# ---- ram_bist_ctrl_flat ----
Figure 1. Signal metal coverage by tile (ram_bist_ctrl_flat).
Drawn at 6 px/um. The die is cut into 11 by 11 equal tiles; white is low, dark blue is high, scaled to the fullest tile. Values are wire area over tile area, all layers added.
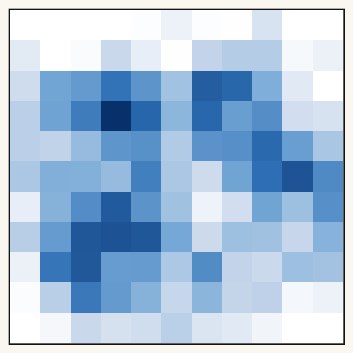
Figure 2. Placed cells, one color a class (ram_bist_ctrl_flat).
Drawn at 8 px/um.
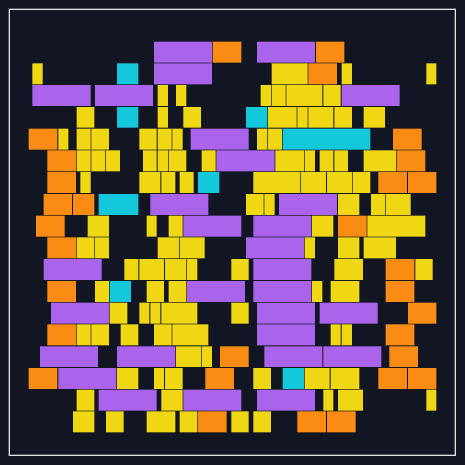
`src/rtl/ram_bist_ctrl_if.sv`:
```
// Single-port RAM bus between the BIST initiator and the RAM under test.
// The master drives write enable, address and write data. The slave returns read data.
interface ram_bist_ctrl_if #(
    parameter int unsigned AW = 3,
    parameter int unsigned DW = 8
);
    logic          write_en;
    logic [AW-1:0] addr;
    logic [DW-1:0] write_data;
    logic [DW-1:0] read_data;

    modport master (
        output write_en,
        output addr,
        output write_data,
        input  read_data
    );

    modport slave (
        input  write_en,
        input  addr,
        input  write_data,
        output read_data
    );
endinterface

```
`src/rtl/ram_bist_ctrl.sv`:
```
// RAM write-then-readback self-test controller.
// A start pulse fills every address with SEED ^ addr, then reads each address back and compares it.
// When the test ends, it reports pass/fail, the first failing address and a saturating error count.
// Optional macro RAM_BIST_INV_PASS_EN adds a second write/read pass using the inverted pattern,
// so that every bit is exercised in both polarities.
module ram_bist_ctrl #(
    parameter int unsigned   AW     = 3,
    parameter int unsigned   DW     = 8,
    parameter logic [DW-1:0] SEED   = 8'hA5,
    parameter int unsigned   RD_LAT = 1
) (
    input  logic                  clk,
    input  logic                  rst,
    input  logic                  start,
    ram_bist_ctrl_if.master       ram,
    output logic                  busy,
    output logic                  done,
    output logic                  pass,
    output logic [AW-1:0]         fail_addr,
    output logic [AW:0]           err_count
);

    typedef enum logic [2:0] {
        IDLE,
        WRITE,
        READ,
        DRAIN,
        DONE
    } state_t;

    localparam logic [AW:0] ERR_MAX = {1'b1, {AW{1'b0}}};

    state_t        state, state_d;
    logic [AW:0]   addr_cnt, addr_d;
    logic          we_q, we_d;
    logic [DW-1:0] wdata_q, wdata_d;
    logic          busy_q, busy_d;
    logic          done_q, done_d;
    logic          pass_q, pass_d;
    logic [AW-1:0] fail_q, fail_d;
    logic [AW:0]   err_q, err_d;

`ifdef RAM_BIST_INV_PASS_EN
    logic          inv_q, inv_d;
`else
    logic          inv_q;
    assign inv_q = 1'b0;
`endif

    logic          issue;
    logic          last_addr;
    logic          cmp_valid;
    logic [DW-1:0] cmp_exp;
    logic [AW-1:0] cmp_addr;
    logic          mismatch;
    logic [AW:0]   err_after;

    function automatic logic [DW-1:0] pattern(input logic [AW-1:0] a, input logic inv);
        logic [DW-1:0] p;
        p = SEED ^ DW'(a);
        return inv ? ~p : p;
    endfunction

    // The counter's extra top bit can only be set if the count overruns, which also forces
    // the end of a pass, so the counter never wraps past the depth.
    assign last_addr = (&addr_cnt[AW-1:0]) | addr_cnt[AW];
    assign issue     = (state == READ);

    generate
        if (RD_LAT == 0) begin : g_lat0
            assign cmp_valid = issue;
            assign cmp_exp   = pattern(addr_cnt[AW-1:0], inv_q);
            assign cmp_addr  = addr_cnt[AW-1:0];
        end else begin : g_lat1
            // Delay the expected value and its address by one stage to line up with registered read data
            always_ff @(posedge clk) begin
                if (!rst) begin
                    cmp_valid <= 1'b0;
                    cmp_exp   <= '0;
                    cmp_addr  <= '0;
                end else begin
                    cmp_valid <= issue;
                    cmp_exp   <= pattern(addr_cnt[AW-1:0], inv_q);
                    cmp_addr  <= addr_cnt[AW-1:0];
                end
            end
        end
    endgenerate

    assign mismatch  = cmp_valid && (ram.read_data != cmp_exp);
    assign err_after = (mismatch && (err_q != ERR_MAX)) ? err_q + 1'b1 : err_q;

    // Next-state, next-output and result bookkeeping for the test sequence
    always_comb begin
        state_d = state;
        addr_d  = addr_cnt;
        we_d    = we_q;
        wdata_d = wdata_q;
        busy_d  = busy_q;
        done_d  = 1'b0;
        pass_d  = pass_q;
        fail_d  = fail_q;
        err_d   = err_after;
`ifdef RAM_BIST_INV_PASS_EN
        inv_d   = inv_q;
`endif

        if (mismatch && (err_q == '0)) begin
            fail_d = cmp_addr;
        end

        unique case (state)
            IDLE: begin
                if (start) begin
                    state_d = WRITE;
                    addr_d  = '0;
                    we_d    = 1'b1;
                    wdata_d = pattern('0, 1'b0);
                    busy_d  = 1'b1;
                    pass_d  = 1'b0;
                    fail_d  = '0;
                    err_d   = '0;
`ifdef RAM_BIST_INV_PASS_EN
                    inv_d   = 1'b0;
`endif
                end
            end
            WRITE: begin
                if (last_addr) begin
                    state_d = READ;
                    addr_d  = '0;
                    we_d    = 1'b0;
                    wdata_d = '0;
                end else begin
                    addr_d  = addr_cnt + 1'b1;
                    wdata_d = pattern(addr_d[AW-1:0], inv_q);
                end
            end
            READ: begin
                if (last_addr) begin
                    addr_d = '0;
`ifdef RAM_BIST_INV_PASS_EN
                    if (!inv_q) begin
                        state_d = WRITE;
                        we_d    = 1'b1;
                        wdata_d = pattern('0, 1'b1);
                        inv_d   = 1'b1;
                    end else
`endif
                    if (RD_LAT == 0) begin
                        state_d = DONE;
                        done_d  = 1'b1;
                        busy_d  = 1'b0;
                        pass_d  = (err_d == '0);
                    end else begin
                        state_d = DRAIN;
                    end
                end else begin
                    addr_d = addr_cnt + 1'b1;
                end
            end
            DRAIN: begin
                state_d = DONE;
                done_d  = 1'b1;
                busy_d  = 1'b0;
                pass_d  = (err_d == '0);
            end
            DONE: begin
                state_d = IDLE;
            end
            default: begin
                state_d = IDLE;
            end
        endcase
    end

    // State and registered outputs; reset aborts any run on the same edge
    always_ff @(posedge clk) begin
        if (!rst) begin
            state    <= IDLE;
            addr_cnt <= '0;
            we_q     <= 1'b0;
            wdata_q  <= '0;
            busy_q   <= 1'b0;
            done_q   <= 1'b0;
            pass_q   <= 1'b0;
            fail_q   <= '0;
            err_q    <= '0;
`ifdef RAM_BIST_INV_PASS_EN
            inv_q    <= 1'b0;
`endif
        end else begin
            state    <= state_d;
            addr_cnt <= addr_d;
            we_q     <= we_d;
            wdata_q  <= wdata_d;
            busy_q   <= busy_d;
            done_q   <= done_d;
            pass_q   <= pass_d;
            fail_q   <= fail_d;
            err_q    <= err_d;
`ifdef RAM_BIST_INV_PASS_EN
            inv_q    <= inv_d;
`endif
        end
    end

    assign ram.write_en   = we_q;
    assign ram.addr       = addr_cnt[AW-1:0];
    assign ram.write_data = wdata_q;
    assign busy           = busy_q;
    assign done           = done_q;
    assign pass           = pass_q;
    assign fail_addr      = fail_q;
    assign err_count      = err_q;

endmodule

```
`src/flat_wrapper.sv`:
```
// flat-port wrapper written by rule: the top's interface ports become plain ports
module ram_bist_ctrl_flat 
#(
    parameter int unsigned   AW     = 3,
    parameter int unsigned   DW     = 8,
    parameter logic [DW-1:0] SEED   = 8'hA5,
    parameter int unsigned   RD_LAT = 1
)
  (clk, rst, start, busy, done, pass, fail_addr, err_count, ram_write_en, ram_addr, ram_write_data, ram_read_data);
  ram_bist_ctrl_if #(.AW(AW), .DW(DW)) ram_i ();
  input  logic clk;
  input  logic rst;
  input  logic start;
  output logic busy;
  output logic done;
  output logic pass;
  output logic [AW-1:0] fail_addr;
  output logic [AW:0] err_count;
  output wire logic [$bits(ram_i.write_en)-1:0] ram_write_en;
  output wire logic [$bits(ram_i.addr)-1:0] ram_addr;
  output wire logic [$bits(ram_i.write_data)-1:0] ram_write_data;
  input wire logic [$bits(ram_i.read_data)-1:0] ram_read_data;
  assign ram_write_en = ram_i.write_en;
  assign ram_addr = ram_i.addr;
  assign ram_write_data = ram_i.write_data;
  assign ram_i.read_data = ram_read_data;
  ram_bist_ctrl #(.AW(AW), .DW(DW), .SEED(SEED), .RD_LAT(RD_LAT)) u_core (.clk(clk), .rst(rst), .start(start), .ram(ram_i), .busy(busy), .done(done), .pass(pass), .fail_addr(fail_addr), .err_count(err_count));
endmodule
```
`config.mk`:
```
export PLATFORM = sky130hd
export DESIGN_NAME = ram_bist_ctrl_flat
export DESIGN_NICKNAME = d
export VERILOG_FILES = /design/src/rtl/ram_bist_ctrl_if.sv /design/src/rtl/ram_bist_ctrl.sv /design/src/flat_wrapper.sv
export SDC_FILE = /design/constraint.sdc
export NUM_CORES = 1
export LEC_CHECK = 0
export CAP_MARGIN = 5
export CORE_MARGIN = 2
export CORE_UTILIZATION = 50
export DETAILED_ROUTE_END_ITERATION = 8
export PLACE_DENSITY_LB_ADDON = 0.3
export SYNTH_ARGS = -nofsm -noshare
export SYNTH_HDL_FRONTEND = slang
export SYNTH_SLANG_ARGS = --single-unit
export TNS_END_PERCENT = 10
```
`constraint.sdc`:
```
create_clock -name clk -period 3.5 [get_ports clk]
set_clock_uncertainty 0.05 [all_clocks]
set_input_delay 0.7 -clock clk [delete_from_list [all_inputs] [get_ports clk]]
set_output_delay 0.7 -clock clk [all_outputs]
set_load 0.05 [all_outputs]
```
==> out/results.tsv <==
metric	value	unit
ys_sh_simple	0.219	
rsz0062_at_grt	false	
cpLargestDelayFamily	buffers and inverters	
switching_share	0.257	
hold_depth	2	
min_to	u_core.fail_addr[0]$_SDFF_PN0_	
warnings	27	
mux_share	0.0452	
lay_top_cells	clkdlybuf4s50_1 (29), dfxtp_1 (29), nor2_1 (10), nand2_1 (9), nor2b_1 (7)	
inverters	5	
syn_area	1330	um^2
seq_power_share	0.475	
setup_viol	0	
p_per_area	435	nW/um^2
nFillCells	202	
yosysWarnings	0	
end_kind	primary output	
critical_path_arrival	1.65	ns
final_cells	203	
drc	0	
r2r_end	u_core.addr_cnt[3]$_SDFFE_PN0P_	
yosys-stat-cells	144	
cts_resized	0	
critPathRequiredTime	2.75	ns
p_clk	291	uW
switchingPower	190	uW
finalSetupTns	0	ns
area_leaders	dfxtp_1 (44%), mux2i_1 (4.5%), buf_4 (4.0%)	
num_vias	1074	
cp_slowest_stage_delay	0.85	ns
tightest_slew	0.559	ns
aoi_share	0.154	
r2r_slack	1.59	ns
yosys.area_share.xor_xnor	0.0395	
hpwl	1.91	mm
status	complete, no violations	
dp.cells	195	
crit_buf_inv	1	
chipArea	3090	um^2
place_area	1610	um^2
wl_met2	1.31	mm
final_nets	187	
yosys.cell_count.top_type	dfxtp_1	
yosysUniqueCellTypes	38	
## Picture notes: Figure 1
- nearly empty tiles: 12%
- tiles over half the peak: 34%
- fullest tile: 0.38
- mean over tiles: 0.14
- densest ninth of the die: right middle

## Picture notes: Figure 2
- other buffers and delay cells: orange (cells 30)
- all other logic: yellow (cells 106)
- flops: purple (cells 29)
- clock drivers and dummy loads: cyan (cells 8)
post-route cell area: 1690 um^2
sequential share of cell area: 0.343
Core Box Area: 2500 um^2
final core occ: 0.678
Placement Rows: 18

==> per-stage QoR <==
stage	total power, uW	worst slack, ns
floorplan	424	1.46
global placement	452	0.972
detailed placement	454	0.940
CTS	744	1.09
global route	766	1.02
finish	738	1.10
==> metal layers <==
| metal | global-route usage | up-vias |
|---|---|---|
| li1 | - | 539 |
| met1 | 0.217 | 495 |
| met2 | 0.321 | 34 |
| met3 | 0.0674 | 6 |
| met4 | 0.0732 | 0 |
| met5 | 0 | - |
==> worst max-delay path by stage <==
stage,from,to,slack (ns)
floorplan,ram_read_data[5],u_core.pass$_SDFFE_PN0P_,1.46
global placement,ram_read_data[5],u_core.pass$_SDFFE_PN0P_,0.97
detailed placement,ram_read_data[5],u_core.pass$_SDFFE_PN0P_,0.94
CTS,u_core.addr_cnt[0]$_SDFFE_PN0P_,ram_addr[0],1.09
global route,u_core.addr_cnt[0]$_SDFFE_PN0P_,ram_addr[0],1.02
finish,u_core.addr_cnt[0]$_SDFFE_PN0P_,ram_addr[0],1.10
==> worst min-delay path, stage by stage, from the launching register on <==
cell	delay [ns]
dfxtp_1	0.32
mux2i_1	0.06
nor2_1	0.07

# ---- audio_i2s_tx ----
Figure 3. Signal wires on met3 (audio_i2s_tx).
Drawn at 2 px/um.
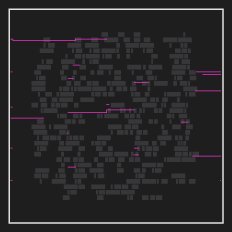
Figure 4. Placed cells, one color a class (audio_i2s_tx).
Drawn at 4 px/um.
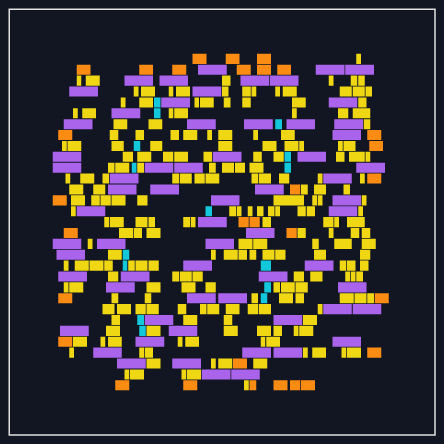
Figure 5. Drive-strength map (audio_i2s_tx).
Drawn at 4 px/um.
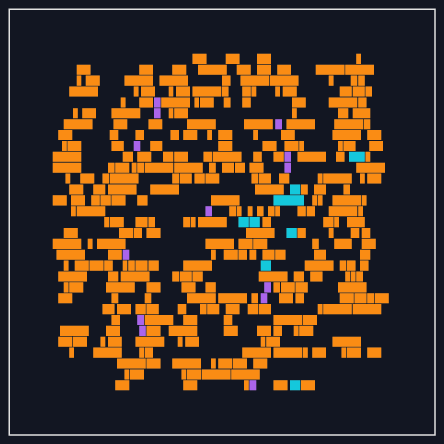
[src/rtl/audio_i2s_tx.sv]
// I2S transmitter: one-deep sample holding register, mono sample sent on
// both channels, BCLK derived from clk, per-frame request strobe and
// sticky underrun/overrun flags.
module audio_i2s_tx #(
  parameter int unsigned SIG_BITS = 16,
  parameter int unsigned CLK_DIV  = 16
) (
  input  logic                clk,
  input  logic                reset,
  input  logic [SIG_BITS-1:0] in,
  input  logic                valid,
  input  logic                clr_flags,
  output logic                req,
  output logic                underrun,
  output logic                overrun,
  output logic                bclk,
  output logic                lrclk,
  output logic                sdata
);

  localparam int unsigned DIV_W = (CLK_DIV > 1) ? $clog2(CLK_DIV) : 1;
  localparam int unsigned BIT_W = $clog2(2 * SIG_BITS);

  localparam logic [DIV_W-1:0] DIV_LAST = DIV_W'(CLK_DIV - 1);
  localparam logic [BIT_W-1:0] BIT_LAST = BIT_W'(2 * SIG_BITS - 1);
  localparam logic [BIT_W-1:0] SLOT_R   = BIT_W'(SIG_BITS);

  logic [DIV_W-1:0]    div_cnt, div_nxt;
  logic [BIT_W-1:0]    bit_cnt, bit_nxt;
  logic [SIG_BITS-1:0] hold, hold_nxt;
  logic                full, full_nxt;
  logic [SIG_BITS-1:0] word, word_nxt;
  logic [SIG_BITS-1:0] shift, shift_nxt;
  logic                bclk_nxt, lrclk_nxt, sdata_nxt, req_nxt;
  logic                under_nxt, over_nxt;
  logic                fall, frame_start, under_set, over_set;

  // Next-state: divider, bit counter, frame load, serialiser, holding register, flags
  always_comb begin
    div_nxt     = div_cnt + 1'b1;
    bclk_nxt    = bclk;
    bit_nxt     = bit_cnt;
    lrclk_nxt   = lrclk;
    sdata_nxt   = sdata;
    word_nxt    = word;
    shift_nxt   = shift;
    hold_nxt    = hold;
    full_nxt    = full;
    req_nxt     = 1'b0;
    under_set   = 1'b0;
    over_set    = 1'b0;
    fall        = 1'b0;
    frame_start = 1'b0;

    if (div_cnt == DIV_LAST) begin
      div_nxt  = '0;
      bclk_nxt = ~bclk;
      fall     = bclk;
    end

    if (fall) begin
      bit_nxt   = (bit_cnt == BIT_LAST) ? '0 : bit_cnt + 1'b1;
      lrclk_nxt = (bit_nxt >= SLOT_R);
      if (bit_nxt == '0) begin
        // Slot 0 still carries the previous right word's LSB.
        frame_start = 1'b1;
        req_nxt     = 1'b1;
        sdata_nxt   = word[0];
        if (full) begin
          word_nxt  = hold;
          shift_nxt = hold;
          full_nxt  = 1'b0;
        end else begin
          shift_nxt = word;
          under_set = 1'b1;
        end
      end else begin
        sdata_nxt = shift[SIG_BITS-1];
        // After the left LSB goes out, restart the shifter for the right word.
        shift_nxt = (bit_nxt == SLOT_R) ? word : {shift[SIG_BITS-2:0], 1'b0};
      end
    end

    // A write on the frame-start cycle lands after the load, so it never overruns.
    if (valid) begin
      hold_nxt = in;
      full_nxt = 1'b1;
      over_set = full && !frame_start;
    end

    under_nxt = under_set | (underrun & ~clr_flags);
    over_nxt  = over_set  | (overrun  & ~clr_flags);
  end

  // State and output registers
  always_ff @(posedge clk) begin
    if (reset) begin
      div_cnt  <= '0;
      bclk     <= 1'b0;
      bit_cnt  <= BIT_LAST;
      lrclk    <= 1'b1;
      sdata    <= 1'b0;
      req      <= 1'b0;
      underrun <= 1'b0;
      overrun  <= 1'b0;
      hold     <= '0;
      full     <= 1'b0;
      word     <= '0;
      shift    <= '0;
    end else begin
      div_cnt  <= div_nxt;
      bclk     <= bclk_nxt;
      bit_cnt  <= bit_nxt;
      lrclk    <= lrclk_nxt;
      sdata    <= sdata_nxt;
      req      <= req_nxt;
      underrun <= under_nxt;
      overrun  <= over_nxt;
      hold     <= hold_nxt;
      full     <= full_nxt;
      word     <= word_nxt;
      shift    <= shift_nxt;
    end
  end

endmodule

[config.mk]
export PLATFORM = sky130hd
export DESIGN_NAME = audio_i2s_tx
export DESIGN_NICKNAME = d
export VERILOG_FILES = /design/src/rtl/audio_i2s_tx.sv
export SDC_FILE = /design/constraint.sdc
export NUM_CORES = 1
export LEC_CHECK = 0
export CAP_MARGIN = 20
export CELL_PAD_IN_SITES_DETAIL_PLACEMENT = 0
export CELL_PAD_IN_SITES_GLOBAL_PLACEMENT = 1
export CORE_MARGIN = 10
export CORE_UTILIZATION = 40
export CTS_BUF_LIST = sky130_fd_sc_hd__clkbuf_2
export DETAILED_ROUTE_END_ITERATION = 8
export PLACE_DENSITY_LB_ADDON = 0.1
export SLEW_MARGIN = 20
export SYNTH_ARGS = -nofsm -noshare
export SYNTH_HDL_FRONTEND = slang
export SYNTH_SLANG_ARGS = --single-unit
export TNS_END_PERCENT = 100
[constraint.sdc]
create_clock -name clk -period 6.95 [get_ports clk]
set_clock_uncertainty 0.1 [all_clocks]
set_input_delay 1.39 -clock clk [delete_from_list [all_inputs] [get_ports clk]]
set_output_delay 1.39 -clock clk [all_outputs]
set_load 0.01 [all_outputs]
==> out/results.tsv <==
metric	value	unit
status	complete, no violations	
cts_made_buffers	9	
flop-count	64	
grt_pass1_wl	10.3	mm
clock_area_frac	0.0226	
mux_share	0.209	
min_period	3.07	ns
critPathRequiredTime	7.20	ns
critical_path_arrival	3.31	ns
clk_latency	0.49	ns
critPathKind	flop to flop	
n_antenna_cell	0	
setup_viol	0	
crit_fanout	19	
p_per_area	179	nW/um^2
fin_ws	3.88	ns
critPathCapture	word[7]$_SDFFE_PP0P_	
cp.depth	8	
drtPass1Iterations	4	
die_w	106	um
yosysUniqueCellTypes	35	
dp.cells	413	
slew_violations	0	
buffers	30	
final_nets	348	
tapCellCount	99	
vdd_ir_drop_max	0.104	mV
lay_top_count	dfxtp_1	
yosysTopAreaCell	dfxtp_1	
place_area	3250	um^2
Notes on Figure 3 above:
- main direction: horizontal
- nets with wire on the layer: 13
- share of all routed wire: 2.9%
- wire length on this layer: 176 um
- longest straight run: 31.3 um
via count: 2,192
Routed WL: 6.03 mm
M3 GR Usage: 0.0290

Notes on Figure 4 above:
- all other logic: yellow (cells 220)
- flops: purple (cells 64)
- clock drivers and dummy loads: cyan (cells 15)
- other buffers and delay cells: orange (cells 30)

Notes on Figure 5 above:
- drive 1 or less: orange (cells 308; most used dfxtp_1)
- drive 2: purple (cells 13; most used clkbuf_2)
- drive 3 to 4: cyan (cells 8; most used buf_4)

## cell usage after synthesis
cell type,count
dfxtp_1,64
mux2i_1,62
nor2_1,39
nand3b_1,18
and2_1,16
o31a_1,15
clkbuf_1,11
nand2_1,10
o21ai_0,10
o21ai_1,10
a21oi_1,6
buf_1,6
buf_2,3
buf_6,3
ha_1,3
inv_1,3
nand2b_1,3
nand3_1,3
a211o_1,2
a31oi_1,2
and3_1,2
nor2b_1,2
nor3_1,2
xnor2_1,2
a21bo_1,1
a311oi_1,1
buf_4,1
nand2_4,1
nand4b_1,1
nor3b_1,1
nor4_1,1
nor4_4,1
nor4b_1,1
o22ai_1,1
or3_1,1
## sequential cells by signal, indices dropped and copies added, names as in the netlist
register	count
shift	16
hold	16
lrclk	1
sdata	1
underrun	1
overrun	1
div_cnt	4
word	16
req	1
full	1
bit_cnt	5
bclk	1
## where the power goes
group / internal [uW] / total [uW] / switching, uW / leakage (uW)
Combinational: 23.2 / 43.4 / 20.2 / 0.000739
Clock: 43.1 / 172 / 129 / 0.0000526
Sequential: 375 / 381 / 5.74 / 0.000520
Total: 441 / 596 / 155 / 0.00131

# ---- add_share_ctrl ----
**config.mk**
```make
export PLATFORM = sky130hd
export DESIGN_NAME = add_share_ctrl
export DESIGN_NICKNAME = d
export VERILOG_FILES = /design/src/rtl/add_share_pkg.sv /design/src/rtl/add_share_adder.sv /design/src/rtl/add_share_rr_arbiter.sv /design/src/rtl/add_share_ctrl.sv
export SDC_FILE = /design/constraint.sdc
export NUM_CORES = 1
export LEC_CHECK = 0
export CAP_MARGIN = 20
export CORE_MARGIN = 4
export CORE_UTILIZATION = 55
export CTS_CLUSTER_SIZE = 25
export DETAILED_ROUTE_END_ITERATION = 8
export DONT_BUFFER_PORTS = 1
export GPL_TIMING_DRIVEN = 0
export HOLD_SLACK_MARGIN = 0.08
export PLACE_DENSITY_LB_ADDON = 0.3
export SLEW_MARGIN = 10
export SYNTH_ARGS = -nofsm -noshare
export SYNTH_HDL_FRONTEND = slang
export SYNTH_HIERARCHICAL = 1
export SYNTH_SLANG_ARGS = --single-unit
```
**constraint.sdc**
```tcl
create_clock -name clk -period 5.8 [get_ports clk]
set_clock_uncertainty 0.15 [all_clocks]
set_input_delay 0.58 -clock clk [delete_from_list [all_inputs] [get_ports clk]]
set_output_delay 0.58 -clock clk [all_outputs]
set_load 0.02 [all_outputs]
```
**src/rtl/add_share_pkg.sv**
```systemverilog
// Shared types, defaults and the round-robin pick function for add_share_ctrl.
package add_share_pkg;

   localparam int WIDTH_DEF   = 16;
   localparam int NUM_REQ_DEF = 4;

   typedef enum logic [1:0] {
      IDLE = 2'd0,
      EXEC = 2'd1,
      HOLD = 2'd2
   } state_t;

   // First requester at or after last+1 (modulo n) with its request bit set.
   // The search walks k from far to near so the nearest hit is written last.
   // Returns 0 when nothing is requesting; callers qualify with |req.
   function automatic int rr_winner(input logic [7:0] req, input int last, input int n);
      int win;
      int idx;
      win = 0;
      for (int k = n; k >= 1; k--) begin
         idx = (last + k) % n;
         if (req[idx]) win = idx;
      end
      return win;
   endfunction

endpackage

```
**src/rtl/add_share_adder.sv**
```systemverilog
// The single shared adder: unsigned, carry kept in the top sum bit.
module add_share_adder #(
   parameter int WIDTH = 16
) (
   input  logic [WIDTH-1:0] i_a,
   input  logic [WIDTH-1:0] i_b,
   output logic [WIDTH:0]   o_sum
);

   assign o_sum = {1'b0, i_a} + {1'b0, i_b};

endmodule

```
**src/rtl/add_share_rr_arbiter.sv**
```systemverilog
// Round-robin arbiter: one-hot grant plus winner index, gated by enable.
module rr_arbiter
   import add_share_pkg::*;
#(
   parameter int NUM_REQ = 4,
   parameter int ID_W    = 2
) (
   input  logic [NUM_REQ-1:0] i_req,
   input  logic [ID_W-1:0]    i_last_grant,
   input  logic               i_enable,
   output logic [NUM_REQ-1:0] o_grant,
   output logic [ID_W-1:0]    o_win
);

   logic            w_any;
   logic [ID_W-1:0] w_win;

   assign w_any   = |i_req;
   assign w_win   = ID_W'(rr_winner(8'(i_req), int'(i_last_grant), NUM_REQ));
   assign o_win   = w_win;
   assign o_grant = (i_enable && w_any) ? (NUM_REQ'(1) << w_win) : '0;

endmodule

```
**src/rtl/add_share_ctrl.sv**
```systemverilog
// Shares one adder between NUM_REQ valid/ready requesters, round-robin,
// with a single registered response channel tagged by requester ID.
module add_share_ctrl
   import add_share_pkg::*;
#(
   parameter int WIDTH   = WIDTH_DEF,
   parameter int NUM_REQ = NUM_REQ_DEF,
   parameter int ID_W    = 2
) (
   input  logic                     clk,
   input  logic                     rst,
   input  logic [NUM_REQ-1:0]       req_valid,
   input  logic [NUM_REQ*WIDTH-1:0] req_a,
   input  logic [NUM_REQ*WIDTH-1:0] req_b,
   output logic [NUM_REQ-1:0]       req_ready,
   output logic                     resp_valid,
   output logic [WIDTH:0]           resp_sum,
   output logic [ID_W-1:0]          resp_id,
   input  logic                     resp_ready,
   output logic                     busy,
   output logic [15:0]              op_count
);

   state_t             r_state;
   logic [WIDTH-1:0]   r_op_a;
   logic [WIDTH-1:0]   r_op_b;
   logic [ID_W-1:0]    r_op_id;
   logic [ID_W-1:0]    r_last_grant;
   logic [WIDTH:0]     r_sum;
   logic [ID_W-1:0]    r_resp_id;
   logic               r_resp_valid;
   logic [15:0]        r_op_count;

   logic [NUM_REQ-1:0] w_grant;
   logic [ID_W-1:0]    w_win;
   logic               w_take;
   logic [WIDTH:0]     w_sum;

   // Grants only while idle, so req_ready is zero in EXEC/HOLD.
   rr_arbiter #(.NUM_REQ(NUM_REQ), .ID_W(ID_W)) u_arb (
      .i_req        (req_valid),
      .i_last_grant (r_last_grant),
      .i_enable     (r_state == IDLE),
      .o_grant      (w_grant),
      .o_win        (w_win)
   );

   add_share_adder #(.WIDTH(WIDTH)) u_add (
      .i_a   (r_op_a),
      .i_b   (r_op_b),
      .o_sum (w_sum)
   );

   // grant is only raised on a valid request, so any grant bit is a handshake
   assign w_take = |w_grant;

   // Control FSM: capture on grant, add in EXEC, hold result until accepted.
   always_ff @(posedge clk or posedge rst) begin
      if (rst) begin
         r_state      <= IDLE;
         r_op_a       <= '0;
         r_op_b       <= '0;
         r_op_id      <= '0;
         r_last_grant <= ID_W'(NUM_REQ - 1);
         r_sum        <= '0;
         r_resp_id    <= '0;
         r_resp_valid <= 1'b0;
         r_op_count   <= '0;
      end else begin
         case (r_state)
            IDLE: begin
               if (w_take) begin
                  r_op_a       <= req_a[w_win*WIDTH +: WIDTH];
                  r_op_b       <= req_b[w_win*WIDTH +: WIDTH];
                  r_op_id      <= w_win;
                  r_last_grant <= w_win;
                  r_state      <= EXEC;
               end
            end
            EXEC: begin
               r_sum        <= w_sum;
               r_resp_id    <= r_op_id;
               r_resp_valid <= 1'b1;
               r_state      <= HOLD;
            end
            HOLD: begin
               if (resp_ready) begin
                  r_resp_valid <= 1'b0;
                  r_op_count   <= r_op_count + 16'd1;
                  r_state      <= IDLE;
               end
            end
            default: r_state <= IDLE;
         endcase
      end
   end

   assign req_ready  = w_grant;
   assign resp_valid = r_resp_valid;
   assign resp_sum   = r_sum;
   assign resp_id    = r_resp_id;
   assign busy       = (r_state != IDLE);
   assign op_count   = r_op_count;

endmodule

```
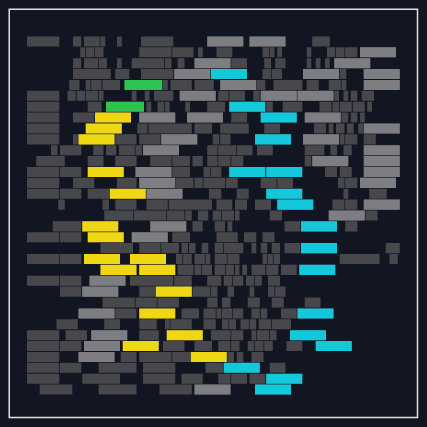
Figure 6: add_share_ctrl, where the registers sit.
Drawn at 4 px/um.
- resp_sum: cyan (placed flops 17)
- r_last_grant: green (placed flops 2)
- r_op_a: yellow (placed flops 16)
- not colored: 39
sequential share of cell area: 0.354
Flop area: 1850 um^2
final core occ: 0.625
sequential power: 1070 uW

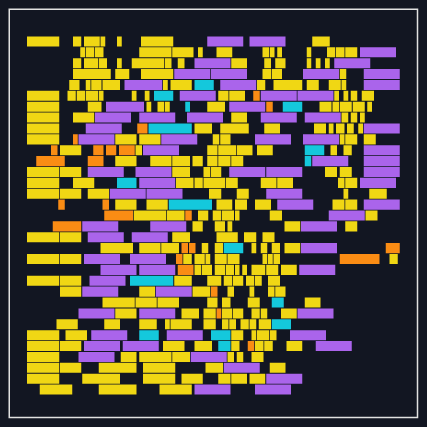
Figure 7: add_share_ctrl, placed cells, one color a class.
Drawn at 4 px/um.
- other buffers and delay cells: orange (cells 24)
- all other logic: yellow (cells 271)
- clock drivers and dummy loads: cyan (cells 16)
- flops: purple (cells 74)
Placement Rows: 33
post-route cell area: 5240 um^2
Core Box Area: 8380 um^2

==> out/results.tsv <==
metric	value	unit
nFillCells	631	
die_w	102	um
synth.yosys.seq_area_share	0.384	
grtUsageTotal	0.217	
place_area	4990	um^2
p_clk_frac	0.131	
switching_share	0.404	
grt_max_degree	59	
internal-power	2190	uW
drtPass1Iterations	4	
critPathKind	flop to flop	
aoi_share	0.0894	
whs	0.253	ns
crit_fanout	10	
warnings	26	
route.met3.wl	1.01	mm
cp_slowest_cell	dfstp_2	
comb_area	2750	um^2
top_cell_area_share	0.373	
lay_top_count	dfrtp_1	
clock_area_frac	0.0458	
seq_power_share	0.290	
tapCellCount	105	
yosysUniqueCellTypes	59	
fin_ws	2.90	ns
mux_share	0.295	
p_comb_frac	0.579	
met2_usage	0.353	
top_usage_layer	met2	
globalRouteOverflowTotal	0	
status	complete, no violations	
p_clk	483	uW
yosys-stat-cells	367	
io-pin-count	176	
highest_layer	met5	
postSynthCellCount	367	
clock_buffers	10	
hpwl	8.85	mm
lay_top_cells	dfrtp_1 (72), mux4_2 (29), mux2_4 (29), mux2_2 (22), xnor2_1 (18)	
==> registers in the layout, indices dropped and copies added (netlist names) <==
register,count
resp_sum,17
op_count,16
r_op_a,16
r_op_b,16
r_last_grant,2
r_op_id,2
r_state,2
resp_id,2
resp_valid,1
==> path summary, 6_finish.rpt <==
check / startpoint / end / depth (start not counted)
hold / removal: resp_ready / op_count[0]$_DFFE_PP0P_ / 2
setup / recovery: r_last_grant[1]$_DFFE_PP1P_ / r_op_b[2]$_DFFE_PP0P_ / 9
min in group asynchronous: rst / op_count[10]$_DFFE_PP0P_ / 2
max in group asynchronous: rst / r_last_grant[0]$_DFFE_PP1P_ / 3
setup reg to reg: r_last_grant[1]$_DFFE_PP1P_ / r_op_b[2]$_DFFE_PP0P_ / 9
hold reg to reg: r_op_b[7]$_DFFE_PP0P_ / r_op_b[7]$_DFFE_PP0P_ / 1
==> cells in the mapped netlist, types with 7 or more instances <==
cell,n
a21o_1,10
a21oi_1,7
buf_2,11
dfrtp_1,72
ha_1,17
inv_1,12
mux2_2,22
mux2_4,29
mux4_2,29
nand2_1,15
nand3_1,9
nor2_1,12
o21ai_0,9
xnor2_1,18
xor2_1,7

# ---- iterative_set_less_than ----
$ cat src/rtl/slt_pkg.sv
// Shared types and constants for the iterative set-less-than unit.
package slt_pkg;

  typedef enum logic [1:0] {
    IDLE = 2'd0,
    BUSY = 2'd1,
    DONE = 2'd2
  } sltState_e;

  localparam int unsigned FLAG_W  = 3;
  localparam int unsigned FLAG_GT = 0;
  localparam int unsigned FLAG_EQ = 1;
  localparam int unsigned FLAG_LT = 2;

  // Build the one-hot gt/eq/lt flag vector from a decided gt/lt pair.
  function automatic logic [FLAG_W-1:0] packFlags(input logic gt, input logic lt);
    logic [FLAG_W-1:0] f;
    f          = '0;
    f[FLAG_GT] = gt;
    f[FLAG_LT] = lt;
    f[FLAG_EQ] = ~(gt | lt);
    return f;
  endfunction

endpackage

$ cat src/rtl/chunk_compare.sv
// Unsigned magnitude compare of two CHUNK-bit slices (combinational).
module chunk_compare #(
  parameter int unsigned CHUNK = 8
) (
  input  logic [CHUNK-1:0] iA,
  input  logic [CHUNK-1:0] iB,
  output logic             oGt_c,
  output logic             oEq_c,
  output logic             oLt_c
);

  // Three-way unsigned compare of the selected slices.
  always_comb begin
    oGt_c = (iA > iB);
    oEq_c = (iA == iB);
    oLt_c = (iA < iB);
  end

endmodule

$ cat src/rtl/iterative_set_less_than.sv
// Multi-cycle SLT/SLTU: compares CHUNK bits per cycle from the MSB down.
// Optional build macro SLT_EARLY_EXIT_EN: finish on the first differing chunk.
module iterative_set_less_than
  import slt_pkg::*;
#(
  parameter int unsigned WIDTH = 32,
  parameter int unsigned CHUNK = 8
) (
  input  logic              iClk,
  input  logic              iRst,
  input  logic              iValid,
  output logic              oReady,
  input  logic              iSigned,
  input  logic [WIDTH-1:0]  iDataA,
  input  logic [WIDTH-1:0]  iDataB,
  output logic              oValid,
  input  logic              iReady,
  output logic [WIDTH-1:0]  oData,
  output logic [FLAG_W-1:0] oFlags
);

  localparam int unsigned NCHUNK = (CHUNK == 0) ? 1 : WIDTH / CHUNK;
  localparam int unsigned IDX_W  = (NCHUNK > 1) ? $clog2(NCHUNK) : 1;

  // Reject configurations where the operand does not split into whole chunks.
  generate
    if ((CHUNK == 0) || ((WIDTH % ((CHUNK == 0) ? 1 : CHUNK)) != 0)) begin : gBadCfg
      $error("iterative_set_less_than: WIDTH must be a nonzero multiple of CHUNK");
    end
  endgenerate

  sltState_e        state;
  logic [WIDTH-1:0] aReg;
  logic [WIDTH-1:0] bReg;
  logic [IDX_W-1:0] idx;
  logic             decided;
  logic             gtReg;
  logic             ltReg;

  logic [CHUNK-1:0] sliceA;
  logic [CHUNK-1:0] sliceB;
  logic             cmpGt;
  logic             cmpEq;
  logic             cmpLt;
  logic             nextGt;
  logic             nextLt;
  logic             nextDecided;
  logic             finishBusy;
  logic [WIDTH-1:0] signFlip;

  // Select the chunk addressed by idx from both latched operands.
  always_comb begin
    sliceA = '0;
    sliceB = '0;
    for (int i = 0; i < int'(NCHUNK); i++) begin
      if (idx == IDX_W'(i)) begin
        sliceA = aReg[i*CHUNK +: CHUNK];
        sliceB = bReg[i*CHUNK +: CHUNK];
      end
    end
  end

  chunk_compare #(
    .CHUNK (CHUNK)
  ) uChunkCompare (
    .iA    (sliceA),
    .iB    (sliceB),
    .oGt_c (cmpGt),
    .oEq_c (cmpEq),
    .oLt_c (cmpLt)
  );

  // Fold the current chunk result into the running decision.
  always_comb begin
    signFlip            = '0;
    signFlip[WIDTH-1]   = iSigned;
    nextDecided         = decided | ~cmpEq;
    nextGt              = decided ? gtReg : cmpGt;
    nextLt              = decided ? ltReg : cmpLt;
`ifdef SLT_EARLY_EXIT_EN
    finishBusy          = (idx == '0) || nextDecided;
`else
    finishBusy          = (idx == '0);
`endif
  end

  // Control FSM with registered handshake and result outputs.
  always_ff @(posedge iClk) begin
    if (iRst) begin
      state   <= IDLE;
      oReady  <= 1'b0;
      oValid  <= 1'b0;
      oData   <= '0;
      oFlags  <= '0;
      aReg    <= '0;
      bReg    <= '0;
      idx     <= '0;
      decided <= 1'b0;
      gtReg   <= 1'b0;
      ltReg   <= 1'b0;
    end else begin
      case (state)
        IDLE: begin
          oReady <= 1'b1;
          oValid <= 1'b0;
          if (iValid && oReady) begin
            // Flipping the sign bit maps two's complement order onto unsigned order.
            aReg    <= iDataA ^ signFlip;
            bReg    <= iDataB ^ signFlip;
            idx     <= IDX_W'(NCHUNK - 1);
            decided <= 1'b0;
            gtReg   <= 1'b0;
            ltReg   <= 1'b0;
            oReady  <= 1'b0;
            state   <= BUSY;
          end
        end
        BUSY: begin
          gtReg   <= nextGt;
          ltReg   <= nextLt;
          decided <= nextDecided;
          idx     <= idx - IDX_W'(1);
          if (finishBusy) begin
            oValid <= 1'b1;
            oData  <= WIDTH'(nextLt);
            oFlags <= packFlags(nextGt, nextLt);
            state  <= DONE;
          end
        end
        DONE: begin
          if (iReady) begin
            oValid <= 1'b0;
            oReady <= 1'b1;
            state  <= IDLE;
          end
        end
        default: begin
          state <= IDLE;
        end
      endcase
    end
  end

endmodule

$ cat config.mk
export PLATFORM = sky130hd
export DESIGN_NAME = iterative_set_less_than
export DESIGN_NICKNAME = d
export VERILOG_FILES = /design/src/rtl/slt_pkg.sv /design/src/rtl/chunk_compare.sv /design/src/rtl/iterative_set_less_than.sv
export SDC_FILE = /design/constraint.sdc
export NUM_CORES = 1
export LEC_CHECK = 0
export CORE_UTILIZATION = 30
export CTS_BUF_LIST = sky130_fd_sc_hd__clkbuf_4 sky130_fd_sc_hd__clkbuf_8
export CTS_CLUSTER_DIAMETER = 120
export DETAILED_ROUTE_END_ITERATION = 6
export HOLD_SLACK_MARGIN = 0.15
export PLACE_DENSITY = 0.66
export SLEW_MARGIN = 20
export SYNTH_ARGS = -nofsm -noshare
export SYNTH_HDL_FRONTEND = slang
export SYNTH_SLANG_ARGS = --single-unit
$ cat constraint.sdc
create_clock -name iClk -period 7.4 [get_ports iClk]
set_clock_uncertainty 0.15 [all_clocks]
set_input_delay 1.48 -clock iClk [delete_from_list [all_inputs] [get_ports iClk]]
set_output_delay 1.48 -clock iClk [all_outputs]
set_load 0.005 [all_outputs]
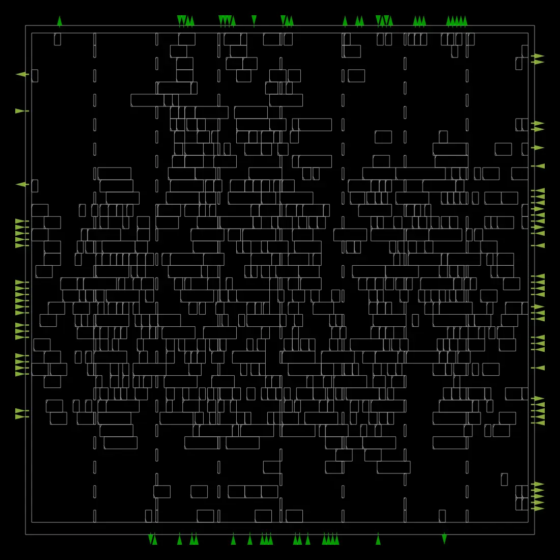
Figure 8: iterative_set_less_than, cell placement.
Placement Rows: 40
sequential share of cell area: 0.332

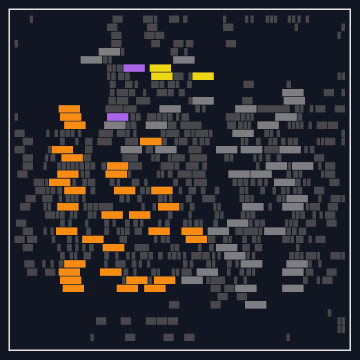
Figure 9: iterative_set_less_than, where the registers sit.
Drawn at 3 px/um.
- bReg: orange (placed flops 32)
- state: purple (placed flops 2)
- oFlags: yellow (placed flops 3)
- not colored: 39
Flop area: 1520 um^2
final core occ: 0.382
sequential power: 449 uW

==> out/results.tsv <==
metric	value	unit
status	complete, no violations	
p_leak	0.00164	uW
timing_hold_violations_final	0	
wl_per_cell	12.9	um
fin_area	4590	um^2
grtUsageMet1	0.173	
grtUsageTotal	0.145	
cp.depth	13	
path_clk_slew	0.08	ns
grt_pass1_vias	3172	
vdd_ir_drop_max	0.0782	mV
fmax	287	MHz
cts_max_path_buffers	2	
hold_path_class	flop to flop	
crit_buf_inv	1	
hpwl	6.28	mm
top_cell_area_share	0.410	
grt_pass1_wl	14.6	mm
cp_slowest_stage_delay	0.81	ns
initCoreUtil	0.309	
finalSetupTns	0	ns
cts_made_buffers	9	
wirelength	9.09	mm
yosysUniqueCellTypes	38	
setup.worst_path.start	idx[1]$_SDFFE_PP0P_	
flop_cell	dfxtp_1	
lay_top_count	nand2_1	
cp_common_cell	a21oi_1	
start_kind	flop	
yosys.cell_count.top_type	nand2_1	
mux_share	0.00304	
synth.yosys.seq_area_share	0.410	
postSynthCellCount	498	
cp_cell_sequence	inv_1 -> ha_1 -> nand3b_1 -> a21oi_1 -> a21oi_1 -> nor2_1 -> a21oi_1 -> ha_1 -> nor2b_1 -> o211ai_1 -> a21oi_4 -> or3_1 -> a21oi_1	
top_usage_layer	met2	
cpLargestDelayFamily	adder cells	
grt_max_degree	77	
gr-usage-met3	0.0396	
clkSinkCount	76	
drt-initial-drc-count	184	
postSynthAreaPerCell	7.45	um^2
## area by class of cell
type | instances | area [um^2]
Fill cell | 1283 | 7420
Timing Repair Buffer | 76 | 751
Clock inverter | 6 | 63.8
Sequential cell | 76 | 1520
Clock buffer | 10 | 138
Inverter | 4 | 15.0
Tap cell | 147 | 184
Multi-Input combinational cell | 383 | 1920
## metal layers
metal  part of all wire  up-vias  wire, um
met5                  0        -         0
met4              0.014        0       124
met3              0.056       14       507
met2               0.49       85      4410
met1               0.44     1485      4040
li1                   -     1695         -
## power breakdown
part	total, uW	internal (uW)	switching [uW]
Clock	319	164	155
Sequential	449	434	14.9
Combinational	207	93.5	114
Total	975	692	283
## per-stage QoR
| step | instances | setup slack [ns] | util | power (uW) | hold slack (ns) |
|---|---|---|---|---|---|
| after floorplan | 528 | 4.71 | - | 605 | 0.286 |
| after global placement | 686 | 3.75 | 0.365 | 660 | 0.294 |
| after detailed placement | 686 | 3.70 | 0.365 | 666 | 0.299 |
| after CTS | 702 | 3.88 | 0.381 | 984 | 0.310 |
| after global routing | 702 | 3.61 | 0.382 | 1030 | 0.319 |
| final | 702 | 3.91 | 0.382 | 975 | 0.308 |

# ---- add2_seg7_top ----
## src/rtl/add2_seg7_pkg.sv

```systemverilog
// Shared widths and 7-segment digit codes (active-high, bit order gfedcba).
package add2_seg7_pkg;

    localparam int OPW  = 2;
    localparam int SUMW = 3;
    localparam int SEGW = 7;

    localparam logic [SEGW-1:0] SEG_0     = 7'h3F;
    localparam logic [SEGW-1:0] SEG_1     = 7'h06;
    localparam logic [SEGW-1:0] SEG_2     = 7'h5B;
    localparam logic [SEGW-1:0] SEG_3     = 7'h4F;
    localparam logic [SEGW-1:0] SEG_4     = 7'h66;
    localparam logic [SEGW-1:0] SEG_5     = 7'h6D;
    localparam logic [SEGW-1:0] SEG_6     = 7'h7D;
    localparam logic [SEGW-1:0] SEG_BLANK = 7'h00;

endpackage

```

## src/rtl/seg7_decoder.sv

```systemverilog
// Combinational digit decoder: 3-bit value to active-high gfedcba pattern.
module seg7_decoder
    import add2_seg7_pkg::*;
(
    input  logic [SUMW-1:0] val,
    output logic [SEGW-1:0] seg
);

    always_comb begin
        seg = SEG_BLANK;
        case (val)
            3'd0:    seg = SEG_0;
            3'd1:    seg = SEG_1;
            3'd2:    seg = SEG_2;
            3'd3:    seg = SEG_3;
            3'd4:    seg = SEG_4;
            3'd5:    seg = SEG_5;
            3'd6:    seg = SEG_6;
            default: seg = SEG_BLANK;
        endcase
    end

endmodule

```

## src/rtl/add2_seg7_top.sv

```systemverilog
// Adds two 2-bit operands and drives the registered sum digit on a 7-seg display.
module add2_seg7_top
    import add2_seg7_pkg::*;
#(
    parameter bit SEG_ACTIVE_LOW = 1'b0
) (
    input  logic            clk,
    input  logic            rst,
    input  logic [OPW-1:0]  a,
    input  logic [OPW-1:0]  b,
    output logic [SEGW-1:0] out
);

    localparam logic [SEGW-1:0] POL_MASK = SEG_ACTIVE_LOW ? '1 : '0;

    logic [SUMW-1:0] sum;
    logic [SEGW-1:0] seg;

    assign sum = {1'b0, a} + {1'b0, b};

    seg7_decoder u_dec (
        .val (sum),
        .seg (seg)
    );

    // Blank is inverted too, so common-anode parts go fully dark in reset.
    always_ff @(posedge clk) begin
        if (rst) begin
            out <= SEG_BLANK ^ POL_MASK;
        end else begin
            out <= seg ^ POL_MASK;
        end
    end

endmodule

```

## config.mk

```make
export PLATFORM = sky130hd
export DESIGN_NAME = add2_seg7_top
export DESIGN_NICKNAME = d
export VERILOG_FILES = /design/src/rtl/add2_seg7_pkg.sv /design/src/rtl/seg7_decoder.sv /design/src/rtl/add2_seg7_top.sv
export SDC_FILE = /design/constraint.sdc
export NUM_CORES = 1
export LEC_CHECK = 0
export CORE_AREA = 3 3 40 42
export CTS_CLUSTER_DIAMETER = 200
export DETAILED_ROUTE_END_ITERATION = 6
export DIE_AREA = 0 0 43 45
export GPL_ROUTABILITY_DRIVEN = 1
export PLACE_DENSITY_LB_ADDON = 0.08
export SETUP_SLACK_MARGIN = 0.3
export SLEW_MARGIN = 20
export SYNTH_ARGS = -nofsm -noshare
export SYNTH_HDL_FRONTEND = slang
export SYNTH_HIERARCHICAL = 1
export SYNTH_SLANG_ARGS = --single-unit
```

## constraint.sdc

```tcl
create_clock -name clk -period 5 [get_ports clk]
set_clock_uncertainty 0.05 [all_clocks]
set_input_delay 1 -clock clk [delete_from_list [all_inputs] [get_ports clk]]
set_output_delay 1 -clock clk [all_outputs]
set_load 0.1 [all_outputs]
```

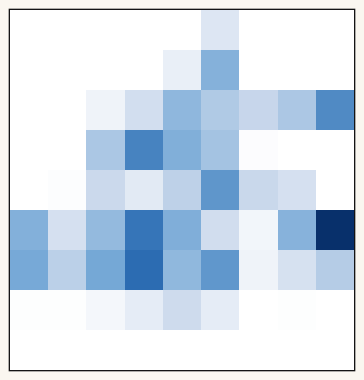
Figure 10: add2_seg7_top, signal metal coverage by tile.
Drawn at 8 px/um. The die is cut into 9 by 9 equal tiles; white is low, dark blue is high, scaled to the fullest tile. Values are wire area over tile area, all layers added.
- nearly empty tiles: 48%
- densest ninth of the die: middle
- tiles over half the peak: 11%
Routed WL: 505 um
via count: 257

==> out/results.tsv <==
metric	value	unit
final_nets	58	
grt_pass1_wl	655	um
timing_hold_violations_final	0	
chipArea	1940	um^2
drtPass1Iterations	2	
synth-edff-count	0	
switching_share	0.410	
port_buffers	12	
drc	0	
cpLargestDelayFamily	buffers and inverters	
rsz0062_at_grt	false	
nFillCells	136	
cts_max_path_buffers	2	
n_antenna_cell	0	
p_clk_frac	0.239	
largest_reg_flops	7	
grt_antenna_before_repair	0	
clkSinkCount	7	
tightest_slew	0.964	ns
numSynthFlops	7	
globalRouteOverflowTotal	0	
slew-limit-headroom	0.355	
path_clk_slew	0.05	ns
dp.cells	60	
cts_made_buffers	3	
hpwl	415	um
mux_share	0.0429	
min_to	out[2]$_SDFF_PP0_	
switchingPower	83.1	uW
postSynthCellCount	37	
vdd_ir_drop_max	0.0992	mV
crit_fanout	1	
syn_nets	45	
yosys-stat-cells	37	
post_cts_buffers	0	
yosysUniqueCellTypes	17	
aoi_share	0.0643	
die_w	43	um
cp_cell_sequence	clkdlybuf4s50_1	
postSynth.asyncResetShare	0	
htreeDepth	1	
status	complete, no violations	
critical_path_arrival	1.67	ns
flop_cell	dfxtp_1	
period_used_share	0.543	
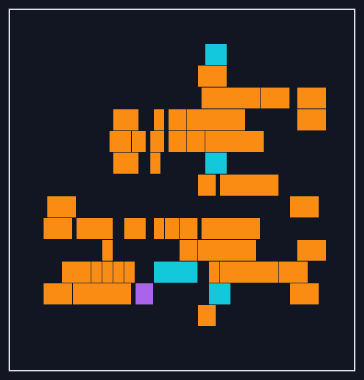
Figure 11: add2_seg7_top, drive-strength map.
Drawn at 8 px/um.
- drive 1 or less: orange (cells 44; most used clkdlybuf4s50_1)
- drive 3 to 4: cyan (cells 4; most used clkbuf_4)
- drive 2: purple (cells 1; most used nand2_2)
post-route cell area: 480 um^2
buffers outside the clock class: 12
Worst Slack Setup Final: 2.28 ns

## final cells by class
| class | instances | area [um^2] | share of cell area |
|---|---|---|---|
| clock buffer | 4 | 26.3 | 0.0547 |
| inverter | 6 | 22.5 | 0.0469 |
| multi-input combinational | 20 | 153 | 0.318 |
| sequential | 7 | 140 | 0.292 |
| tap | 15 | 18.8 | 0.0391 |
| timing repair buffer | 12 | 120 | 0.250 |
## per-layer routing
layer  up-vias  share of wire  GRT usage
met5         -              0          0
li1        132              -          -
met4         0              0     0.0904
met2        12           0.50     0.0808
met1       113           0.36     0.0389
met3         0           0.14     0.0239
## per-stage QoR
step | hold slack (ns) | setup slack, ns | cell area, um^2
3_5_place_dp | 1.65 | 2.08 | 454
5_1_grt | 1.43 | 2.24 | 480
3_3_place_gp | 1.64 | 2.13 | 454
2_1_floorplan | 1.02 | 2.59 | 350
4_1_cts | 1.40 | 2.26 | 480
6_report | 1.40 | 2.28 | 480
## placed cells by master, fill, tap and decap left out, types with 2 or more instances in the layout
| cell type | count |
|---|---|
| clkbuf_4 | 3 |
| inv_1 | 6 |
| clkdlybuf4s50_1 | 12 |
| nor2b_1 | 7 |
| dfxtp_1 | 7 |
| a21oi_1 | 2 |
| xnor2_1 | 2 |

# ---- adder_reservation_stations_flat ----
Figure 12. Where the registers sit (adder_reservation_stations_flat).
Drawn at 1 px/um.
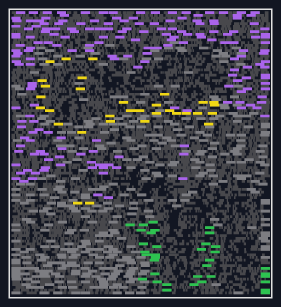
Figure 13. Placed cells, one color a class (adder_reservation_stations_flat).
Drawn at 1.5 px/um.
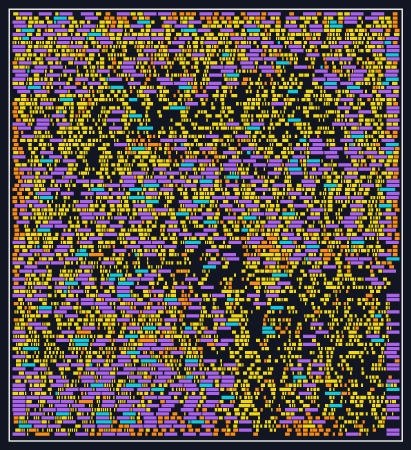
Figure 14. Signal wires on met3 (adder_reservation_stations_flat).
Drawn at 1 px/um.
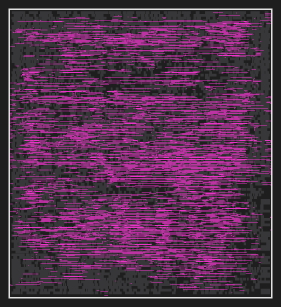
===== config.mk =====
export PLATFORM = sky130hd
export DESIGN_NAME = adder_reservation_stations_flat
export DESIGN_NICKNAME = d
export VERILOG_FILES = /design/src/rtl/adder_rs_pkg.sv /design/src/rtl/adder_reservation_stations_if.sv /design/src/rtl/adder_reservation_stations_rs_entry.sv /design/src/rtl/adder_reservation_stations.sv /design/src/flat_wrapper.sv
export SDC_FILE = /design/constraint.sdc
export NUM_CORES = 2
export LEC_CHECK = 0
export CAP_MARGIN = 10
export CORE_ASPECT_RATIO = 1.1
export CORE_UTILIZATION = 60
export CTS_CLUSTER_DIAMETER = 150
export DETAILED_ROUTE_END_ITERATION = 6
export GPL_TIMING_DRIVEN = 0
export PLACE_DENSITY = 0.79
export SYNTH_ARGS = -nofsm -noshare
export SYNTH_HDL_FRONTEND = slang
export SYNTH_SLANG_ARGS = --single-unit

===== constraint.sdc =====
create_clock -name clock -period 5 [get_ports clock]
set_input_delay 1 -clock clock [delete_from_list [all_inputs] [get_ports clock]]
set_output_delay 1 -clock clock [all_outputs]
set_load 0.01 [all_outputs]

===== src/rtl/adder_rs_pkg.sv =====
// Shared constants and types for the adder reservation-station block.
// Unit code, ALU op codes, FSM states and default widths.
package adder_rs_pkg;
   localparam int TAG_WIDTH = 6;
   localparam int DWIDTH    = 32;
   localparam int RADDR     = 5;
   localparam int LATENCY   = 2;

   localparam logic [2:0] ADDER   = 3'b000;
   localparam logic [2:0] ALU_ADD = 3'b000;
   localparam logic [2:0] ALU_SUB = 3'b001;
   localparam logic [2:0] ALU_OR  = 3'b100;
   localparam logic [2:0] ALU_AND = 3'b101;
   localparam logic [2:0] ALU_NOT = 3'b110;
   localparam logic [2:0] ALU_XOR = 3'b111;

   typedef enum logic [1:0] {IDLE, EXEC, WAIT_CDB} state_t;
endpackage


===== src/rtl/adder_reservation_stations_if.sv =====
// Issue-queue / CDB bundle between the instruction queue and the adder stations.
// slave = reservation-station side, master = queue / arbiter side.
interface adder_reservation_stations_if import adder_rs_pkg::*; #(
   parameter int NUM_RS        = TAG_WIDTH,
   parameter int DATA_WIDTH    = DWIDTH,
   parameter int REG_ADDR_BITS = RADDR
);
   logic                     issue;
   logic [5:0]               operation;
   logic [2:0]               execution_unit;
   logic [REG_ADDR_BITS-1:0] Dest_address;
   logic [REG_ADDR_BITS-1:0] A_address;
   logic [REG_ADDR_BITS-1:0] B_address;
   logic [DATA_WIDTH-1:0]    rf_A_value;
   logic [DATA_WIDTH-1:0]    rf_B_value;
   logic [NUM_RS-1:0]        rf_A_tag;
   logic [NUM_RS-1:0]        rf_B_tag;
   logic                     cdb_in_valid;
   logic [NUM_RS-1:0]        cdb_in_tag;
   logic [DATA_WIDTH-1:0]    cdb_in_value;
   logic                     cdb_grant;
   logic                     adder_available;
   logic [NUM_RS-1:0]        adder_RS_available;
   logic [NUM_RS-1:0]        RS_issued;
   logic [NUM_RS-1:0]        RS_executing_adder;
   logic                     adder_rts;
   logic [NUM_RS-1:0]        cdb_tag;
   logic [REG_ADDR_BITS-1:0] cdb_dest;
   logic [DATA_WIDTH-1:0]    cdb_value;
   logic [NUM_RS-1:0]        RS_finished;
   logic                     issue_error;

   modport slave (
      input  issue, operation, execution_unit, Dest_address,
      input  A_address, B_address, rf_A_value, rf_B_value,
      input  rf_A_tag, rf_B_tag, cdb_in_valid, cdb_in_tag,
      input  cdb_in_value, cdb_grant,
      output adder_available, adder_RS_available, RS_issued,
      output RS_executing_adder, adder_rts, cdb_tag, cdb_dest,
      output cdb_value, RS_finished, issue_error
   );

   modport master (
      output issue, operation, execution_unit, Dest_address,
      output A_address, B_address, rf_A_value, rf_B_value,
      output rf_A_tag, rf_B_tag, cdb_in_valid, cdb_in_tag,
      output cdb_in_value, cdb_grant,
      input  adder_available, adder_RS_available, RS_issued,
      input  RS_executing_adder, adder_rts, cdb_tag, cdb_dest,
      input  cdb_value, RS_finished, issue_error
   );
endinterface


===== src/rtl/adder_reservation_stations_rs_entry.sv =====
// One adder reservation station: operands or producer tags,
// same-cycle bypass on allocation, CDB wakeup, and a ready flag.
module rs_entry import adder_rs_pkg::*; #(
   parameter int NUM_RS        = TAG_WIDTH,
   parameter int DATA_WIDTH    = DWIDTH,
   parameter int REG_ADDR_BITS = RADDR
) (
   input  logic                     clock,
   input  logic                     reset_n,
   input  logic                     alloc,
   input  logic [2:0]               op,
   input  logic [REG_ADDR_BITS-1:0] dest,
   input  logic [DATA_WIDTH-1:0]    a_value,
   input  logic [NUM_RS-1:0]        a_tag,
   input  logic [DATA_WIDTH-1:0]    b_value,
   input  logic [NUM_RS-1:0]        b_tag,
   input  logic                     ext_valid,
   input  logic [NUM_RS-1:0]        ext_tag,
   input  logic [DATA_WIDTH-1:0]    ext_value,
   input  logic                     own_valid,
   input  logic [NUM_RS-1:0]        own_tag,
   input  logic [DATA_WIDTH-1:0]    own_value,
   input  logic                     dispatch,
   input  logic                     retire,
   output logic                     busy,
   output logic                     ready,
   output logic [2:0]               alu_op,
   output logic [REG_ADDR_BITS-1:0] dest_reg,
   output logic [DATA_WIDTH-1:0]    vj,
   output logic [DATA_WIDTH-1:0]    vk
);
   logic [NUM_RS-1:0]     qj, qk, qj_n, qk_n, src_j, src_k;
   logic [DATA_WIDTH-1:0] vj_n, vk_n;
   logic                  dispatched;

   // Allocation looks at the rf inputs, otherwise at the held tags;
   // either way a matching broadcast this cycle resolves the operand.
   always_comb begin
      src_j = alloc ? a_tag : qj;
      vj_n  = alloc ? a_value : vj;
      src_k = alloc ? ((op == ALU_NOT) ? '0 : b_tag) : qk;
      vk_n  = alloc ? b_value : vk;
      qj_n  = src_j;
      qk_n  = src_k;
      if (|src_j && own_valid && src_j == own_tag) begin
         qj_n = '0;
         vj_n = own_value;
      end
      if (|src_j && ext_valid && src_j == ext_tag) begin
         qj_n = '0;
         vj_n = ext_value;
      end
      if (|src_k && own_valid && src_k == own_tag) begin
         qk_n = '0;
         vk_n = own_value;
      end
      if (|src_k && ext_valid && src_k == ext_tag) begin
         qk_n = '0;
         vk_n = ext_value;
      end
   end

   always_ff @(posedge clock or negedge reset_n) begin
      if (!reset_n) begin
         busy       <= 1'b0;
         dispatched <= 1'b0;
         alu_op     <= '0;
         dest_reg   <= '0;
         qj         <= '0;
         qk         <= '0;
         vj         <= '0;
         vk         <= '0;
      end else begin
         if (alloc) begin
            busy       <= 1'b1;
            dispatched <= 1'b0;
            alu_op     <= op;
            dest_reg   <= dest;
         end else if (retire) begin
            busy       <= 1'b0;
            dispatched <= 1'b0;
         end else if (dispatch) begin
            dispatched <= 1'b1;
         end
         if (alloc || busy) begin
            qj <= qj_n;
            qk <= qk_n;
            vj <= vj_n;
            vk <= vk_n;
         end
      end
   end

   assign ready = busy && qj == '0 && qk == '0 && !dispatched;
endmodule


===== src/rtl/adder_reservation_stations.sv =====
// Adder reservation stations: free/ready priority pick, one
// unpipelined ALU and the result hold until the CDB grant.
module adder_reservation_stations import adder_rs_pkg::*; #(
   parameter int NUM_RS        = TAG_WIDTH,
   parameter int DATA_WIDTH    = DWIDTH,
   parameter int ADDER_LATENCY = LATENCY,
   parameter int REG_ADDR_BITS = RADDR
) (
   input logic                         clock,
   input logic                         reset_n,
   adder_reservation_stations_if.slave bus
);
   localparam int CW = (ADDER_LATENCY > 1) ? $clog2(ADDER_LATENCY) : 1;

   state_t                   state, state_n;
   logic [CW-1:0]            cnt, cnt_n;
   logic [NUM_RS-1:0]        busy, ready, free, free_pick, ready_pick;
   logic [NUM_RS-1:0]        alloc_vec, dispatch_vec, retire_vec;
   logic [DATA_WIDTH-1:0]    vj_arr [NUM_RS];
   logic [DATA_WIDTH-1:0]    vk_arr [NUM_RS];
   logic [2:0]               op_arr [NUM_RS];
   logic [REG_ADDR_BITS-1:0] dest_arr [NUM_RS];
   logic [DATA_WIDTH-1:0]    ex_vj, ex_vj_n, ex_vk, ex_vk_n;
   logic [2:0]               ex_op, ex_op_n;
   logic [NUM_RS-1:0]        ex_tag, ex_tag_n;
   logic [REG_ADDR_BITS-1:0] ex_dest, ex_dest_n;
   logic                     rts, rts_n, own_valid, issue_ok;
   logic [NUM_RS-1:0]        res_tag, res_tag_n;
   logic [REG_ADDR_BITS-1:0] res_dest, res_dest_n;
   logic [DATA_WIDTH-1:0]    res_value, res_value_n;
   logic [NUM_RS-1:0]        issued_q, exec_q, fin_q;
   logic                     err_q;
   logic                     unused_bits;

   function automatic logic [DATA_WIDTH-1:0] alu(
      input logic [2:0]            op,
      input logic [DATA_WIDTH-1:0] a,
      input logic [DATA_WIDTH-1:0] b
   );
      case (op)
         ALU_ADD: alu = a + b;
         ALU_SUB: alu = a - b;
         ALU_OR:  alu = a | b;
         ALU_AND: alu = a & b;
         ALU_NOT: alu = ~a;
         ALU_XOR: alu = a ^ b;
         default: alu = '0;
      endcase
   endfunction

   assign free       = ~busy;
   assign free_pick  = free & (~free + NUM_RS'(1));
   assign ready_pick = ready & (~ready + NUM_RS'(1));
   assign own_valid  = rts && bus.cdb_grant;
   assign issue_ok   = bus.issue && bus.execution_unit == ADDER && |free;
   assign alloc_vec  = issue_ok ? free_pick : '0;

   for (genvar i = 0; i < NUM_RS; i++) begin : g_rs
      rs_entry #(
         .NUM_RS(NUM_RS),
         .DATA_WIDTH(DATA_WIDTH),
         .REG_ADDR_BITS(REG_ADDR_BITS)
      ) u_rs (
         .clock(clock),
         .reset_n(reset_n),
         .alloc(alloc_vec[i]),
         .op(bus.operation[2:0]),
         .dest(bus.Dest_address),
         .a_value(bus.rf_A_value),
         .a_tag(bus.rf_A_tag),
         .b_value(bus.rf_B_value),
         .b_tag(bus.rf_B_tag),
         .ext_valid(bus.cdb_in_valid),
         .ext_tag(bus.cdb_in_tag),
         .ext_value(bus.cdb_in_value),
         .own_valid(own_valid),
         .own_tag(res_tag),
         .own_value(res_value),
         .dispatch(dispatch_vec[i]),
         .retire(retire_vec[i]),
         .busy(busy[i]),
         .ready(ready[i]),
         .alu_op(op_arr[i]),
         .dest_reg(dest_arr[i]),
         .vj(vj_arr[i]),
         .vk(vk_arr[i])
      );
   end

   always_comb begin
      state_n      = state;
      cnt_n        = cnt;
      ex_vj_n      = ex_vj;
      ex_vk_n      = ex_vk;
      ex_op_n      = ex_op;
      ex_tag_n     = ex_tag;
      ex_dest_n    = ex_dest;
      rts_n        = rts;
      res_tag_n    = res_tag;
      res_dest_n   = res_dest;
      res_value_n  = res_value;
      dispatch_vec = '0;
      retire_vec   = '0;
      unique case (state)
         IDLE: begin
            if (|ready) begin
               dispatch_vec = ready_pick;
               ex_tag_n     = ready_pick;
               cnt_n        = CW'(ADDER_LATENCY - 1);
               state_n      = EXEC;
               for (int i = 0; i < NUM_RS; i++) begin
                  if (ready_pick[i]) begin
                     ex_vj_n   = vj_arr[i];
                     ex_vk_n   = vk_arr[i];
                     ex_op_n   = op_arr[i];
                     ex_dest_n = dest_arr[i];
                  end
               end
            end
         end
         EXEC: begin
            if (cnt == '0) begin
               res_value_n = alu(ex_op, ex_vj, ex_vk);
               res_tag_n   = ex_tag;
               res_dest_n  = ex_dest;
               rts_n       = 1'b1;
               state_n     = WAIT_CDB;
            end else begin
               cnt_n = cnt - CW'(1);
            end
         end
         WAIT_CDB: begin
            if (bus.cdb_grant) begin
               retire_vec  = res_tag;
               rts_n       = 1'b0;
               res_tag_n   = '0;
               res_dest_n  = '0;
               res_value_n = '0;
               state_n     = IDLE;
            end
         end
         default: state_n = IDLE;
      endcase
   end

   always_ff @(posedge clock or negedge reset_n) begin
      if (!reset_n) begin
         state     <= IDLE;
         cnt       <= '0;
         ex_vj     <= '0;
         ex_vk     <= '0;
         ex_op     <= '0;
         ex_tag    <= '0;
         ex_dest   <= '0;
         rts       <= 1'b0;
         res_tag   <= '0;
         res_dest  <= '0;
         res_value <= '0;
         issued_q  <= '0;
         exec_q    <= '0;
         fin_q     <= '0;
         err_q     <= 1'b0;
      end else begin
         state     <= state_n;
         cnt       <= cnt_n;
         ex_vj     <= ex_vj_n;
         ex_vk     <= ex_vk_n;
         ex_op     <= ex_op_n;
         ex_tag    <= ex_tag_n;
         ex_dest   <= ex_dest_n;
         rts       <= rts_n;
         res_tag   <= res_tag_n;
         res_dest  <= res_dest_n;
         res_value <= res_value_n;
         issued_q  <= alloc_vec;
         exec_q    <= dispatch_vec;
         fin_q     <= retire_vec;
         err_q     <= bus.issue && !issue_ok;
      end
   end

   assign bus.adder_available    = |free;
   assign bus.adder_RS_available = free_pick;
   assign bus.RS_issued          = issued_q;
   assign bus.RS_executing_adder = exec_q;
   assign bus.adder_rts          = rts;
   assign bus.cdb_tag            = res_tag;
   assign bus.cdb_dest           = res_dest;
   assign bus.cdb_value          = res_value;
   assign bus.RS_finished        = fin_q;
   assign bus.issue_error        = err_q;

   // Source addresses feed the external register-status lookup only.
   assign unused_bits = ^{bus.A_address, bus.B_address, bus.operation[5:3]};
endmodule

===== src/flat_wrapper.sv =====
// flat-port wrapper written by rule: the top's interface ports become plain ports
module adder_reservation_stations_flat import adder_rs_pkg::*;
#(
   parameter int NUM_RS        = TAG_WIDTH,
   parameter int DATA_WIDTH    = DWIDTH,
   parameter int ADDER_LATENCY = LATENCY,
   parameter int REG_ADDR_BITS = RADDR
)
  (clock, reset_n, bus_issue, bus_operation, bus_execution_unit, bus_Dest_address, bus_A_address, bus_B_address, bus_rf_A_value, bus_rf_B_value, bus_rf_A_tag, bus_rf_B_tag, bus_cdb_in_valid, bus_cdb_in_tag, bus_cdb_in_value, bus_cdb_grant, bus_adder_available, bus_adder_RS_available, bus_RS_issued, bus_RS_executing_adder, bus_adder_rts, bus_cdb_tag, bus_cdb_dest, bus_cdb_value, bus_RS_finished, bus_issue_error);
  adder_reservation_stations_if #(.NUM_RS(NUM_RS), .DATA_WIDTH(DATA_WIDTH), .REG_ADDR_BITS(REG_ADDR_BITS)) bus_i ();
  input logic clock;
  input logic reset_n;
  input wire logic [$bits(bus_i.issue)-1:0] bus_issue;
  input wire logic [$bits(bus_i.operation)-1:0] bus_operation;
  input wire logic [$bits(bus_i.execution_unit)-1:0] bus_execution_unit;
  input wire logic [$bits(bus_i.Dest_address)-1:0] bus_Dest_address;
  input wire logic [$bits(bus_i.A_address)-1:0] bus_A_address;
  input wire logic [$bits(bus_i.B_address)-1:0] bus_B_address;
  input wire logic [$bits(bus_i.rf_A_value)-1:0] bus_rf_A_value;
  input wire logic [$bits(bus_i.rf_B_value)-1:0] bus_rf_B_value;
  input wire logic [$bits(bus_i.rf_A_tag)-1:0] bus_rf_A_tag;
  input wire logic [$bits(bus_i.rf_B_tag)-1:0] bus_rf_B_tag;
  input wire logic [$bits(bus_i.cdb_in_valid)-1:0] bus_cdb_in_valid;
  input wire logic [$bits(bus_i.cdb_in_tag)-1:0] bus_cdb_in_tag;
  input wire logic [$bits(bus_i.cdb_in_value)-1:0] bus_cdb_in_value;
  input wire logic [$bits(bus_i.cdb_grant)-1:0] bus_cdb_grant;
  output wire logic [$bits(bus_i.adder_available)-1:0] bus_adder_available;
  output wire logic [$bits(bus_i.adder_RS_available)-1:0] bus_adder_RS_available;
  output wire logic [$bits(bus_i.RS_issued)-1:0] bus_RS_issued;
  output wire logic [$bits(bus_i.RS_executing_adder)-1:0] bus_RS_executing_adder;
  output wire logic [$bits(bus_i.adder_rts)-1:0] bus_adder_rts;
  output wire logic [$bits(bus_i.cdb_tag)-1:0] bus_cdb_tag;
  output wire logic [$bits(bus_i.cdb_dest)-1:0] bus_cdb_dest;
  output wire logic [$bits(bus_i.cdb_value)-1:0] bus_cdb_value;
  output wire logic [$bits(bus_i.RS_finished)-1:0] bus_RS_finished;
  output wire logic [$bits(bus_i.issue_error)-1:0] bus_issue_error;
  assign bus_i.issue = bus_issue;
  assign bus_i.operation = bus_operation;
  assign bus_i.execution_unit = bus_execution_unit;
  assign bus_i.Dest_address = bus_Dest_address;
  assign bus_i.A_address = bus_A_address;
  assign bus_i.B_address = bus_B_address;
  assign bus_i.rf_A_value = bus_rf_A_value;
  assign bus_i.rf_B_value = bus_rf_B_value;
  assign bus_i.rf_A_tag = bus_rf_A_tag;
  assign bus_i.rf_B_tag = bus_rf_B_tag;
  assign bus_i.cdb_in_valid = bus_cdb_in_valid;
  assign bus_i.cdb_in_tag = bus_cdb_in_tag;
  assign bus_i.cdb_in_value = bus_cdb_in_value;
  assign bus_i.cdb_grant = bus_cdb_grant;
  assign bus_adder_available = bus_i.adder_available;
  assign bus_adder_RS_available = bus_i.adder_RS_available;
  assign bus_RS_issued = bus_i.RS_issued;
  assign bus_RS_executing_adder = bus_i.RS_executing_adder;
  assign bus_adder_rts = bus_i.adder_rts;
  assign bus_cdb_tag = bus_i.cdb_tag;
  assign bus_cdb_dest = bus_i.cdb_dest;
  assign bus_cdb_value = bus_i.cdb_value;
  assign bus_RS_finished = bus_i.RS_finished;
  assign bus_issue_error = bus_i.issue_error;
  adder_reservation_stations #(.NUM_RS(NUM_RS), .DATA_WIDTH(DATA_WIDTH), .ADDER_LATENCY(ADDER_LATENCY), .REG_ADDR_BITS(REG_ADDR_BITS)) u_core (.clock(clock), .reset_n(reset_n), .bus(bus_i));
endmodule

==> out/results.tsv <==
metric	value	unit
sh_comb_area	0.502	
n_antenna_cell	14	
status	finished, violations left	
setup_viol	110	
chipArea	74900	um^2
postSynth.asyncResetShare	1.00	
flop-count	660	
num_vias	46500	
period_used_share	1.04	
finalPower	34100	uW
yosysUniqueCellTypes	91	
end_kind	flop	
logic_family	AND-OR/OR-AND gates	
ys_sh_simple	0.147	
drc	55	
nFillCells	5890	
clock_buffers	104	
vdd_ir_drop_max	0.389	mV
fin_ws	-0.177	ns
gp_congestion	1.05	
logic_gates	3716	
violations	design-rule violations, negative setup slack	
yosysTopAreaCell	dfrtp_1	
Notes on Figure 12 above:
- u_core.g_rs.u_rs.qj: green (placed flops 36)
- u_core.g_rs.u_rs.vk: purple (placed flops 192)
- u_core.ex_vj: yellow (placed flops 32)

Notes on Figure 13 above:
- all other logic: yellow (cells 3,837)
- other buffers and delay cells: orange (cells 695)
- flops: purple (cells 660)
- clock drivers and dummy loads: cyan (cells 133)

Notes on Figure 14 above:
- longest straight run: 154 um
- wire length on this layer: 32.8 mm
- nets with wire on the layer: 1,145

critical path, delay by kind of cell:
| family | cells | cell delay (ns) |
|---|---|---|
| buffers and inverters | 4 | 1.60 |
| AOI/OAI and AO/OA | 3 | 1.92 |
| muxes | 1 | 0.32 |
| and+or+nand+nor | 3 | 0.87 |
cells in the mapped netlist (45+ instances only):
master,n
inv_1,111
o211ai_1,119
a22o_1,82
ha_1,96
a21o_1,71
nand3_1,202
o31ai_1,45
nor3_1,74
buf_2,76
and3_1,46
xnor2_1,90
mux2i_1,293
clkbuf_1,355
dfrtp_1,660
a21oi_1,237
nand2_1,515
a211oi_1,77
nor2_1,392
mux2_2,360
a31oi_1,73
o21ai_0,382
power by group through the flow:
stage / Clock, uW / Sequential [uW] / Combinational [uW]
CTS: 6180 / 8870 / 17500
finish: 6260 / 9050 / 18800
global placement: 0 / 8930 / 16900
detailed placement: 0 / 8930 / 17300
global route: 6390 / 9150 / 19400
floorplan: 0 / 8340 / 11300
repair_timing:
| item | in CTS | in global routing |
|---|---|---|
| hold endpoints to repair | 0 | 0 |
| endpoints found under the setup margin | 363 | 371 |
| cloned | 0 | 0 |
| pin swaps | 7 | 6 |
| gates resized | 34 | 50 |
| setup buffers | 16 | 7 |

# ---- falafel_config_writer ----
<file path="config.mk">
export PLATFORM = sky130hd
export DESIGN_NAME = falafel_config_writer
export DESIGN_NICKNAME = d
export VERILOG_FILES = /design/src/rtl/falafel_pkg.sv /design/src/rtl/falafel_cfg_fifo.sv /design/src/rtl/falafel_config_writer.sv
export SDC_FILE = /design/constraint.sdc
export NUM_CORES = 1
export LEC_CHECK = 0
export CAP_MARGIN = 15
export CELL_PAD_IN_SITES_DETAIL_PLACEMENT = 0
export CELL_PAD_IN_SITES_GLOBAL_PLACEMENT = 1
export CORE_MARGIN = 4
export CORE_UTILIZATION = 49
export CTS_BUF_LIST = sky130_fd_sc_hd__clkbuf_4 sky130_fd_sc_hd__clkbuf_8
export DETAILED_ROUTE_END_ITERATION = 8
export GPL_TIMING_DRIVEN = 0
export PLACE_DENSITY_LB_ADDON = 0.1
export SLEW_MARGIN = 20
export SYNTH_ARGS = -nofsm -noshare
export SYNTH_HDL_FRONTEND = slang
export SYNTH_HIERARCHICAL = 1
export SYNTH_SLANG_ARGS = --single-unit
</file>
<file path="constraint.sdc">
create_clock -name clk_i -period 2.7 [get_ports clk_i]
set_clock_uncertainty 0.2 [all_clocks]
set_input_delay 0.54 -clock clk_i [delete_from_list [all_inputs] [get_ports clk_i]]
set_output_delay 0.54 -clock clk_i [all_outputs]
set_load 0.02 [all_outputs]
</file>
<file path="src/rtl/falafel_pkg.sv">
// falafel_pkg: shared data width, config command record and writer FSM states
package falafel_pkg;

   localparam int DATA_W = 8;

   typedef struct packed {
      logic [DATA_W-1:0] addr;
      logic [DATA_W-1:0] data;
   } cfg_cmd_t;

   typedef enum logic [1:0] {
      IDLE,
      WRITE,
      GAP
   } cfg_writer_state_e;

endpackage

</file>
<file path="src/rtl/falafel_cfg_fifo.sv">
// falafel_cfg_fifo: synchronous FIFO of config commands with flush and occupancy count
module falafel_cfg_fifo
   import falafel_pkg::*;
#(
   parameter int DEPTH = 4
) (
   input  logic                       clk_i,
   input  logic                       rst_i,
   input  logic                       push_i,
   input  cfg_cmd_t                   push_cmd_i,
   input  logic                       pop_i,
   input  logic                       flush_i,
   output cfg_cmd_t                   head_o,
   output logic                       full_o,
   output logic                       empty_o,
   output logic [$clog2(DEPTH+1)-1:0] count_o
);

   localparam int AW = $clog2(DEPTH);
   localparam int CW = $clog2(DEPTH + 1);

   cfg_cmd_t      r_mem [DEPTH];
   logic [AW-1:0] r_wr_ptr;
   logic [AW-1:0] r_rd_ptr;
   logic [CW-1:0] r_count;
   logic          w_push;
   logic          w_pop;

   // full/empty come straight from the registered count; flush kills both push and pop
   assign full_o  = (r_count == CW'(DEPTH));
   assign empty_o = (r_count == '0);
   assign w_push  = push_i && !full_o && !flush_i;
   assign w_pop   = pop_i && !empty_o && !flush_i;
   assign head_o  = r_mem[r_rd_ptr];
   assign count_o = r_count;

   // storage array, no reset needed since occupancy is tracked by r_count
   always_ff @(posedge clk_i) begin
      if (w_push) r_mem[r_wr_ptr] <= push_cmd_i;
   end

   // pointers wrap naturally because DEPTH is a power of two
   always_ff @(posedge clk_i or posedge rst_i) begin
      if (rst_i) begin
         r_wr_ptr <= '0;
         r_rd_ptr <= '0;
         r_count  <= '0;
      end else if (flush_i) begin
         r_wr_ptr <= '0;
         r_rd_ptr <= '0;
         r_count  <= '0;
      end else begin
         if (w_push) r_wr_ptr <= r_wr_ptr + 1'b1;
         if (w_pop) r_rd_ptr <= r_rd_ptr + 1'b1;
         r_count <= r_count + CW'(w_push) - CW'(w_pop);
      end
   end

endmodule

</file>
<file path="src/rtl/falafel_config_writer.sv">
// falafel_config_writer: buffers (addr,data) commands and replays them as single-cycle
// config-register write pulses with a programmable idle gap; out-of-range addresses are
// dropped and flagged. Define FALAFEL_CFG_WRITER_STATS_EN to add saturating pulse/drop counters.
module falafel_config_writer
   import falafel_pkg::*;
#(
   parameter int FIFO_DEPTH = 4,
   parameter int GAP_CYCLES = 0,
   parameter int ADDR_LIMIT = 16
) (
   input  logic              clk_i,
   input  logic              rst_i,
   input  logic              cmd_valid_i,
   output logic              cmd_ready_o,
   input  logic [DATA_W-1:0] cmd_addr_i,
   input  logic [DATA_W-1:0] cmd_data_i,
   input  logic              flush_i,
   output logic              write_o,
   output logic [DATA_W-1:0] addr_o,
   output logic [DATA_W-1:0] data_o,
   output logic              busy_o,
   output logic              err_o,
   output logic [DATA_W-1:0] err_addr_o
`ifdef FALAFEL_CFG_WRITER_STATS_EN
   ,
   output logic [31:0]       wr_count_o,
   output logic [15:0]       drop_count_o
`endif
);

   localparam int GW = (GAP_CYCLES > 0) ? $clog2(GAP_CYCLES + 1) : 1;
   localparam int CW = $clog2(FIFO_DEPTH + 1);
   localparam logic [DATA_W:0] LIMIT = (DATA_W + 1)'(ADDR_LIMIT);

   cfg_writer_state_e r_state;
   logic [GW-1:0]     r_gap_cnt;
   logic              r_write;
   logic [DATA_W-1:0] r_addr;
   logic [DATA_W-1:0] r_data;
   logic              r_err;
   logic [DATA_W-1:0] r_err_addr;
   cfg_cmd_t          w_cmd;
   cfg_cmd_t          w_head;
   logic              w_full;
   logic              w_empty;
   logic [CW-1:0]     w_count;
   logic              w_slot;
   logic              w_pop;
   logic              w_legal;

   assign w_cmd = '{addr: cmd_addr_i, data: cmd_data_i};

   falafel_cfg_fifo #(
      .DEPTH(FIFO_DEPTH)
   ) u_fifo (
      .clk_i     (clk_i),
      .rst_i     (rst_i),
      .push_i    (cmd_valid_i),
      .push_cmd_i(w_cmd),
      .pop_i     (w_pop),
      .flush_i   (flush_i),
      .head_o    (w_head),
      .full_o    (w_full),
      .empty_o   (w_empty),
      .count_o   (w_count)
   );

   // a pop slot exists in IDLE, in WRITE when back-to-back, and in the last GAP cycle so
   // that exactly GAP_CYCLES idle cycles separate consecutive pulses
   assign w_slot  = (r_state == IDLE) ||
                    ((r_state == WRITE) && (GAP_CYCLES == 0)) ||
                    ((r_state == GAP) && (r_gap_cnt == '0));
   assign w_pop   = w_slot && !w_empty && !flush_i;
   assign w_legal = {1'b0, w_head.addr} < LIMIT;

   assign cmd_ready_o = !w_full;
   assign busy_o      = (w_count != '0) || (r_state != IDLE);
   assign write_o     = r_write;
   assign addr_o      = r_addr;
   assign data_o      = r_data;
   assign err_o       = r_err;
   assign err_addr_o  = r_err_addr;

   // issue FSM: pops the head, emits a registered pulse or records a drop, then times the gap
   always_ff @(posedge clk_i or posedge rst_i) begin
      if (rst_i) begin
         r_state    <= IDLE;
         r_gap_cnt  <= '0;
         r_write    <= 1'b0;
         r_addr     <= '0;
         r_data     <= '0;
         r_err      <= 1'b0;
         r_err_addr <= '0;
      end else begin
         r_write <= 1'b0;
         if (w_pop) begin
            if (w_legal) begin
               r_state <= WRITE;
               r_write <= 1'b1;
               r_addr  <= w_head.addr;
               r_data  <= w_head.data;
            end else begin
               r_state <= IDLE;
               r_err   <= 1'b1;
               if (!r_err) r_err_addr <= w_head.addr;
            end
         end else if ((r_state == WRITE) && (GAP_CYCLES > 0)) begin
            r_state   <= GAP;
            r_gap_cnt <= GW'(GAP_CYCLES - 1);
         end else if ((r_state == GAP) && (r_gap_cnt != '0)) begin
            r_gap_cnt <= r_gap_cnt - 1'b1;
         end else begin
            r_state <= IDLE;
         end
      end
   end

`ifdef FALAFEL_CFG_WRITER_STATS_EN
   logic [31:0] r_wr_count;
   logic [15:0] r_drop_count;

   assign wr_count_o   = r_wr_count;
   assign drop_count_o = r_drop_count;

   // saturating counters of issued pulses and dropped commands
   always_ff @(posedge clk_i or posedge rst_i) begin
      if (rst_i) begin
         r_wr_count   <= '0;
         r_drop_count <= '0;
      end else begin
         if (r_write && (r_wr_count != '1)) r_wr_count <= r_wr_count + 32'd1;
         if (w_pop && !w_legal && (r_drop_count != '1)) r_drop_count <= r_drop_count + 16'd1;
      end
   end
`endif

endmodule

</file>
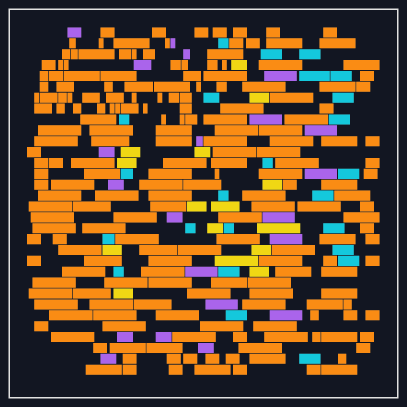
Figure 15: falafel_config_writer, drive-strength map.
Drawn at 4 px/um.
- drive 2: purple (cells 21; most used mux4_2)
- drive 1 or less: orange (cells 200; most used edfxtp_1)
- drive 3 to 4: cyan (cells 24; most used mux2_4)
- drive 6 and up: yellow (cells 15; most used clkbuf_8)
layout overhead on the synthesized area: 22.3%
buffers outside the clock class: 57
post-route cell area: 4720 um^2
Worst Slack Setup Final: 0.0445 ns

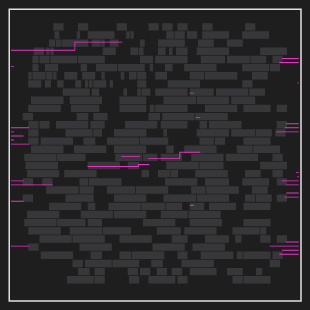
Figure 16: falafel_config_writer, signal wires on met3.
Drawn at 3 px/um.
- wire length on this layer: 204 um
- nets with wire on the layer: 28
- longest straight run: 21.2 um
- share of all routed wire: 3.2%
Routed WL: 6.45 mm
via count: 1,827
M3 GR Usage: 0.0310

==> flip-flops by register name, summed over array words and instances, names as in the netlist <==
name             flops
u_fifo/r_rd_ptr      2
err_addr_o           8
u_fifo/count_o       3
u_fifo/r_mem        64
u_fifo/r_wr_ptr      2
err_o                1
data_o               8
r_state              1
addr_o               8
==> power by group through the flow <==
stage,Clock [uW],Sequential [uW],Combinational (uW)
floorplan,0,1950,406
global placement,0,1870,807
detailed placement,0,1870,819
CTS,1050,1840,827
global route,1120,1860,877
finish,1030,1840,809
==> metal layers <==
layer  track usage  wire length (um)  up-vias
li1              -                 -      860
met1         0.196              3050      927
met2         0.242              3130       34
met3        0.0310               203        6
met4        0.0551                68        0
met5             0                 0        -
==> per-stage QoR <==
stage                     instances  cell area [um^2]  setup TNS [ns]  total power (uW)  hold slack [ns]
after floorplan                 194              3860               0              2350            0.143
after global placement          343              4460          -26.13              2680            0.269
after detailed placement        343              4460          -28.05              2690            0.272
after CTS                       359              4690               0              3710            0.263
after global routing            362              4720          -0.142              3860            0.279
final                           362              4720               0              3670            0.261
==> what timing repair did <==
action | CTS | global route
pin swaps | 1 | 2
gates resized | 4 | 1
endpoints found under the setup margin | 71 | 17
setup buffers | 0 | 3
==> out/results.tsv <==
metric	value	unit
slew-limit-headroom	0.391	
nFillCells	594	
root_buffer	clkbuf_8	
critical_path_arrival	2.69	ns
cpLargestDelayFamily	buffers and inverters	
pre_cts_slack	-0.518	ns
yosys.area_share.xor_xnor	0.00908	
p_per_area	778	nW/um^2
yosys-stat-cells	194	
seq_power_share	0.500	
start_kind	primary input	
postSynth.asyncResetShare	0.340	
p_leak	0.00186	uW
switchingPower	960	uW
top_cell_area_share	0.498	
drv_cap	0	
grt_pass1_wl	10.6	mm
status	complete, no violations	

# ---- cpu_phase_sequencer ----
Figure 17. Signal wires on met3 (cpu_phase_sequencer).
Drawn at 3 px/um.
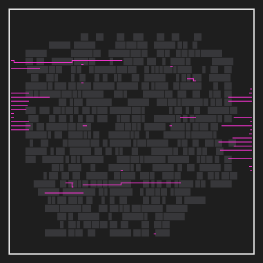
Figure 18. Placed cells, one color a class (cpu_phase_sequencer).
Drawn at 6 px/um.
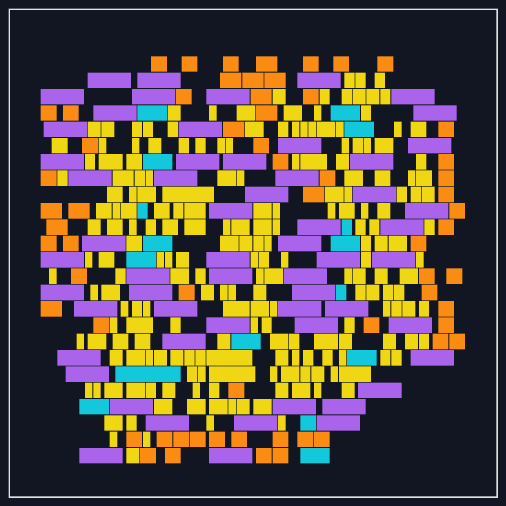
Figure 19. Drive-strength map (cpu_phase_sequencer).
Drawn at 4 px/um.
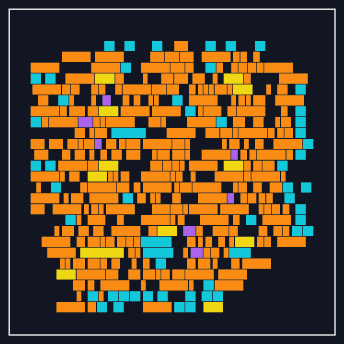
[src/rtl/cpu_phase_sequencer.sv]
// cpu_phase_sequencer
// Multi-cycle phase controller for the 8-bit ExceptioNull CPU. Steps one
// instruction at a time through FETCH .. PCUPD, skips the memory and
// writeback phases an instruction does not use, stalls on slow data
// memory with a bounded wait, and provides run / single-step / halt
// control plus debug counters for retired instructions and memory stalls.
//
// Every strobe, the phase code and 'halted' are registered from the
// next-state value, so they change only on the clock edge and always
// line up with the phase held in the state register.

module cpu_phase_sequencer #(
    parameter logic [3:0] HALT_OPCODE = 4'hF,
    parameter logic [7:0] MEM_TIMEOUT = 8'd16,
    parameter int         CNT_W       = 16
) (
    input  logic             clk,
    input  logic             reset,
    input  logic             run,
    input  logic             step,
    input  logic             halt_req,
    input  logic [3:0]       opcode,
    input  logic             mem_r_en,
    input  logic             mem_w_en,
    input  logic             reg_w_en,
    input  logic             mem_ready,
    output logic             fetch,
    output logic             decode,
    output logic             reg_read,
    output logic             execute,
    output logic             access_mem,
    output logic             wb_resolve,
    output logic             writeback,
    output logic             update_pc,
    output logic [2:0]       state,
    output logic             halted,
    output logic             mem_error,
    output logic [CNT_W-1:0] instr_count,
    output logic [CNT_W-1:0] stall_count
);

    // Low three bits of each active phase are its externally visible code.
    typedef enum logic [3:0] {
        S_FETCH   = 4'd0,
        S_DECODE  = 4'd1,
        S_REGREAD = 4'd2,
        S_EXECUTE = 4'd3,
        S_MEMACC  = 4'd4,
        S_WBRES   = 4'd5,
        S_WB      = 4'd6,
        S_PCUPD   = 4'd7,
        S_HALT    = 4'd8
    } phase_t;

    phase_t     cur_phase;
    phase_t     nxt_phase;
    logic       step_flag;
    logic [7:0] wait_cnt;

    logic       mem_access;
    logic       mem_stall;
    logic       mem_timeout;
    logic       stop_after_pc;

    assign mem_access    = mem_r_en | mem_w_en;
    assign mem_stall     = (cur_phase == S_MEMACC) && !mem_ready;
    // The wait that would be the MEM_TIMEOUT-th stalled cycle ends the access.
    assign mem_timeout   = mem_stall && (wait_cnt == MEM_TIMEOUT - 8'd1);
    assign stop_after_pc = (opcode == HALT_OPCODE) || halt_req || step_flag || !run;

    // Next-phase selection from the current phase and the qualifying inputs.
    always_comb begin
        // NOTE: default assignment first so no path leaves nxt_phase unassigned (no latch).
        nxt_phase = cur_phase;
        unique case (cur_phase)
            S_HALT: begin
                if (!mem_error && (run || step)) nxt_phase = S_FETCH;
            end
            S_FETCH:   nxt_phase = S_DECODE;
            S_DECODE:  nxt_phase = S_REGREAD;
            S_REGREAD: nxt_phase = S_EXECUTE;
            S_EXECUTE: begin
                if (mem_access)    nxt_phase = S_MEMACC;
                else if (reg_w_en) nxt_phase = S_WBRES;
                else               nxt_phase = S_PCUPD;
            end
            S_MEMACC: begin
                if (mem_ready)        nxt_phase = reg_w_en ? S_WBRES : S_PCUPD;
                else if (mem_timeout) nxt_phase = S_HALT;
            end
            S_WBRES: nxt_phase = S_WB;
            S_WB:    nxt_phase = S_PCUPD;
            S_PCUPD: nxt_phase = stop_after_pc ? S_HALT : S_FETCH;
            default: nxt_phase = S_HALT;
        endcase
    end

    // Phase register, registered strobes, step/wait bookkeeping and debug counters.
    always_ff @(posedge clk) begin
        // NOTE: non-blocking assignments throughout so every register samples pre-edge values.
        if (reset) begin
            cur_phase   <= S_HALT;
            step_flag   <= 1'b0;
            wait_cnt    <= 8'd0;
            fetch       <= 1'b0;
            decode      <= 1'b0;
            reg_read    <= 1'b0;
            execute     <= 1'b0;
            access_mem  <= 1'b0;
            wb_resolve  <= 1'b0;
            writeback   <= 1'b0;
            update_pc   <= 1'b0;
            state       <= 3'd0;
            halted      <= 1'b1;
            mem_error   <= 1'b0;
            instr_count <= '0;
            stall_count <= '0;
        end else begin
            cur_phase  <= nxt_phase;

            fetch      <= (nxt_phase == S_FETCH);
            decode     <= (nxt_phase == S_DECODE);
            reg_read   <= (nxt_phase == S_REGREAD);
            execute    <= (nxt_phase == S_EXECUTE);
            access_mem <= (nxt_phase == S_MEMACC);
            wb_resolve <= (nxt_phase == S_WBRES);
            writeback  <= (nxt_phase == S_WB);
            update_pc  <= (nxt_phase == S_PCUPD);
            halted     <= (nxt_phase == S_HALT);
            state      <= (nxt_phase == S_HALT) ? 3'd0 : nxt_phase[2:0];

            // A step accepted from HALT limits the run to one instruction.
            if (cur_phase == S_HALT && step && !mem_error) step_flag <= 1'b1;
            else if (cur_phase == S_PCUPD)                 step_flag <= 1'b0;

            // Wait counter only lives across consecutive stalled MEMACC cycles.
            if (mem_stall && !mem_timeout) wait_cnt <= wait_cnt + 8'd1;
            else                           wait_cnt <= 8'd0;

            if (mem_stall)   stall_count <= stall_count + CNT_W'(1);
            if (mem_timeout) mem_error   <= 1'b1;

            if (cur_phase == S_PCUPD) instr_count <= instr_count + CNT_W'(1);
        end
    end

endmodule

[config.mk]
export PLATFORM = sky130hd
export DESIGN_NAME = cpu_phase_sequencer
export DESIGN_NICKNAME = d
export VERILOG_FILES = /design/src/rtl/cpu_phase_sequencer.sv
export SDC_FILE = /design/constraint.sdc
export NUM_CORES = 1
export LEC_CHECK = 0
export CAP_MARGIN = 20
export CORE_MARGIN = 5
export CORE_UTILIZATION = 50
export DETAILED_ROUTE_END_ITERATION = 8
export PLACE_DENSITY = 0.8
export SYNTH_ARGS = -nofsm -noshare
export SYNTH_HDL_FRONTEND = slang
export SYNTH_SLANG_ARGS = --single-unit
export TNS_END_PERCENT = 10
[constraint.sdc]
create_clock -name clk -period 2.6 [get_ports clk]
set_input_delay 0.39 -clock clk [delete_from_list [all_inputs] [get_ports clk]]
set_output_delay 0.39 -clock clk [all_outputs]
set_load 0.1 [all_outputs]
==> out/results.tsv <==
metric	value	unit
status	complete, no violations	
cp.depth	4	
hpwl	3.97	mm
pg_seq	924	uW
seq_area_frac	0.362	
cts_max_path_buffers	2	
viasPerCell	5.35	
postSynthCellCount	279	
lay_top_cells	dfxtp_1 (58), buf_4 (49), nor2_1 (36), xnor2_1 (19), a21oi_1 (19)	
comb_area	1240	um^2
cts_made_buffers	9	
fp.dieH	81.1	um
p_comb_frac	0.095	
globalRouteOverflowTotal	0	
final_nets	353	
synth-edff-count	0	
p_clk_frac	0.432	
n_antenna_cell	0	
critical_path_arrival	2.38	ns
About Figure 17:
- wire length on this layer: 236 um
- nets with wire on the layer: 32

About Figure 18:
- other buffers and delay cells: orange (cells 61)
- all other logic: yellow (cells 207)
- clock drivers and dummy loads: cyan (cells 16)
- flops: purple (cells 58)
Placement Rows: 25
final core occ: 0.666
post-route cell area: 3210 um^2
Core Box Area: 4820 um^2

About Figure 19:
- drive 1 or less: orange (cells 269; most used dfxtp_1)
- drive 2: purple (cells 7; most used clkinv_2)
- drive 3 to 4: cyan (cells 54; most used buf_4)
- drive 6 and up: yellow (cells 12; most used clkbuf_8)
Worst Slack Setup Final: 0.442 ns
layout overhead on the synthesized area: 26.9%
buffers outside the clock class: 61

==> synth_stat cells (all sizes together) (2+ instances only) <==
library cell,instances,area [um^2]
dfxtp,58,1160
nand2b,2,12.5
clkbuf,7,26.3
a21oi,19,95.1
a31o,2,17.5
or3,11,68.8
nor4,8,80.1
nor3b,4,30.0
inv,9,33.8
nand3,13,65.1
nor2b,2,12.5
ha,3,37.5
nor2,36,135
nor3,9,45.0
and4,2,17.5
mux2,2,26.3
nand3b,2,15.0
o21ai,12,60.1
nand4b,3,41.3
nand4,6,37.5
xnor2,19,166
nand2,16,60.1
or4,5,37.5
xor2,3,26.3
and3,5,31.3
buf,7,68.8
==> state kept, by name, indices dropped and copies added (netlist names) <==
signal,cells
instr_count,16
stall_count,16
wait_cnt,8
cur_phase,4
state,3
access_mem,1
decode,1
execute,1
fetch,1
halted,1
mem_error,1
reg_read,1
step_flag,1
update_pc,1
wb_resolve,1
writeback,1
==> through the flow <==
stage,util,power [uW],hold WS (ns),worst slack [ns]
CTS,0.666,1970,0.449,0.445
global placement,0.623,1130,0.432,0.483
finish,0.666,1950,0.447,0.442
detailed placement,0.623,1130,0.439,0.451
global route,0.666,2030,0.492,0.331
floorplan,-,1080,0.418,0.0766

# ---- calc_sequencer_flat ----
### src/rtl/calc_pkg.sv
// rtl/calc_pkg.sv - shared key codes, state and display encodings for the calculator sequencer
package calc_pkg;

    localparam logic [4:0] KEY_OP_BASE   = 5'h10;
    localparam logic [4:0] KEY_EQ        = 5'h18;
    localparam logic [4:0] KEY_CLR       = 5'h19;
    localparam logic [4:0] KEY_CIN       = 5'h1A;
    localparam logic [4:0] KEY_RSVD_BASE = 5'h1B;

    typedef enum logic [1:0] {
        ENTER_X = 2'd0,
        ENTER_Y = 2'd1,
        EXEC    = 2'd2,
        SHOW    = 2'd3
    } calc_state_e;

    typedef enum logic [1:0] {
        DISP_X   = 2'd0,
        DISP_Y   = 2'd1,
        DISP_RES = 2'd2
    } disp_sel_e;

endpackage

### src/rtl/calc_sequencer_if.sv
// rtl/calc_sequencer_if.sv - key, ALU and display signal bundle around the calculator sequencer
interface calc_sequencer_if #(
    parameter int DATA_W = 8,
    parameter int ANS_W  = 16
);
    logic              key_valid;
    logic [4:0]        key_code;
    logic [DATA_W-1:0] X;
    logic [DATA_W-1:0] Y;
    logic [2:0]        S;
    logic              cin;
    logic              alu_go;
    logic [ANS_W-1:0]  alu_ans;
    logic              alu_exceed;
    logic [ANS_W-1:0]  result;
    logic              result_exceed;
    logic              busy;
    logic              key_drop;
    logic [1:0]        disp_sel;

    modport master (
        input  key_valid, key_code, alu_ans, alu_exceed,
        output X, Y, S, cin, alu_go, result, result_exceed, busy, key_drop, disp_sel
    );

    modport slave (
        output key_valid, key_code, alu_ans, alu_exceed,
        input  X, Y, S, cin, alu_go, result, result_exceed, busy, key_drop, disp_sel
    );
endinterface

### src/rtl/calc_key_decode.sv
// rtl/calc_key_decode.sv - combinational classification of a 5-bit key token
module calc_key_decode
    import calc_pkg::*;
(
    input  logic [4:0] key_code,
    output logic       is_digit,
    output logic       is_op,
    output logic       is_eq,
    output logic       is_clr,
    output logic       is_cin,
    output logic       is_rsvd,
    output logic [3:0] nibble,
    output logic [2:0] op
);

    // Token classes are mutually exclusive and cover all 32 codes
    always_comb begin
        is_digit = ~key_code[4];
        is_op    = (key_code[4:3] == KEY_OP_BASE[4:3]);
        is_eq    = (key_code == KEY_EQ);
        is_clr   = (key_code == KEY_CLR);
        is_cin   = (key_code == KEY_CIN);
        is_rsvd  = (key_code >= KEY_RSVD_BASE);
        nibble   = key_code[3:0];
        op       = key_code[2:0];
    end

endmodule

### src/rtl/calc_sequencer.sv
// rtl/calc_sequencer.sv - keypad-driven sequencer that assembles operands and runs the ALU
module calc_sequencer
    import calc_pkg::*;
#(
    parameter int DATA_W  = 8,
    parameter int ANS_W   = 16,
    parameter int ALU_LAT = 1
) (
    input logic              clk,
    input logic              rst_n,
    calc_sequencer_if.master bus
);

    // Last counter value of EXEC; the capture edge closes the ALU_LAT-th busy cycle
    localparam logic [3:0] CNT_LAST = 4'(ALU_LAT - 1);

    calc_state_e       state, state_nxt;
    disp_sel_e         disp, disp_nxt;
    logic [DATA_W-1:0] x_val, x_nxt;
    logic [DATA_W-1:0] y_val, y_nxt;
    logic [2:0]        s_val, s_nxt;
    logic              cin_val, cin_nxt;
    logic [ANS_W-1:0]  res_val, res_nxt;
    logic              exc_val, exc_nxt;
    logic              go_val, go_nxt;
    logic              busy_val, busy_nxt;
    logic              drop_val, drop_nxt;
    logic [3:0]        cnt, cnt_nxt;

    logic       is_digit, is_op, is_eq, is_clr, is_cin, is_rsvd;
    logic [3:0] nibble;
    logic [2:0] op;

    calc_key_decode u_decode (
        .key_code (bus.key_code),
        .is_digit (is_digit),
        .is_op    (is_op),
        .is_eq    (is_eq),
        .is_clr   (is_clr),
        .is_cin   (is_cin),
        .is_rsvd  (is_rsvd),
        .nibble   (nibble),
        .op       (op)
    );

    // State and datapath registers; reset and clear share the same idle values
    always_ff @(posedge clk or negedge rst_n) begin
        if (!rst_n) begin
            state    <= ENTER_X;
            disp     <= DISP_X;
            x_val    <= '0;
            y_val    <= '0;
            s_val    <= '0;
            cin_val  <= 1'b0;
            res_val  <= '0;
            exc_val  <= 1'b0;
            go_val   <= 1'b0;
            busy_val <= 1'b0;
            drop_val <= 1'b0;
            cnt      <= '0;
        end else begin
            state    <= state_nxt;
            disp     <= disp_nxt;
            x_val    <= x_nxt;
            y_val    <= y_nxt;
            s_val    <= s_nxt;
            cin_val  <= cin_nxt;
            res_val  <= res_nxt;
            exc_val  <= exc_nxt;
            go_val   <= go_nxt;
            busy_val <= busy_nxt;
            drop_val <= drop_nxt;
            cnt      <= cnt_nxt;
        end
    end

    // Next-state and next-output decision for each key token and the EXEC countdown
    always_comb begin
        state_nxt = state;
        disp_nxt  = disp;
        x_nxt     = x_val;
        y_nxt     = y_val;
        s_nxt     = s_val;
        cin_nxt   = cin_val;
        res_nxt   = res_val;
        exc_nxt   = exc_val;
        go_nxt    = 1'b0;
        busy_nxt  = busy_val;
        drop_nxt  = 1'b0;
        cnt_nxt   = cnt;

        if (bus.key_valid && is_clr) begin
            // Clear wins over everything, including a capture due this same cycle
            state_nxt = ENTER_X;
            disp_nxt  = DISP_X;
            x_nxt     = '0;
            y_nxt     = '0;
            s_nxt     = '0;
            cin_nxt   = 1'b0;
            res_nxt   = '0;
            exc_nxt   = 1'b0;
            busy_nxt  = 1'b0;
            cnt_nxt   = '0;
        end else begin
            case (state)
                ENTER_X: begin
                    if (bus.key_valid) begin
                        if (is_rsvd) begin
                            drop_nxt = 1'b1;
                        end else if (is_digit) begin
                            x_nxt = {x_val[DATA_W-5:0], nibble};
                        end else if (is_op) begin
                            s_nxt     = op;
                            y_nxt     = '0;
                            state_nxt = ENTER_Y;
                            disp_nxt  = DISP_Y;
                        end else if (is_cin) begin
                            cin_nxt = ~cin_val;
                        end
                    end
                end

                ENTER_Y: begin
                    if (bus.key_valid) begin
                        if (is_rsvd) begin
                            drop_nxt = 1'b1;
                        end else if (is_digit) begin
                            y_nxt = {y_val[DATA_W-5:0], nibble};
                        end else if (is_op) begin
                            s_nxt = op;
                        end else if (is_eq) begin
                            go_nxt    = 1'b1;
                            busy_nxt  = 1'b1;
                            cnt_nxt   = '0;
                            state_nxt = EXEC;
                        end else if (is_cin) begin
                            cin_nxt = ~cin_val;
                        end
                    end
                end

                EXEC: begin
                    // No token queue: anything but clear arriving now is lost
                    if (bus.key_valid) begin
                        drop_nxt = 1'b1;
                    end
                    if (cnt == CNT_LAST) begin
                        res_nxt   = bus.alu_ans;
                        exc_nxt   = bus.alu_exceed;
                        busy_nxt  = 1'b0;
                        disp_nxt  = DISP_RES;
                        cnt_nxt   = '0;
                        state_nxt = SHOW;
                    end else begin
                        cnt_nxt = cnt + 4'd1;
                    end
                end

                SHOW: begin
                    if (bus.key_valid) begin
                        if (is_rsvd) begin
                            drop_nxt = 1'b1;
                        end else if (is_digit) begin
                            x_nxt     = {{(DATA_W-4){1'b0}}, nibble};
                            y_nxt     = '0;
                            state_nxt = ENTER_X;
                            disp_nxt  = DISP_X;
                        end else if (is_op) begin
                            x_nxt     = res_val[DATA_W-1:0];
                            s_nxt     = op;
                            y_nxt     = '0;
                            state_nxt = ENTER_Y;
                            disp_nxt  = DISP_Y;
                        end else if (is_eq) begin
                            // Repeat the last operation with the previous answer as X
                            x_nxt     = res_val[DATA_W-1:0];
                            go_nxt    = 1'b1;
                            busy_nxt  = 1'b1;
                            cnt_nxt   = '0;
                            disp_nxt  = DISP_Y;
                            state_nxt = EXEC;
                        end else if (is_cin) begin
                            cin_nxt = ~cin_val;
                        end
                    end
                end

                default: begin
                    state_nxt = ENTER_X;
                end
            endcase
        end
    end

    assign bus.X             = x_val;
    assign bus.Y             = y_val;
    assign bus.S             = s_val;
    assign bus.cin           = cin_val;
    assign bus.alu_go        = go_val;
    assign bus.result        = res_val;
    assign bus.result_exceed = exc_val;
    assign bus.busy          = busy_val;
    assign bus.key_drop      = drop_val;
    assign bus.disp_sel      = disp;

endmodule

### src/flat_wrapper.sv
// flat-port wrapper written by rule: the top's interface ports become plain ports
module calc_sequencer_flat import calc_pkg::*;
#(
    parameter int DATA_W  = 8,
    parameter int ANS_W   = 16,
    parameter int ALU_LAT = 1
)
  (clk, rst_n, bus_key_valid, bus_key_code, bus_alu_ans, bus_alu_exceed, bus_X, bus_Y, bus_S, bus_cin, bus_alu_go, bus_result, bus_result_exceed, bus_busy, bus_key_drop, bus_disp_sel);
  calc_sequencer_if #(.DATA_W(DATA_W), .ANS_W(ANS_W)) bus_i ();
  input logic clk;
  input logic rst_n;
  input wire logic [$bits(bus_i.key_valid)-1:0] bus_key_valid;
  input wire logic [$bits(bus_i.key_code)-1:0] bus_key_code;
  input wire logic [$bits(bus_i.alu_ans)-1:0] bus_alu_ans;
  input wire logic [$bits(bus_i.alu_exceed)-1:0] bus_alu_exceed;
  output wire logic [$bits(bus_i.X)-1:0] bus_X;
  output wire logic [$bits(bus_i.Y)-1:0] bus_Y;
  output wire logic [$bits(bus_i.S)-1:0] bus_S;
  output wire logic [$bits(bus_i.cin)-1:0] bus_cin;
  output wire logic [$bits(bus_i.alu_go)-1:0] bus_alu_go;
  output wire logic [$bits(bus_i.result)-1:0] bus_result;
  output wire logic [$bits(bus_i.result_exceed)-1:0] bus_result_exceed;
  output wire logic [$bits(bus_i.busy)-1:0] bus_busy;
  output wire logic [$bits(bus_i.key_drop)-1:0] bus_key_drop;
  output wire logic [$bits(bus_i.disp_sel)-1:0] bus_disp_sel;
  assign bus_i.key_valid = bus_key_valid;
  assign bus_i.key_code = bus_key_code;
  assign bus_i.alu_ans = bus_alu_ans;
  assign bus_i.alu_exceed = bus_alu_exceed;
  assign bus_X = bus_i.X;
  assign bus_Y = bus_i.Y;
  assign bus_S = bus_i.S;
  assign bus_cin = bus_i.cin;
  assign bus_alu_go = bus_i.alu_go;
  assign bus_result = bus_i.result;
  assign bus_result_exceed = bus_i.result_exceed;
  assign bus_busy = bus_i.busy;
  assign bus_key_drop = bus_i.key_drop;
  assign bus_disp_sel = bus_i.disp_sel;
  calc_sequencer #(.DATA_W(DATA_W), .ANS_W(ANS_W), .ALU_LAT(ALU_LAT)) u_core (.clk(clk), .rst_n(rst_n), .bus(bus_i));
endmodule
### config.mk
export PLATFORM = sky130hd
export DESIGN_NAME = calc_sequencer_flat
export DESIGN_NICKNAME = d
export VERILOG_FILES = /design/src/rtl/calc_pkg.sv /design/src/rtl/calc_sequencer_if.sv /design/src/rtl/calc_key_decode.sv /design/src/rtl/calc_sequencer.sv /design/src/flat_wrapper.sv
export SDC_FILE = /design/constraint.sdc
export NUM_CORES = 1
export LEC_CHECK = 0
export CORE_MARGIN = 2
export CORE_UTILIZATION = 43
export CTS_CLUSTER_SIZE = 30
export DETAILED_ROUTE_END_ITERATION = 6
export PLACE_DENSITY = 0.76
export SYNTH_ARGS = -nofsm -noshare
export SYNTH_HDL_FRONTEND = slang
export SYNTH_SLANG_ARGS = --single-unit
### constraint.sdc
create_clock -name clk -period 1.89 [get_ports clk]
set_input_delay 0.378 -clock clk [delete_from_list [all_inputs] [get_ports clk]]
set_output_delay 0.378 -clock clk [all_outputs]
set_load 0.03 [all_outputs]
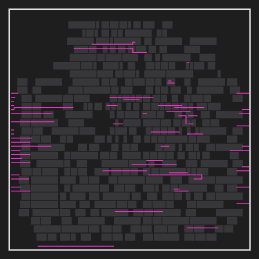
Figure 20: calc_sequencer_flat, signal wires on met3.
Drawn at 3 px/um.
- nets with wire on the layer: 51
- longest straight run: 25.1 um
- share of all routed wire: 5.5%

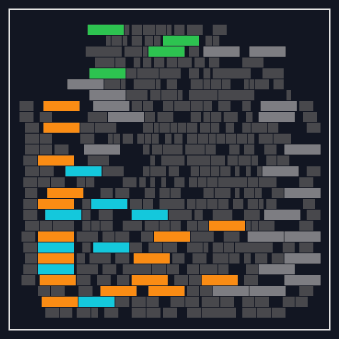
Figure 21: calc_sequencer_flat, where the registers sit.
Drawn at 4 px/um.
- u_core.cnt: green (placed flops 4; where top middle)
- u_core.bus.result: orange (placed flops 16)
- u_core.bus.X: cyan (placed flops 8)

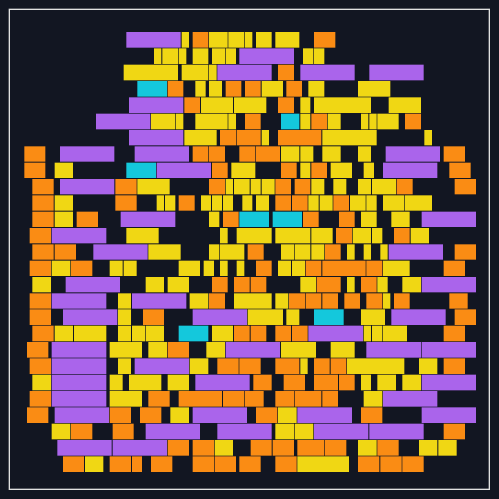
Figure 22: calc_sequencer_flat, placed cells, one color a class.
Drawn at 6 px/um.
- all other logic: yellow (cells 158)
- flops: purple (cells 48)
- other buffers and delay cells: orange (cells 129)
- clock drivers and dummy loads: cyan (cells 7)
final core occ: 0.708
post-route cell area: 3920 um^2
Placement Rows: 27
sequential share of cell area: 0.306
Core Box Area: 5540 um^2

==> out/results.tsv <==
metric	value	unit
status	finished, violations left	
violations	negative setup slack	
yosysTopAreaCell	dfrtp_1	
lay_top_count	clkdlybuf4s50_1	
gr-usage-met3	0.0486	
chipArea	6360	um^2
die_w	79.8	um
flop_cell	dfrtp_1	
wirelength	7.18	mm
synth-edff-count	0	
viasPerCell	5.41	
cp_cell_sequence	inv_2 -> ha_4 -> or3b_4 -> o211ai_1 -> nand3_1 -> nor3_2 -> mux2_4	
logic_family	AND-OR/OR-AND gates	
p_per_area	1440	nW/um^2
grtUsageMet1	0.307	
drtPass1Iterations	4	
grt_max_degree	28	
antenna_left	0	
cpLargestDelayFamily	simple AND/OR/NAND/NOR gates	
cts_tree	done	
r2r_end	u_core.bus.disp_sel[0]$_DFFE_PN0P_	
yosys-stat-cells	217	
postSynth.asyncResetShare	1.00	
yosysUniqueCellTypes	51	
yosys.cell_count.top_type	dfrtp_1	
setup_viol	2	
root_buffer	clkbuf_8	
hpwl	5.29	mm
critPathCapture	u_core.bus.disp_sel[0]$_DFFE_PN0P_	
power_leader	combinational logic	
p_leak	0.00175	uW
path_clk_slew	0.09	ns
drc	0	
crit_buf_inv	1	
numSynthFlops	48	
postSynthCellCount	217	
syn_area	2470	um^2
finalSetupTns	-0.0786	ns
timing_hold_violations_final	0	
slew_violations	0	
fin_ws	-0.0593	ns
-- through the flow --
step	area [um^2]	instances
CTS	3780	412
global placement	3600	401
detailed placement	3600	401
global route	3920	414
finish	3920	414
floorplan	2470	217
-- sequential cells by signal, indices dropped and copies added, names as in the netlist --
signal and count:
u_core.bus.S 3, u_core.bus.X 8, u_core.bus.Y 8, u_core.bus.alu_go 1, u_core.bus.busy 1, u_core.bus.cin 1, u_core.bus.disp_sel 2, u_core.bus.key_drop 1
u_core.bus.result 16, u_core.bus.result_exceed 1, u_core.cnt 4, u_core.state 2
-- routing by layer --
metal  share of wire  vias to the layer above
met2            0.49                       81
met1            0.43                     1082
met4           0.025                        0
met3           0.055                       12
met5               0                        -
li1                -                     1063
-- what timing repair did --
action / 4_1_cts / 5_1_grt
gates resized: 20 / 29
setup buffers: 5 / 2
pin swaps: 9 / 10
endpoints found under the setup margin: 43 / 43
-- final cells by class --
class	count	area, um^2	area share
multi-input cells	149	1320	0.336
flip-flops and latches	48	1200	0.306
repair buffers	129	1180	0.302
well taps	72	90.1	0.0230
clock buffers	6	82.6	0.0211
inverters	9	33.8	0.00862
clock inverters	1	8.76	0.00223

# ---- aou_issuer ----
Figure 23. Placed cells, one color a class (aou_issuer).
Drawn at 8 px/um.
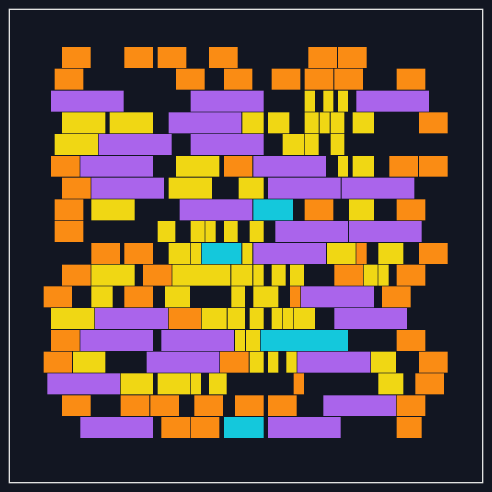
Figure 24. Where the registers sit (aou_issuer).
Drawn at 6 px/um.
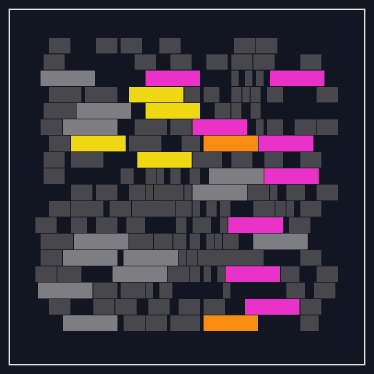
--- config.mk ---
export PLATFORM = sky130hd
export DESIGN_NAME = aou_issuer
export DESIGN_NICKNAME = d
export VERILOG_FILES = /design/src/rtl/aou_issuer.sv
export SDC_FILE = /design/constraint.sdc
export NUM_CORES = 1
export LEC_CHECK = 0
export CAP_MARGIN = 5
export CORE_MARGIN = 4
export CORE_UTILIZATION = 44
export CTS_BUF_LIST = sky130_fd_sc_hd__clkbuf_8 sky130_fd_sc_hd__clkbuf_16
export DETAILED_ROUTE_END_ITERATION = 8
export GPL_TIMING_DRIVEN = 0
export PLACE_DENSITY_LB_ADDON = 0.15
export RECOVER_POWER = 50
export SYNTH_ARGS = -nofsm -noshare
export SYNTH_HDL_FRONTEND = slang
export SYNTH_SLANG_ARGS = --single-unit
--- constraint.sdc ---
create_clock -name clk -period 4.1 [get_ports clk]
set_clock_uncertainty 0.15 [all_clocks]
set_input_delay 1.025 -clock clk [delete_from_list [all_inputs] [get_ports clk]]
set_output_delay 1.025 -clock clk [all_outputs]
set_load 0.01 [all_outputs]
--- src/rtl/aou_issuer.sv ---
// Sequential issuer for the 4-bit AOU: screens requests, drives the AOU, captures result.
// Latency: legal op responds SETTLE_CYCLES edges after accept; illegal/div-by-zero after 1 edge.
// Backpressure: one op in flight; req_ready low until the response is taken, response held stable.
module aou_issuer #(
    parameter int SETTLE_CYCLES = 1
) (
    input  logic       clk,
    input  logic       rst_n,
    input  logic       req_valid,
    output logic       req_ready,
    input  logic [3:0] req_op,
    input  logic [3:0] req_a,
    input  logic [3:0] req_b,
    output logic [3:0] aou_op,
    output logic [3:0] aou_a,
    output logic [3:0] aou_b,
    input  logic [7:0] aou_y,
    input  logic       aou_v,
    output logic       rsp_valid,
    input  logic       rsp_ready,
    output logic [7:0] rsp_y,
    output logic       rsp_v,
    output logic       rsp_err,
    output logic       busy
);

    if (SETTLE_CYCLES < 1) begin : g_bad_settle
        $error("aou_issuer: SETTLE_CYCLES must be at least 1");
    end

    localparam int CW = (SETTLE_CYCLES < 2) ? 1 : $clog2(SETTLE_CYCLES + 1);

    localparam logic [1:0] IDLE  = 2'd0;
    localparam logic [1:0] DRIVE = 2'd1;
    localparam logic [1:0] RESP  = 2'd2;

    localparam logic [3:0] OP_ADD  = 4'b0110;
    localparam logic [3:0] OP_SUB  = 4'b0111;
    localparam logic [3:0] OP_MULT = 4'b1000;
    localparam logic [3:0] OP_DIV  = 4'b1001;

    logic [1:0]    state;
    logic [CW-1:0] cnt;
    logic          op_legal;
    logic          div_zero;
    logic          cur_addsub;

    assign op_legal   = (req_op == OP_ADD) || (req_op == OP_SUB) ||
                        (req_op == OP_MULT) || (req_op == OP_DIV);
    assign div_zero   = (req_op == OP_DIV) && (req_b == 4'd0);
    assign cur_addsub = (aou_op == OP_ADD) || (aou_op == OP_SUB);

    // Ready is masked by rst_n so nothing is offered while reset is held.
    assign req_ready = rst_n && (state == IDLE);
    assign busy      = (state != IDLE);

    always_ff @(posedge clk or negedge rst_n) begin
        if (!rst_n) begin
            state     <= IDLE;
            cnt       <= '0;
            aou_op    <= 4'b0000;
            aou_a     <= 4'd0;
            aou_b     <= 4'd0;
            rsp_valid <= 1'b0;
            rsp_y     <= 8'h00;
            rsp_v     <= 1'b0;
            rsp_err   <= 1'b0;
        end else begin
            case (state)
                IDLE: begin
                    if (req_valid) begin
                        if (op_legal && !div_zero) begin
                            aou_op <= req_op;
                            aou_a  <= req_a;
                            aou_b  <= req_b;
                            cnt    <= CW'(SETTLE_CYCLES);
                            state  <= DRIVE;
                        end else begin
                            // Rejected ops never touch the AOU bus.
                            rsp_y     <= 8'h00;
                            rsp_v     <= 1'b0;
                            rsp_err   <= 1'b1;
                            rsp_valid <= 1'b1;
                            state     <= RESP;
                        end
                    end
                end
                DRIVE: begin
                    cnt <= cnt - CW'(1);
                    if (cnt == CW'(1)) begin
                        if (cur_addsub) begin
                            rsp_y <= {{4{aou_y[3]}}, aou_y[3:0]};
                            rsp_v <= aou_v;
                        end else begin
                            rsp_y <= aou_y;
                            rsp_v <= 1'b0;
                        end
                        rsp_err   <= 1'b0;
                        rsp_valid <= 1'b1;
                        state     <= RESP;
                    end
                end
                RESP: begin
                    if (rsp_ready) begin
                        rsp_valid <= 1'b0;
                        state     <= IDLE;
                    end
                end
                default: begin
                    state <= IDLE;
                end
            endcase
        end
    end

endmodule
==> out/results.tsv <==
metric	value	unit
pre_cts_slack	-0.221	ns
fmax	297	MHz
cp.depth	3	
htreeDepth	1	
min_period	3.36	ns
min_to	rsp_y[6]$_DFFE_PN0P_	
logic_family	AND-OR/OR-AND gates	
hold_depth	1	
r2r_cells	6	
yosys.area_share.xor_xnor	0	
antenna_left	0	
flop_cell	dfrtp_1	
root_buffer	clkbuf_8	
grt_pass1_vias	934	
crit_buf_inv	2	
grtUsageTotal	0.156	
critPathRequiredTime	2.92	ns
io-pin-count	50	
fin_area	1740	um^2
yosys-stat-cells	92	
comb_power	425	uW
min_from	rsp_y[6]$_DFFE_PN0P_	
syn_to_final_growth	52.3	%
comb_area	455	um^2
end_kind	primary output	
die_w	59.0	um
clkSinkCount	26	
yosysWarnings	0	
place_area	1670	um^2
aoi_share	0.156	
vdd_ir_drop_max	0.453	mV
regArea	651	um^2
slew-limit-headroom	0.375	
whs	0.328	ns
clk_latency	0.27	ns
finalPower	1040	uW
num_vias	913	
cts_made_buffers	3	
synth.yosys.seq_area_share	0.569	
nFillCells	201	
status	complete, no violations	
final_nets	172	
Notes on Figure 23 above:
- other buffers and delay cells: orange (cells 53)
- all other logic: yellow (cells 63)
- clock drivers and dummy loads: cyan (cells 4)
- flops: purple (cells 26)

Notes on Figure 24 above:
- state: orange (placed flops 2)
- rsp_y: magenta (placed flops 8)
- aou_op: yellow (placed flops 4)
- not colored: 12
sequential power: 412 uW
sequential share of cell area: 0.374
final core occ: 0.703

## registers in the layout, summed over array words and instances, names as in the netlist
signal	count
aou_a	4
aou_b	4
aou_op	4
cnt	1
rsp_err	1
rsp_v	1
rsp_valid	1
rsp_y	8
state	2
## cell type report
class	instances	area share
plain buffers	3	0.0108
clock buffers	3	0.0237
clock inverters	1	0.0172
inverters	4	0.00862
multi-input cells	59	0.261
flip-flops and latches	26	0.374
well taps	30	0.0216
repair buffers	50	0.283
## metal layers
layer | up-vias | global-route usage | wire, um
li1 | 437 | - | -
met1 | 440 | 0.174 | 1010
met2 | 32 | 0.276 | 1210
met3 | 4 | 0.0479 | 213
met4 | 0 | 0.0583 | 38
met5 | - | 0 | 0
## synthesized netlist by cell type, drive strengths merged (2+ instances only)
cell type / count / area share
and2: 2 / 0.013
inv: 4 / 0.013
dfrtp: 26 / 0.57
and3b: 2 / 0.015
nand2b: 2 / 0.011
nand2: 8 / 0.026
nor2: 4 / 0.013
a21oi: 9 / 0.039
nand3: 2 / 0.0088
mux2: 11 / 0.13
o31ai: 2 / 0.013
o21ai: 3 / 0.013
a22o: 4 / 0.031
a21o: 4 / 0.026
clkbuf: 2 / 0.0066


==> layout pictures side by side <==
Cell placement.
picture 1
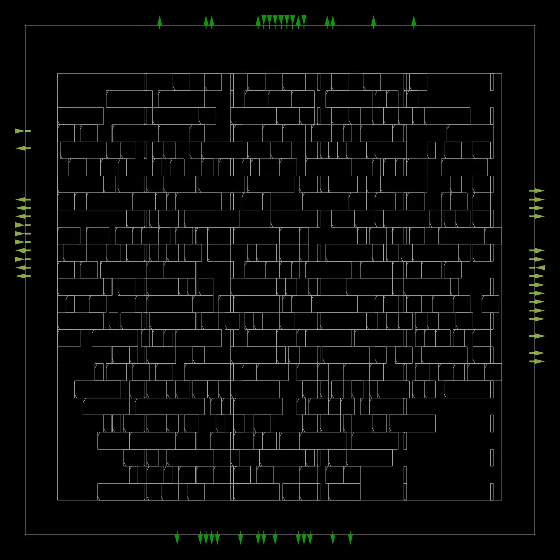
picture 2
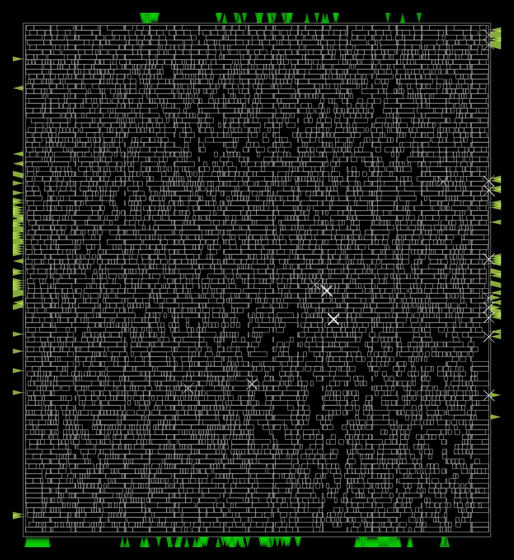
picture 3
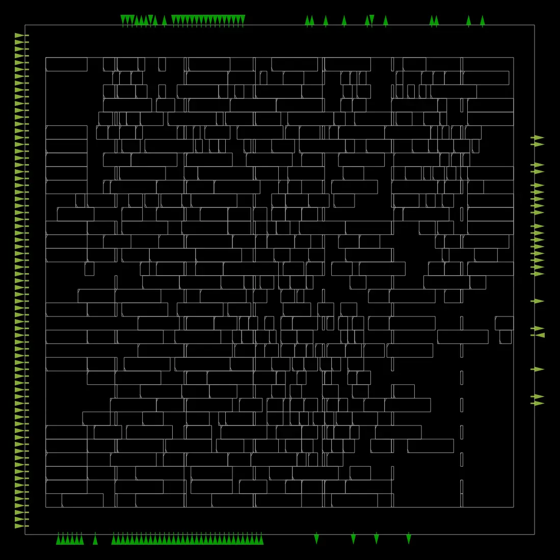
picture 4
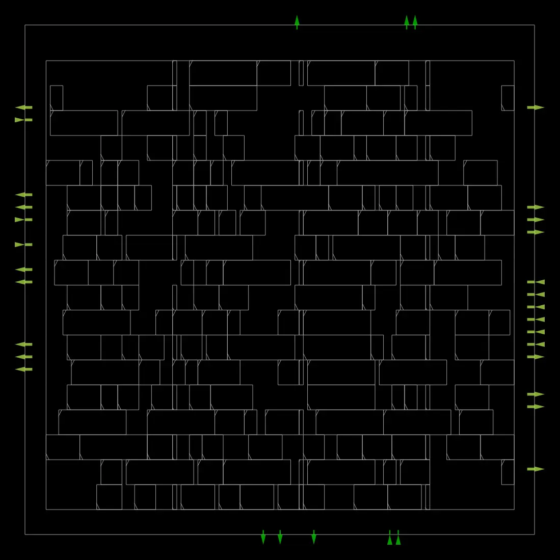
picture 5
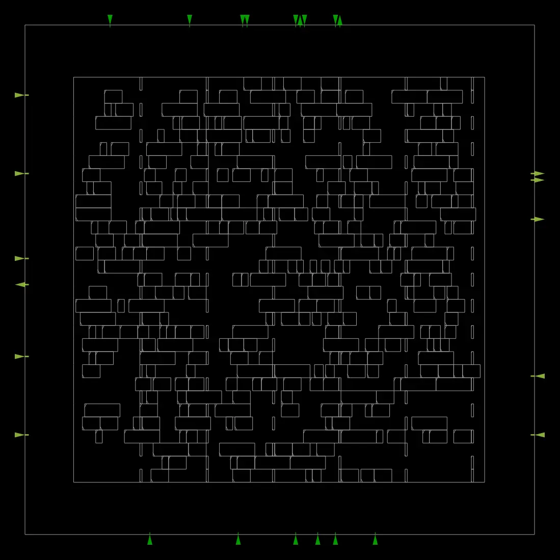
picture 6
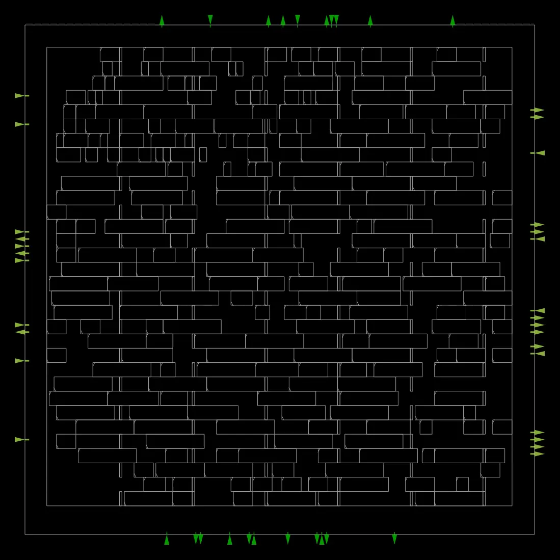
- picture 5 = audio_i2s_tx
- picture 2 = adder_reservation_stations_flat
- picture 3 = add_share_ctrl
- picture 4 = ram_bist_ctrl_flat
- picture 6 = falafel_config_writer
- picture 1 = cpu_phase_sequencer


## Gallery

Where the registers sit.
Drawn at 4 px/um.
panel A
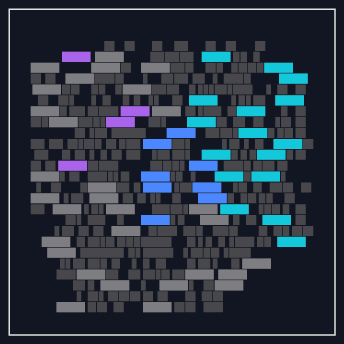
panel B
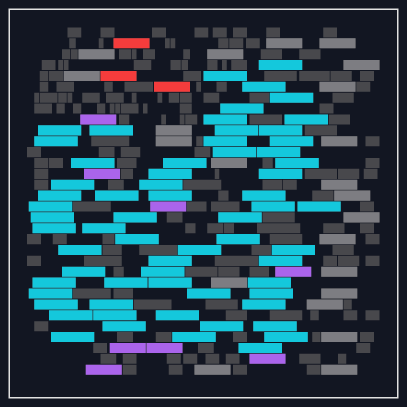
panel C
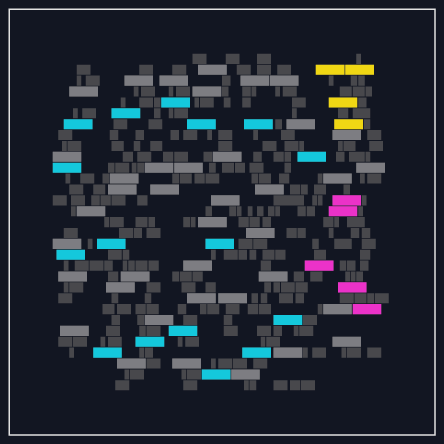
Panel A comes from cpu_phase_sequencer.
Panel B comes from falafel_config_writer.
Panel C comes from audio_i2s_tx.

Key to panel B:
- data_o: purple (placed flops 8)
- u_fifo/r_mem: cyan (placed flops 64)
- u_fifo/count_o: red (placed flops 3)
- not colored: 22

Power is estimated from default activity; no workload was simulated.
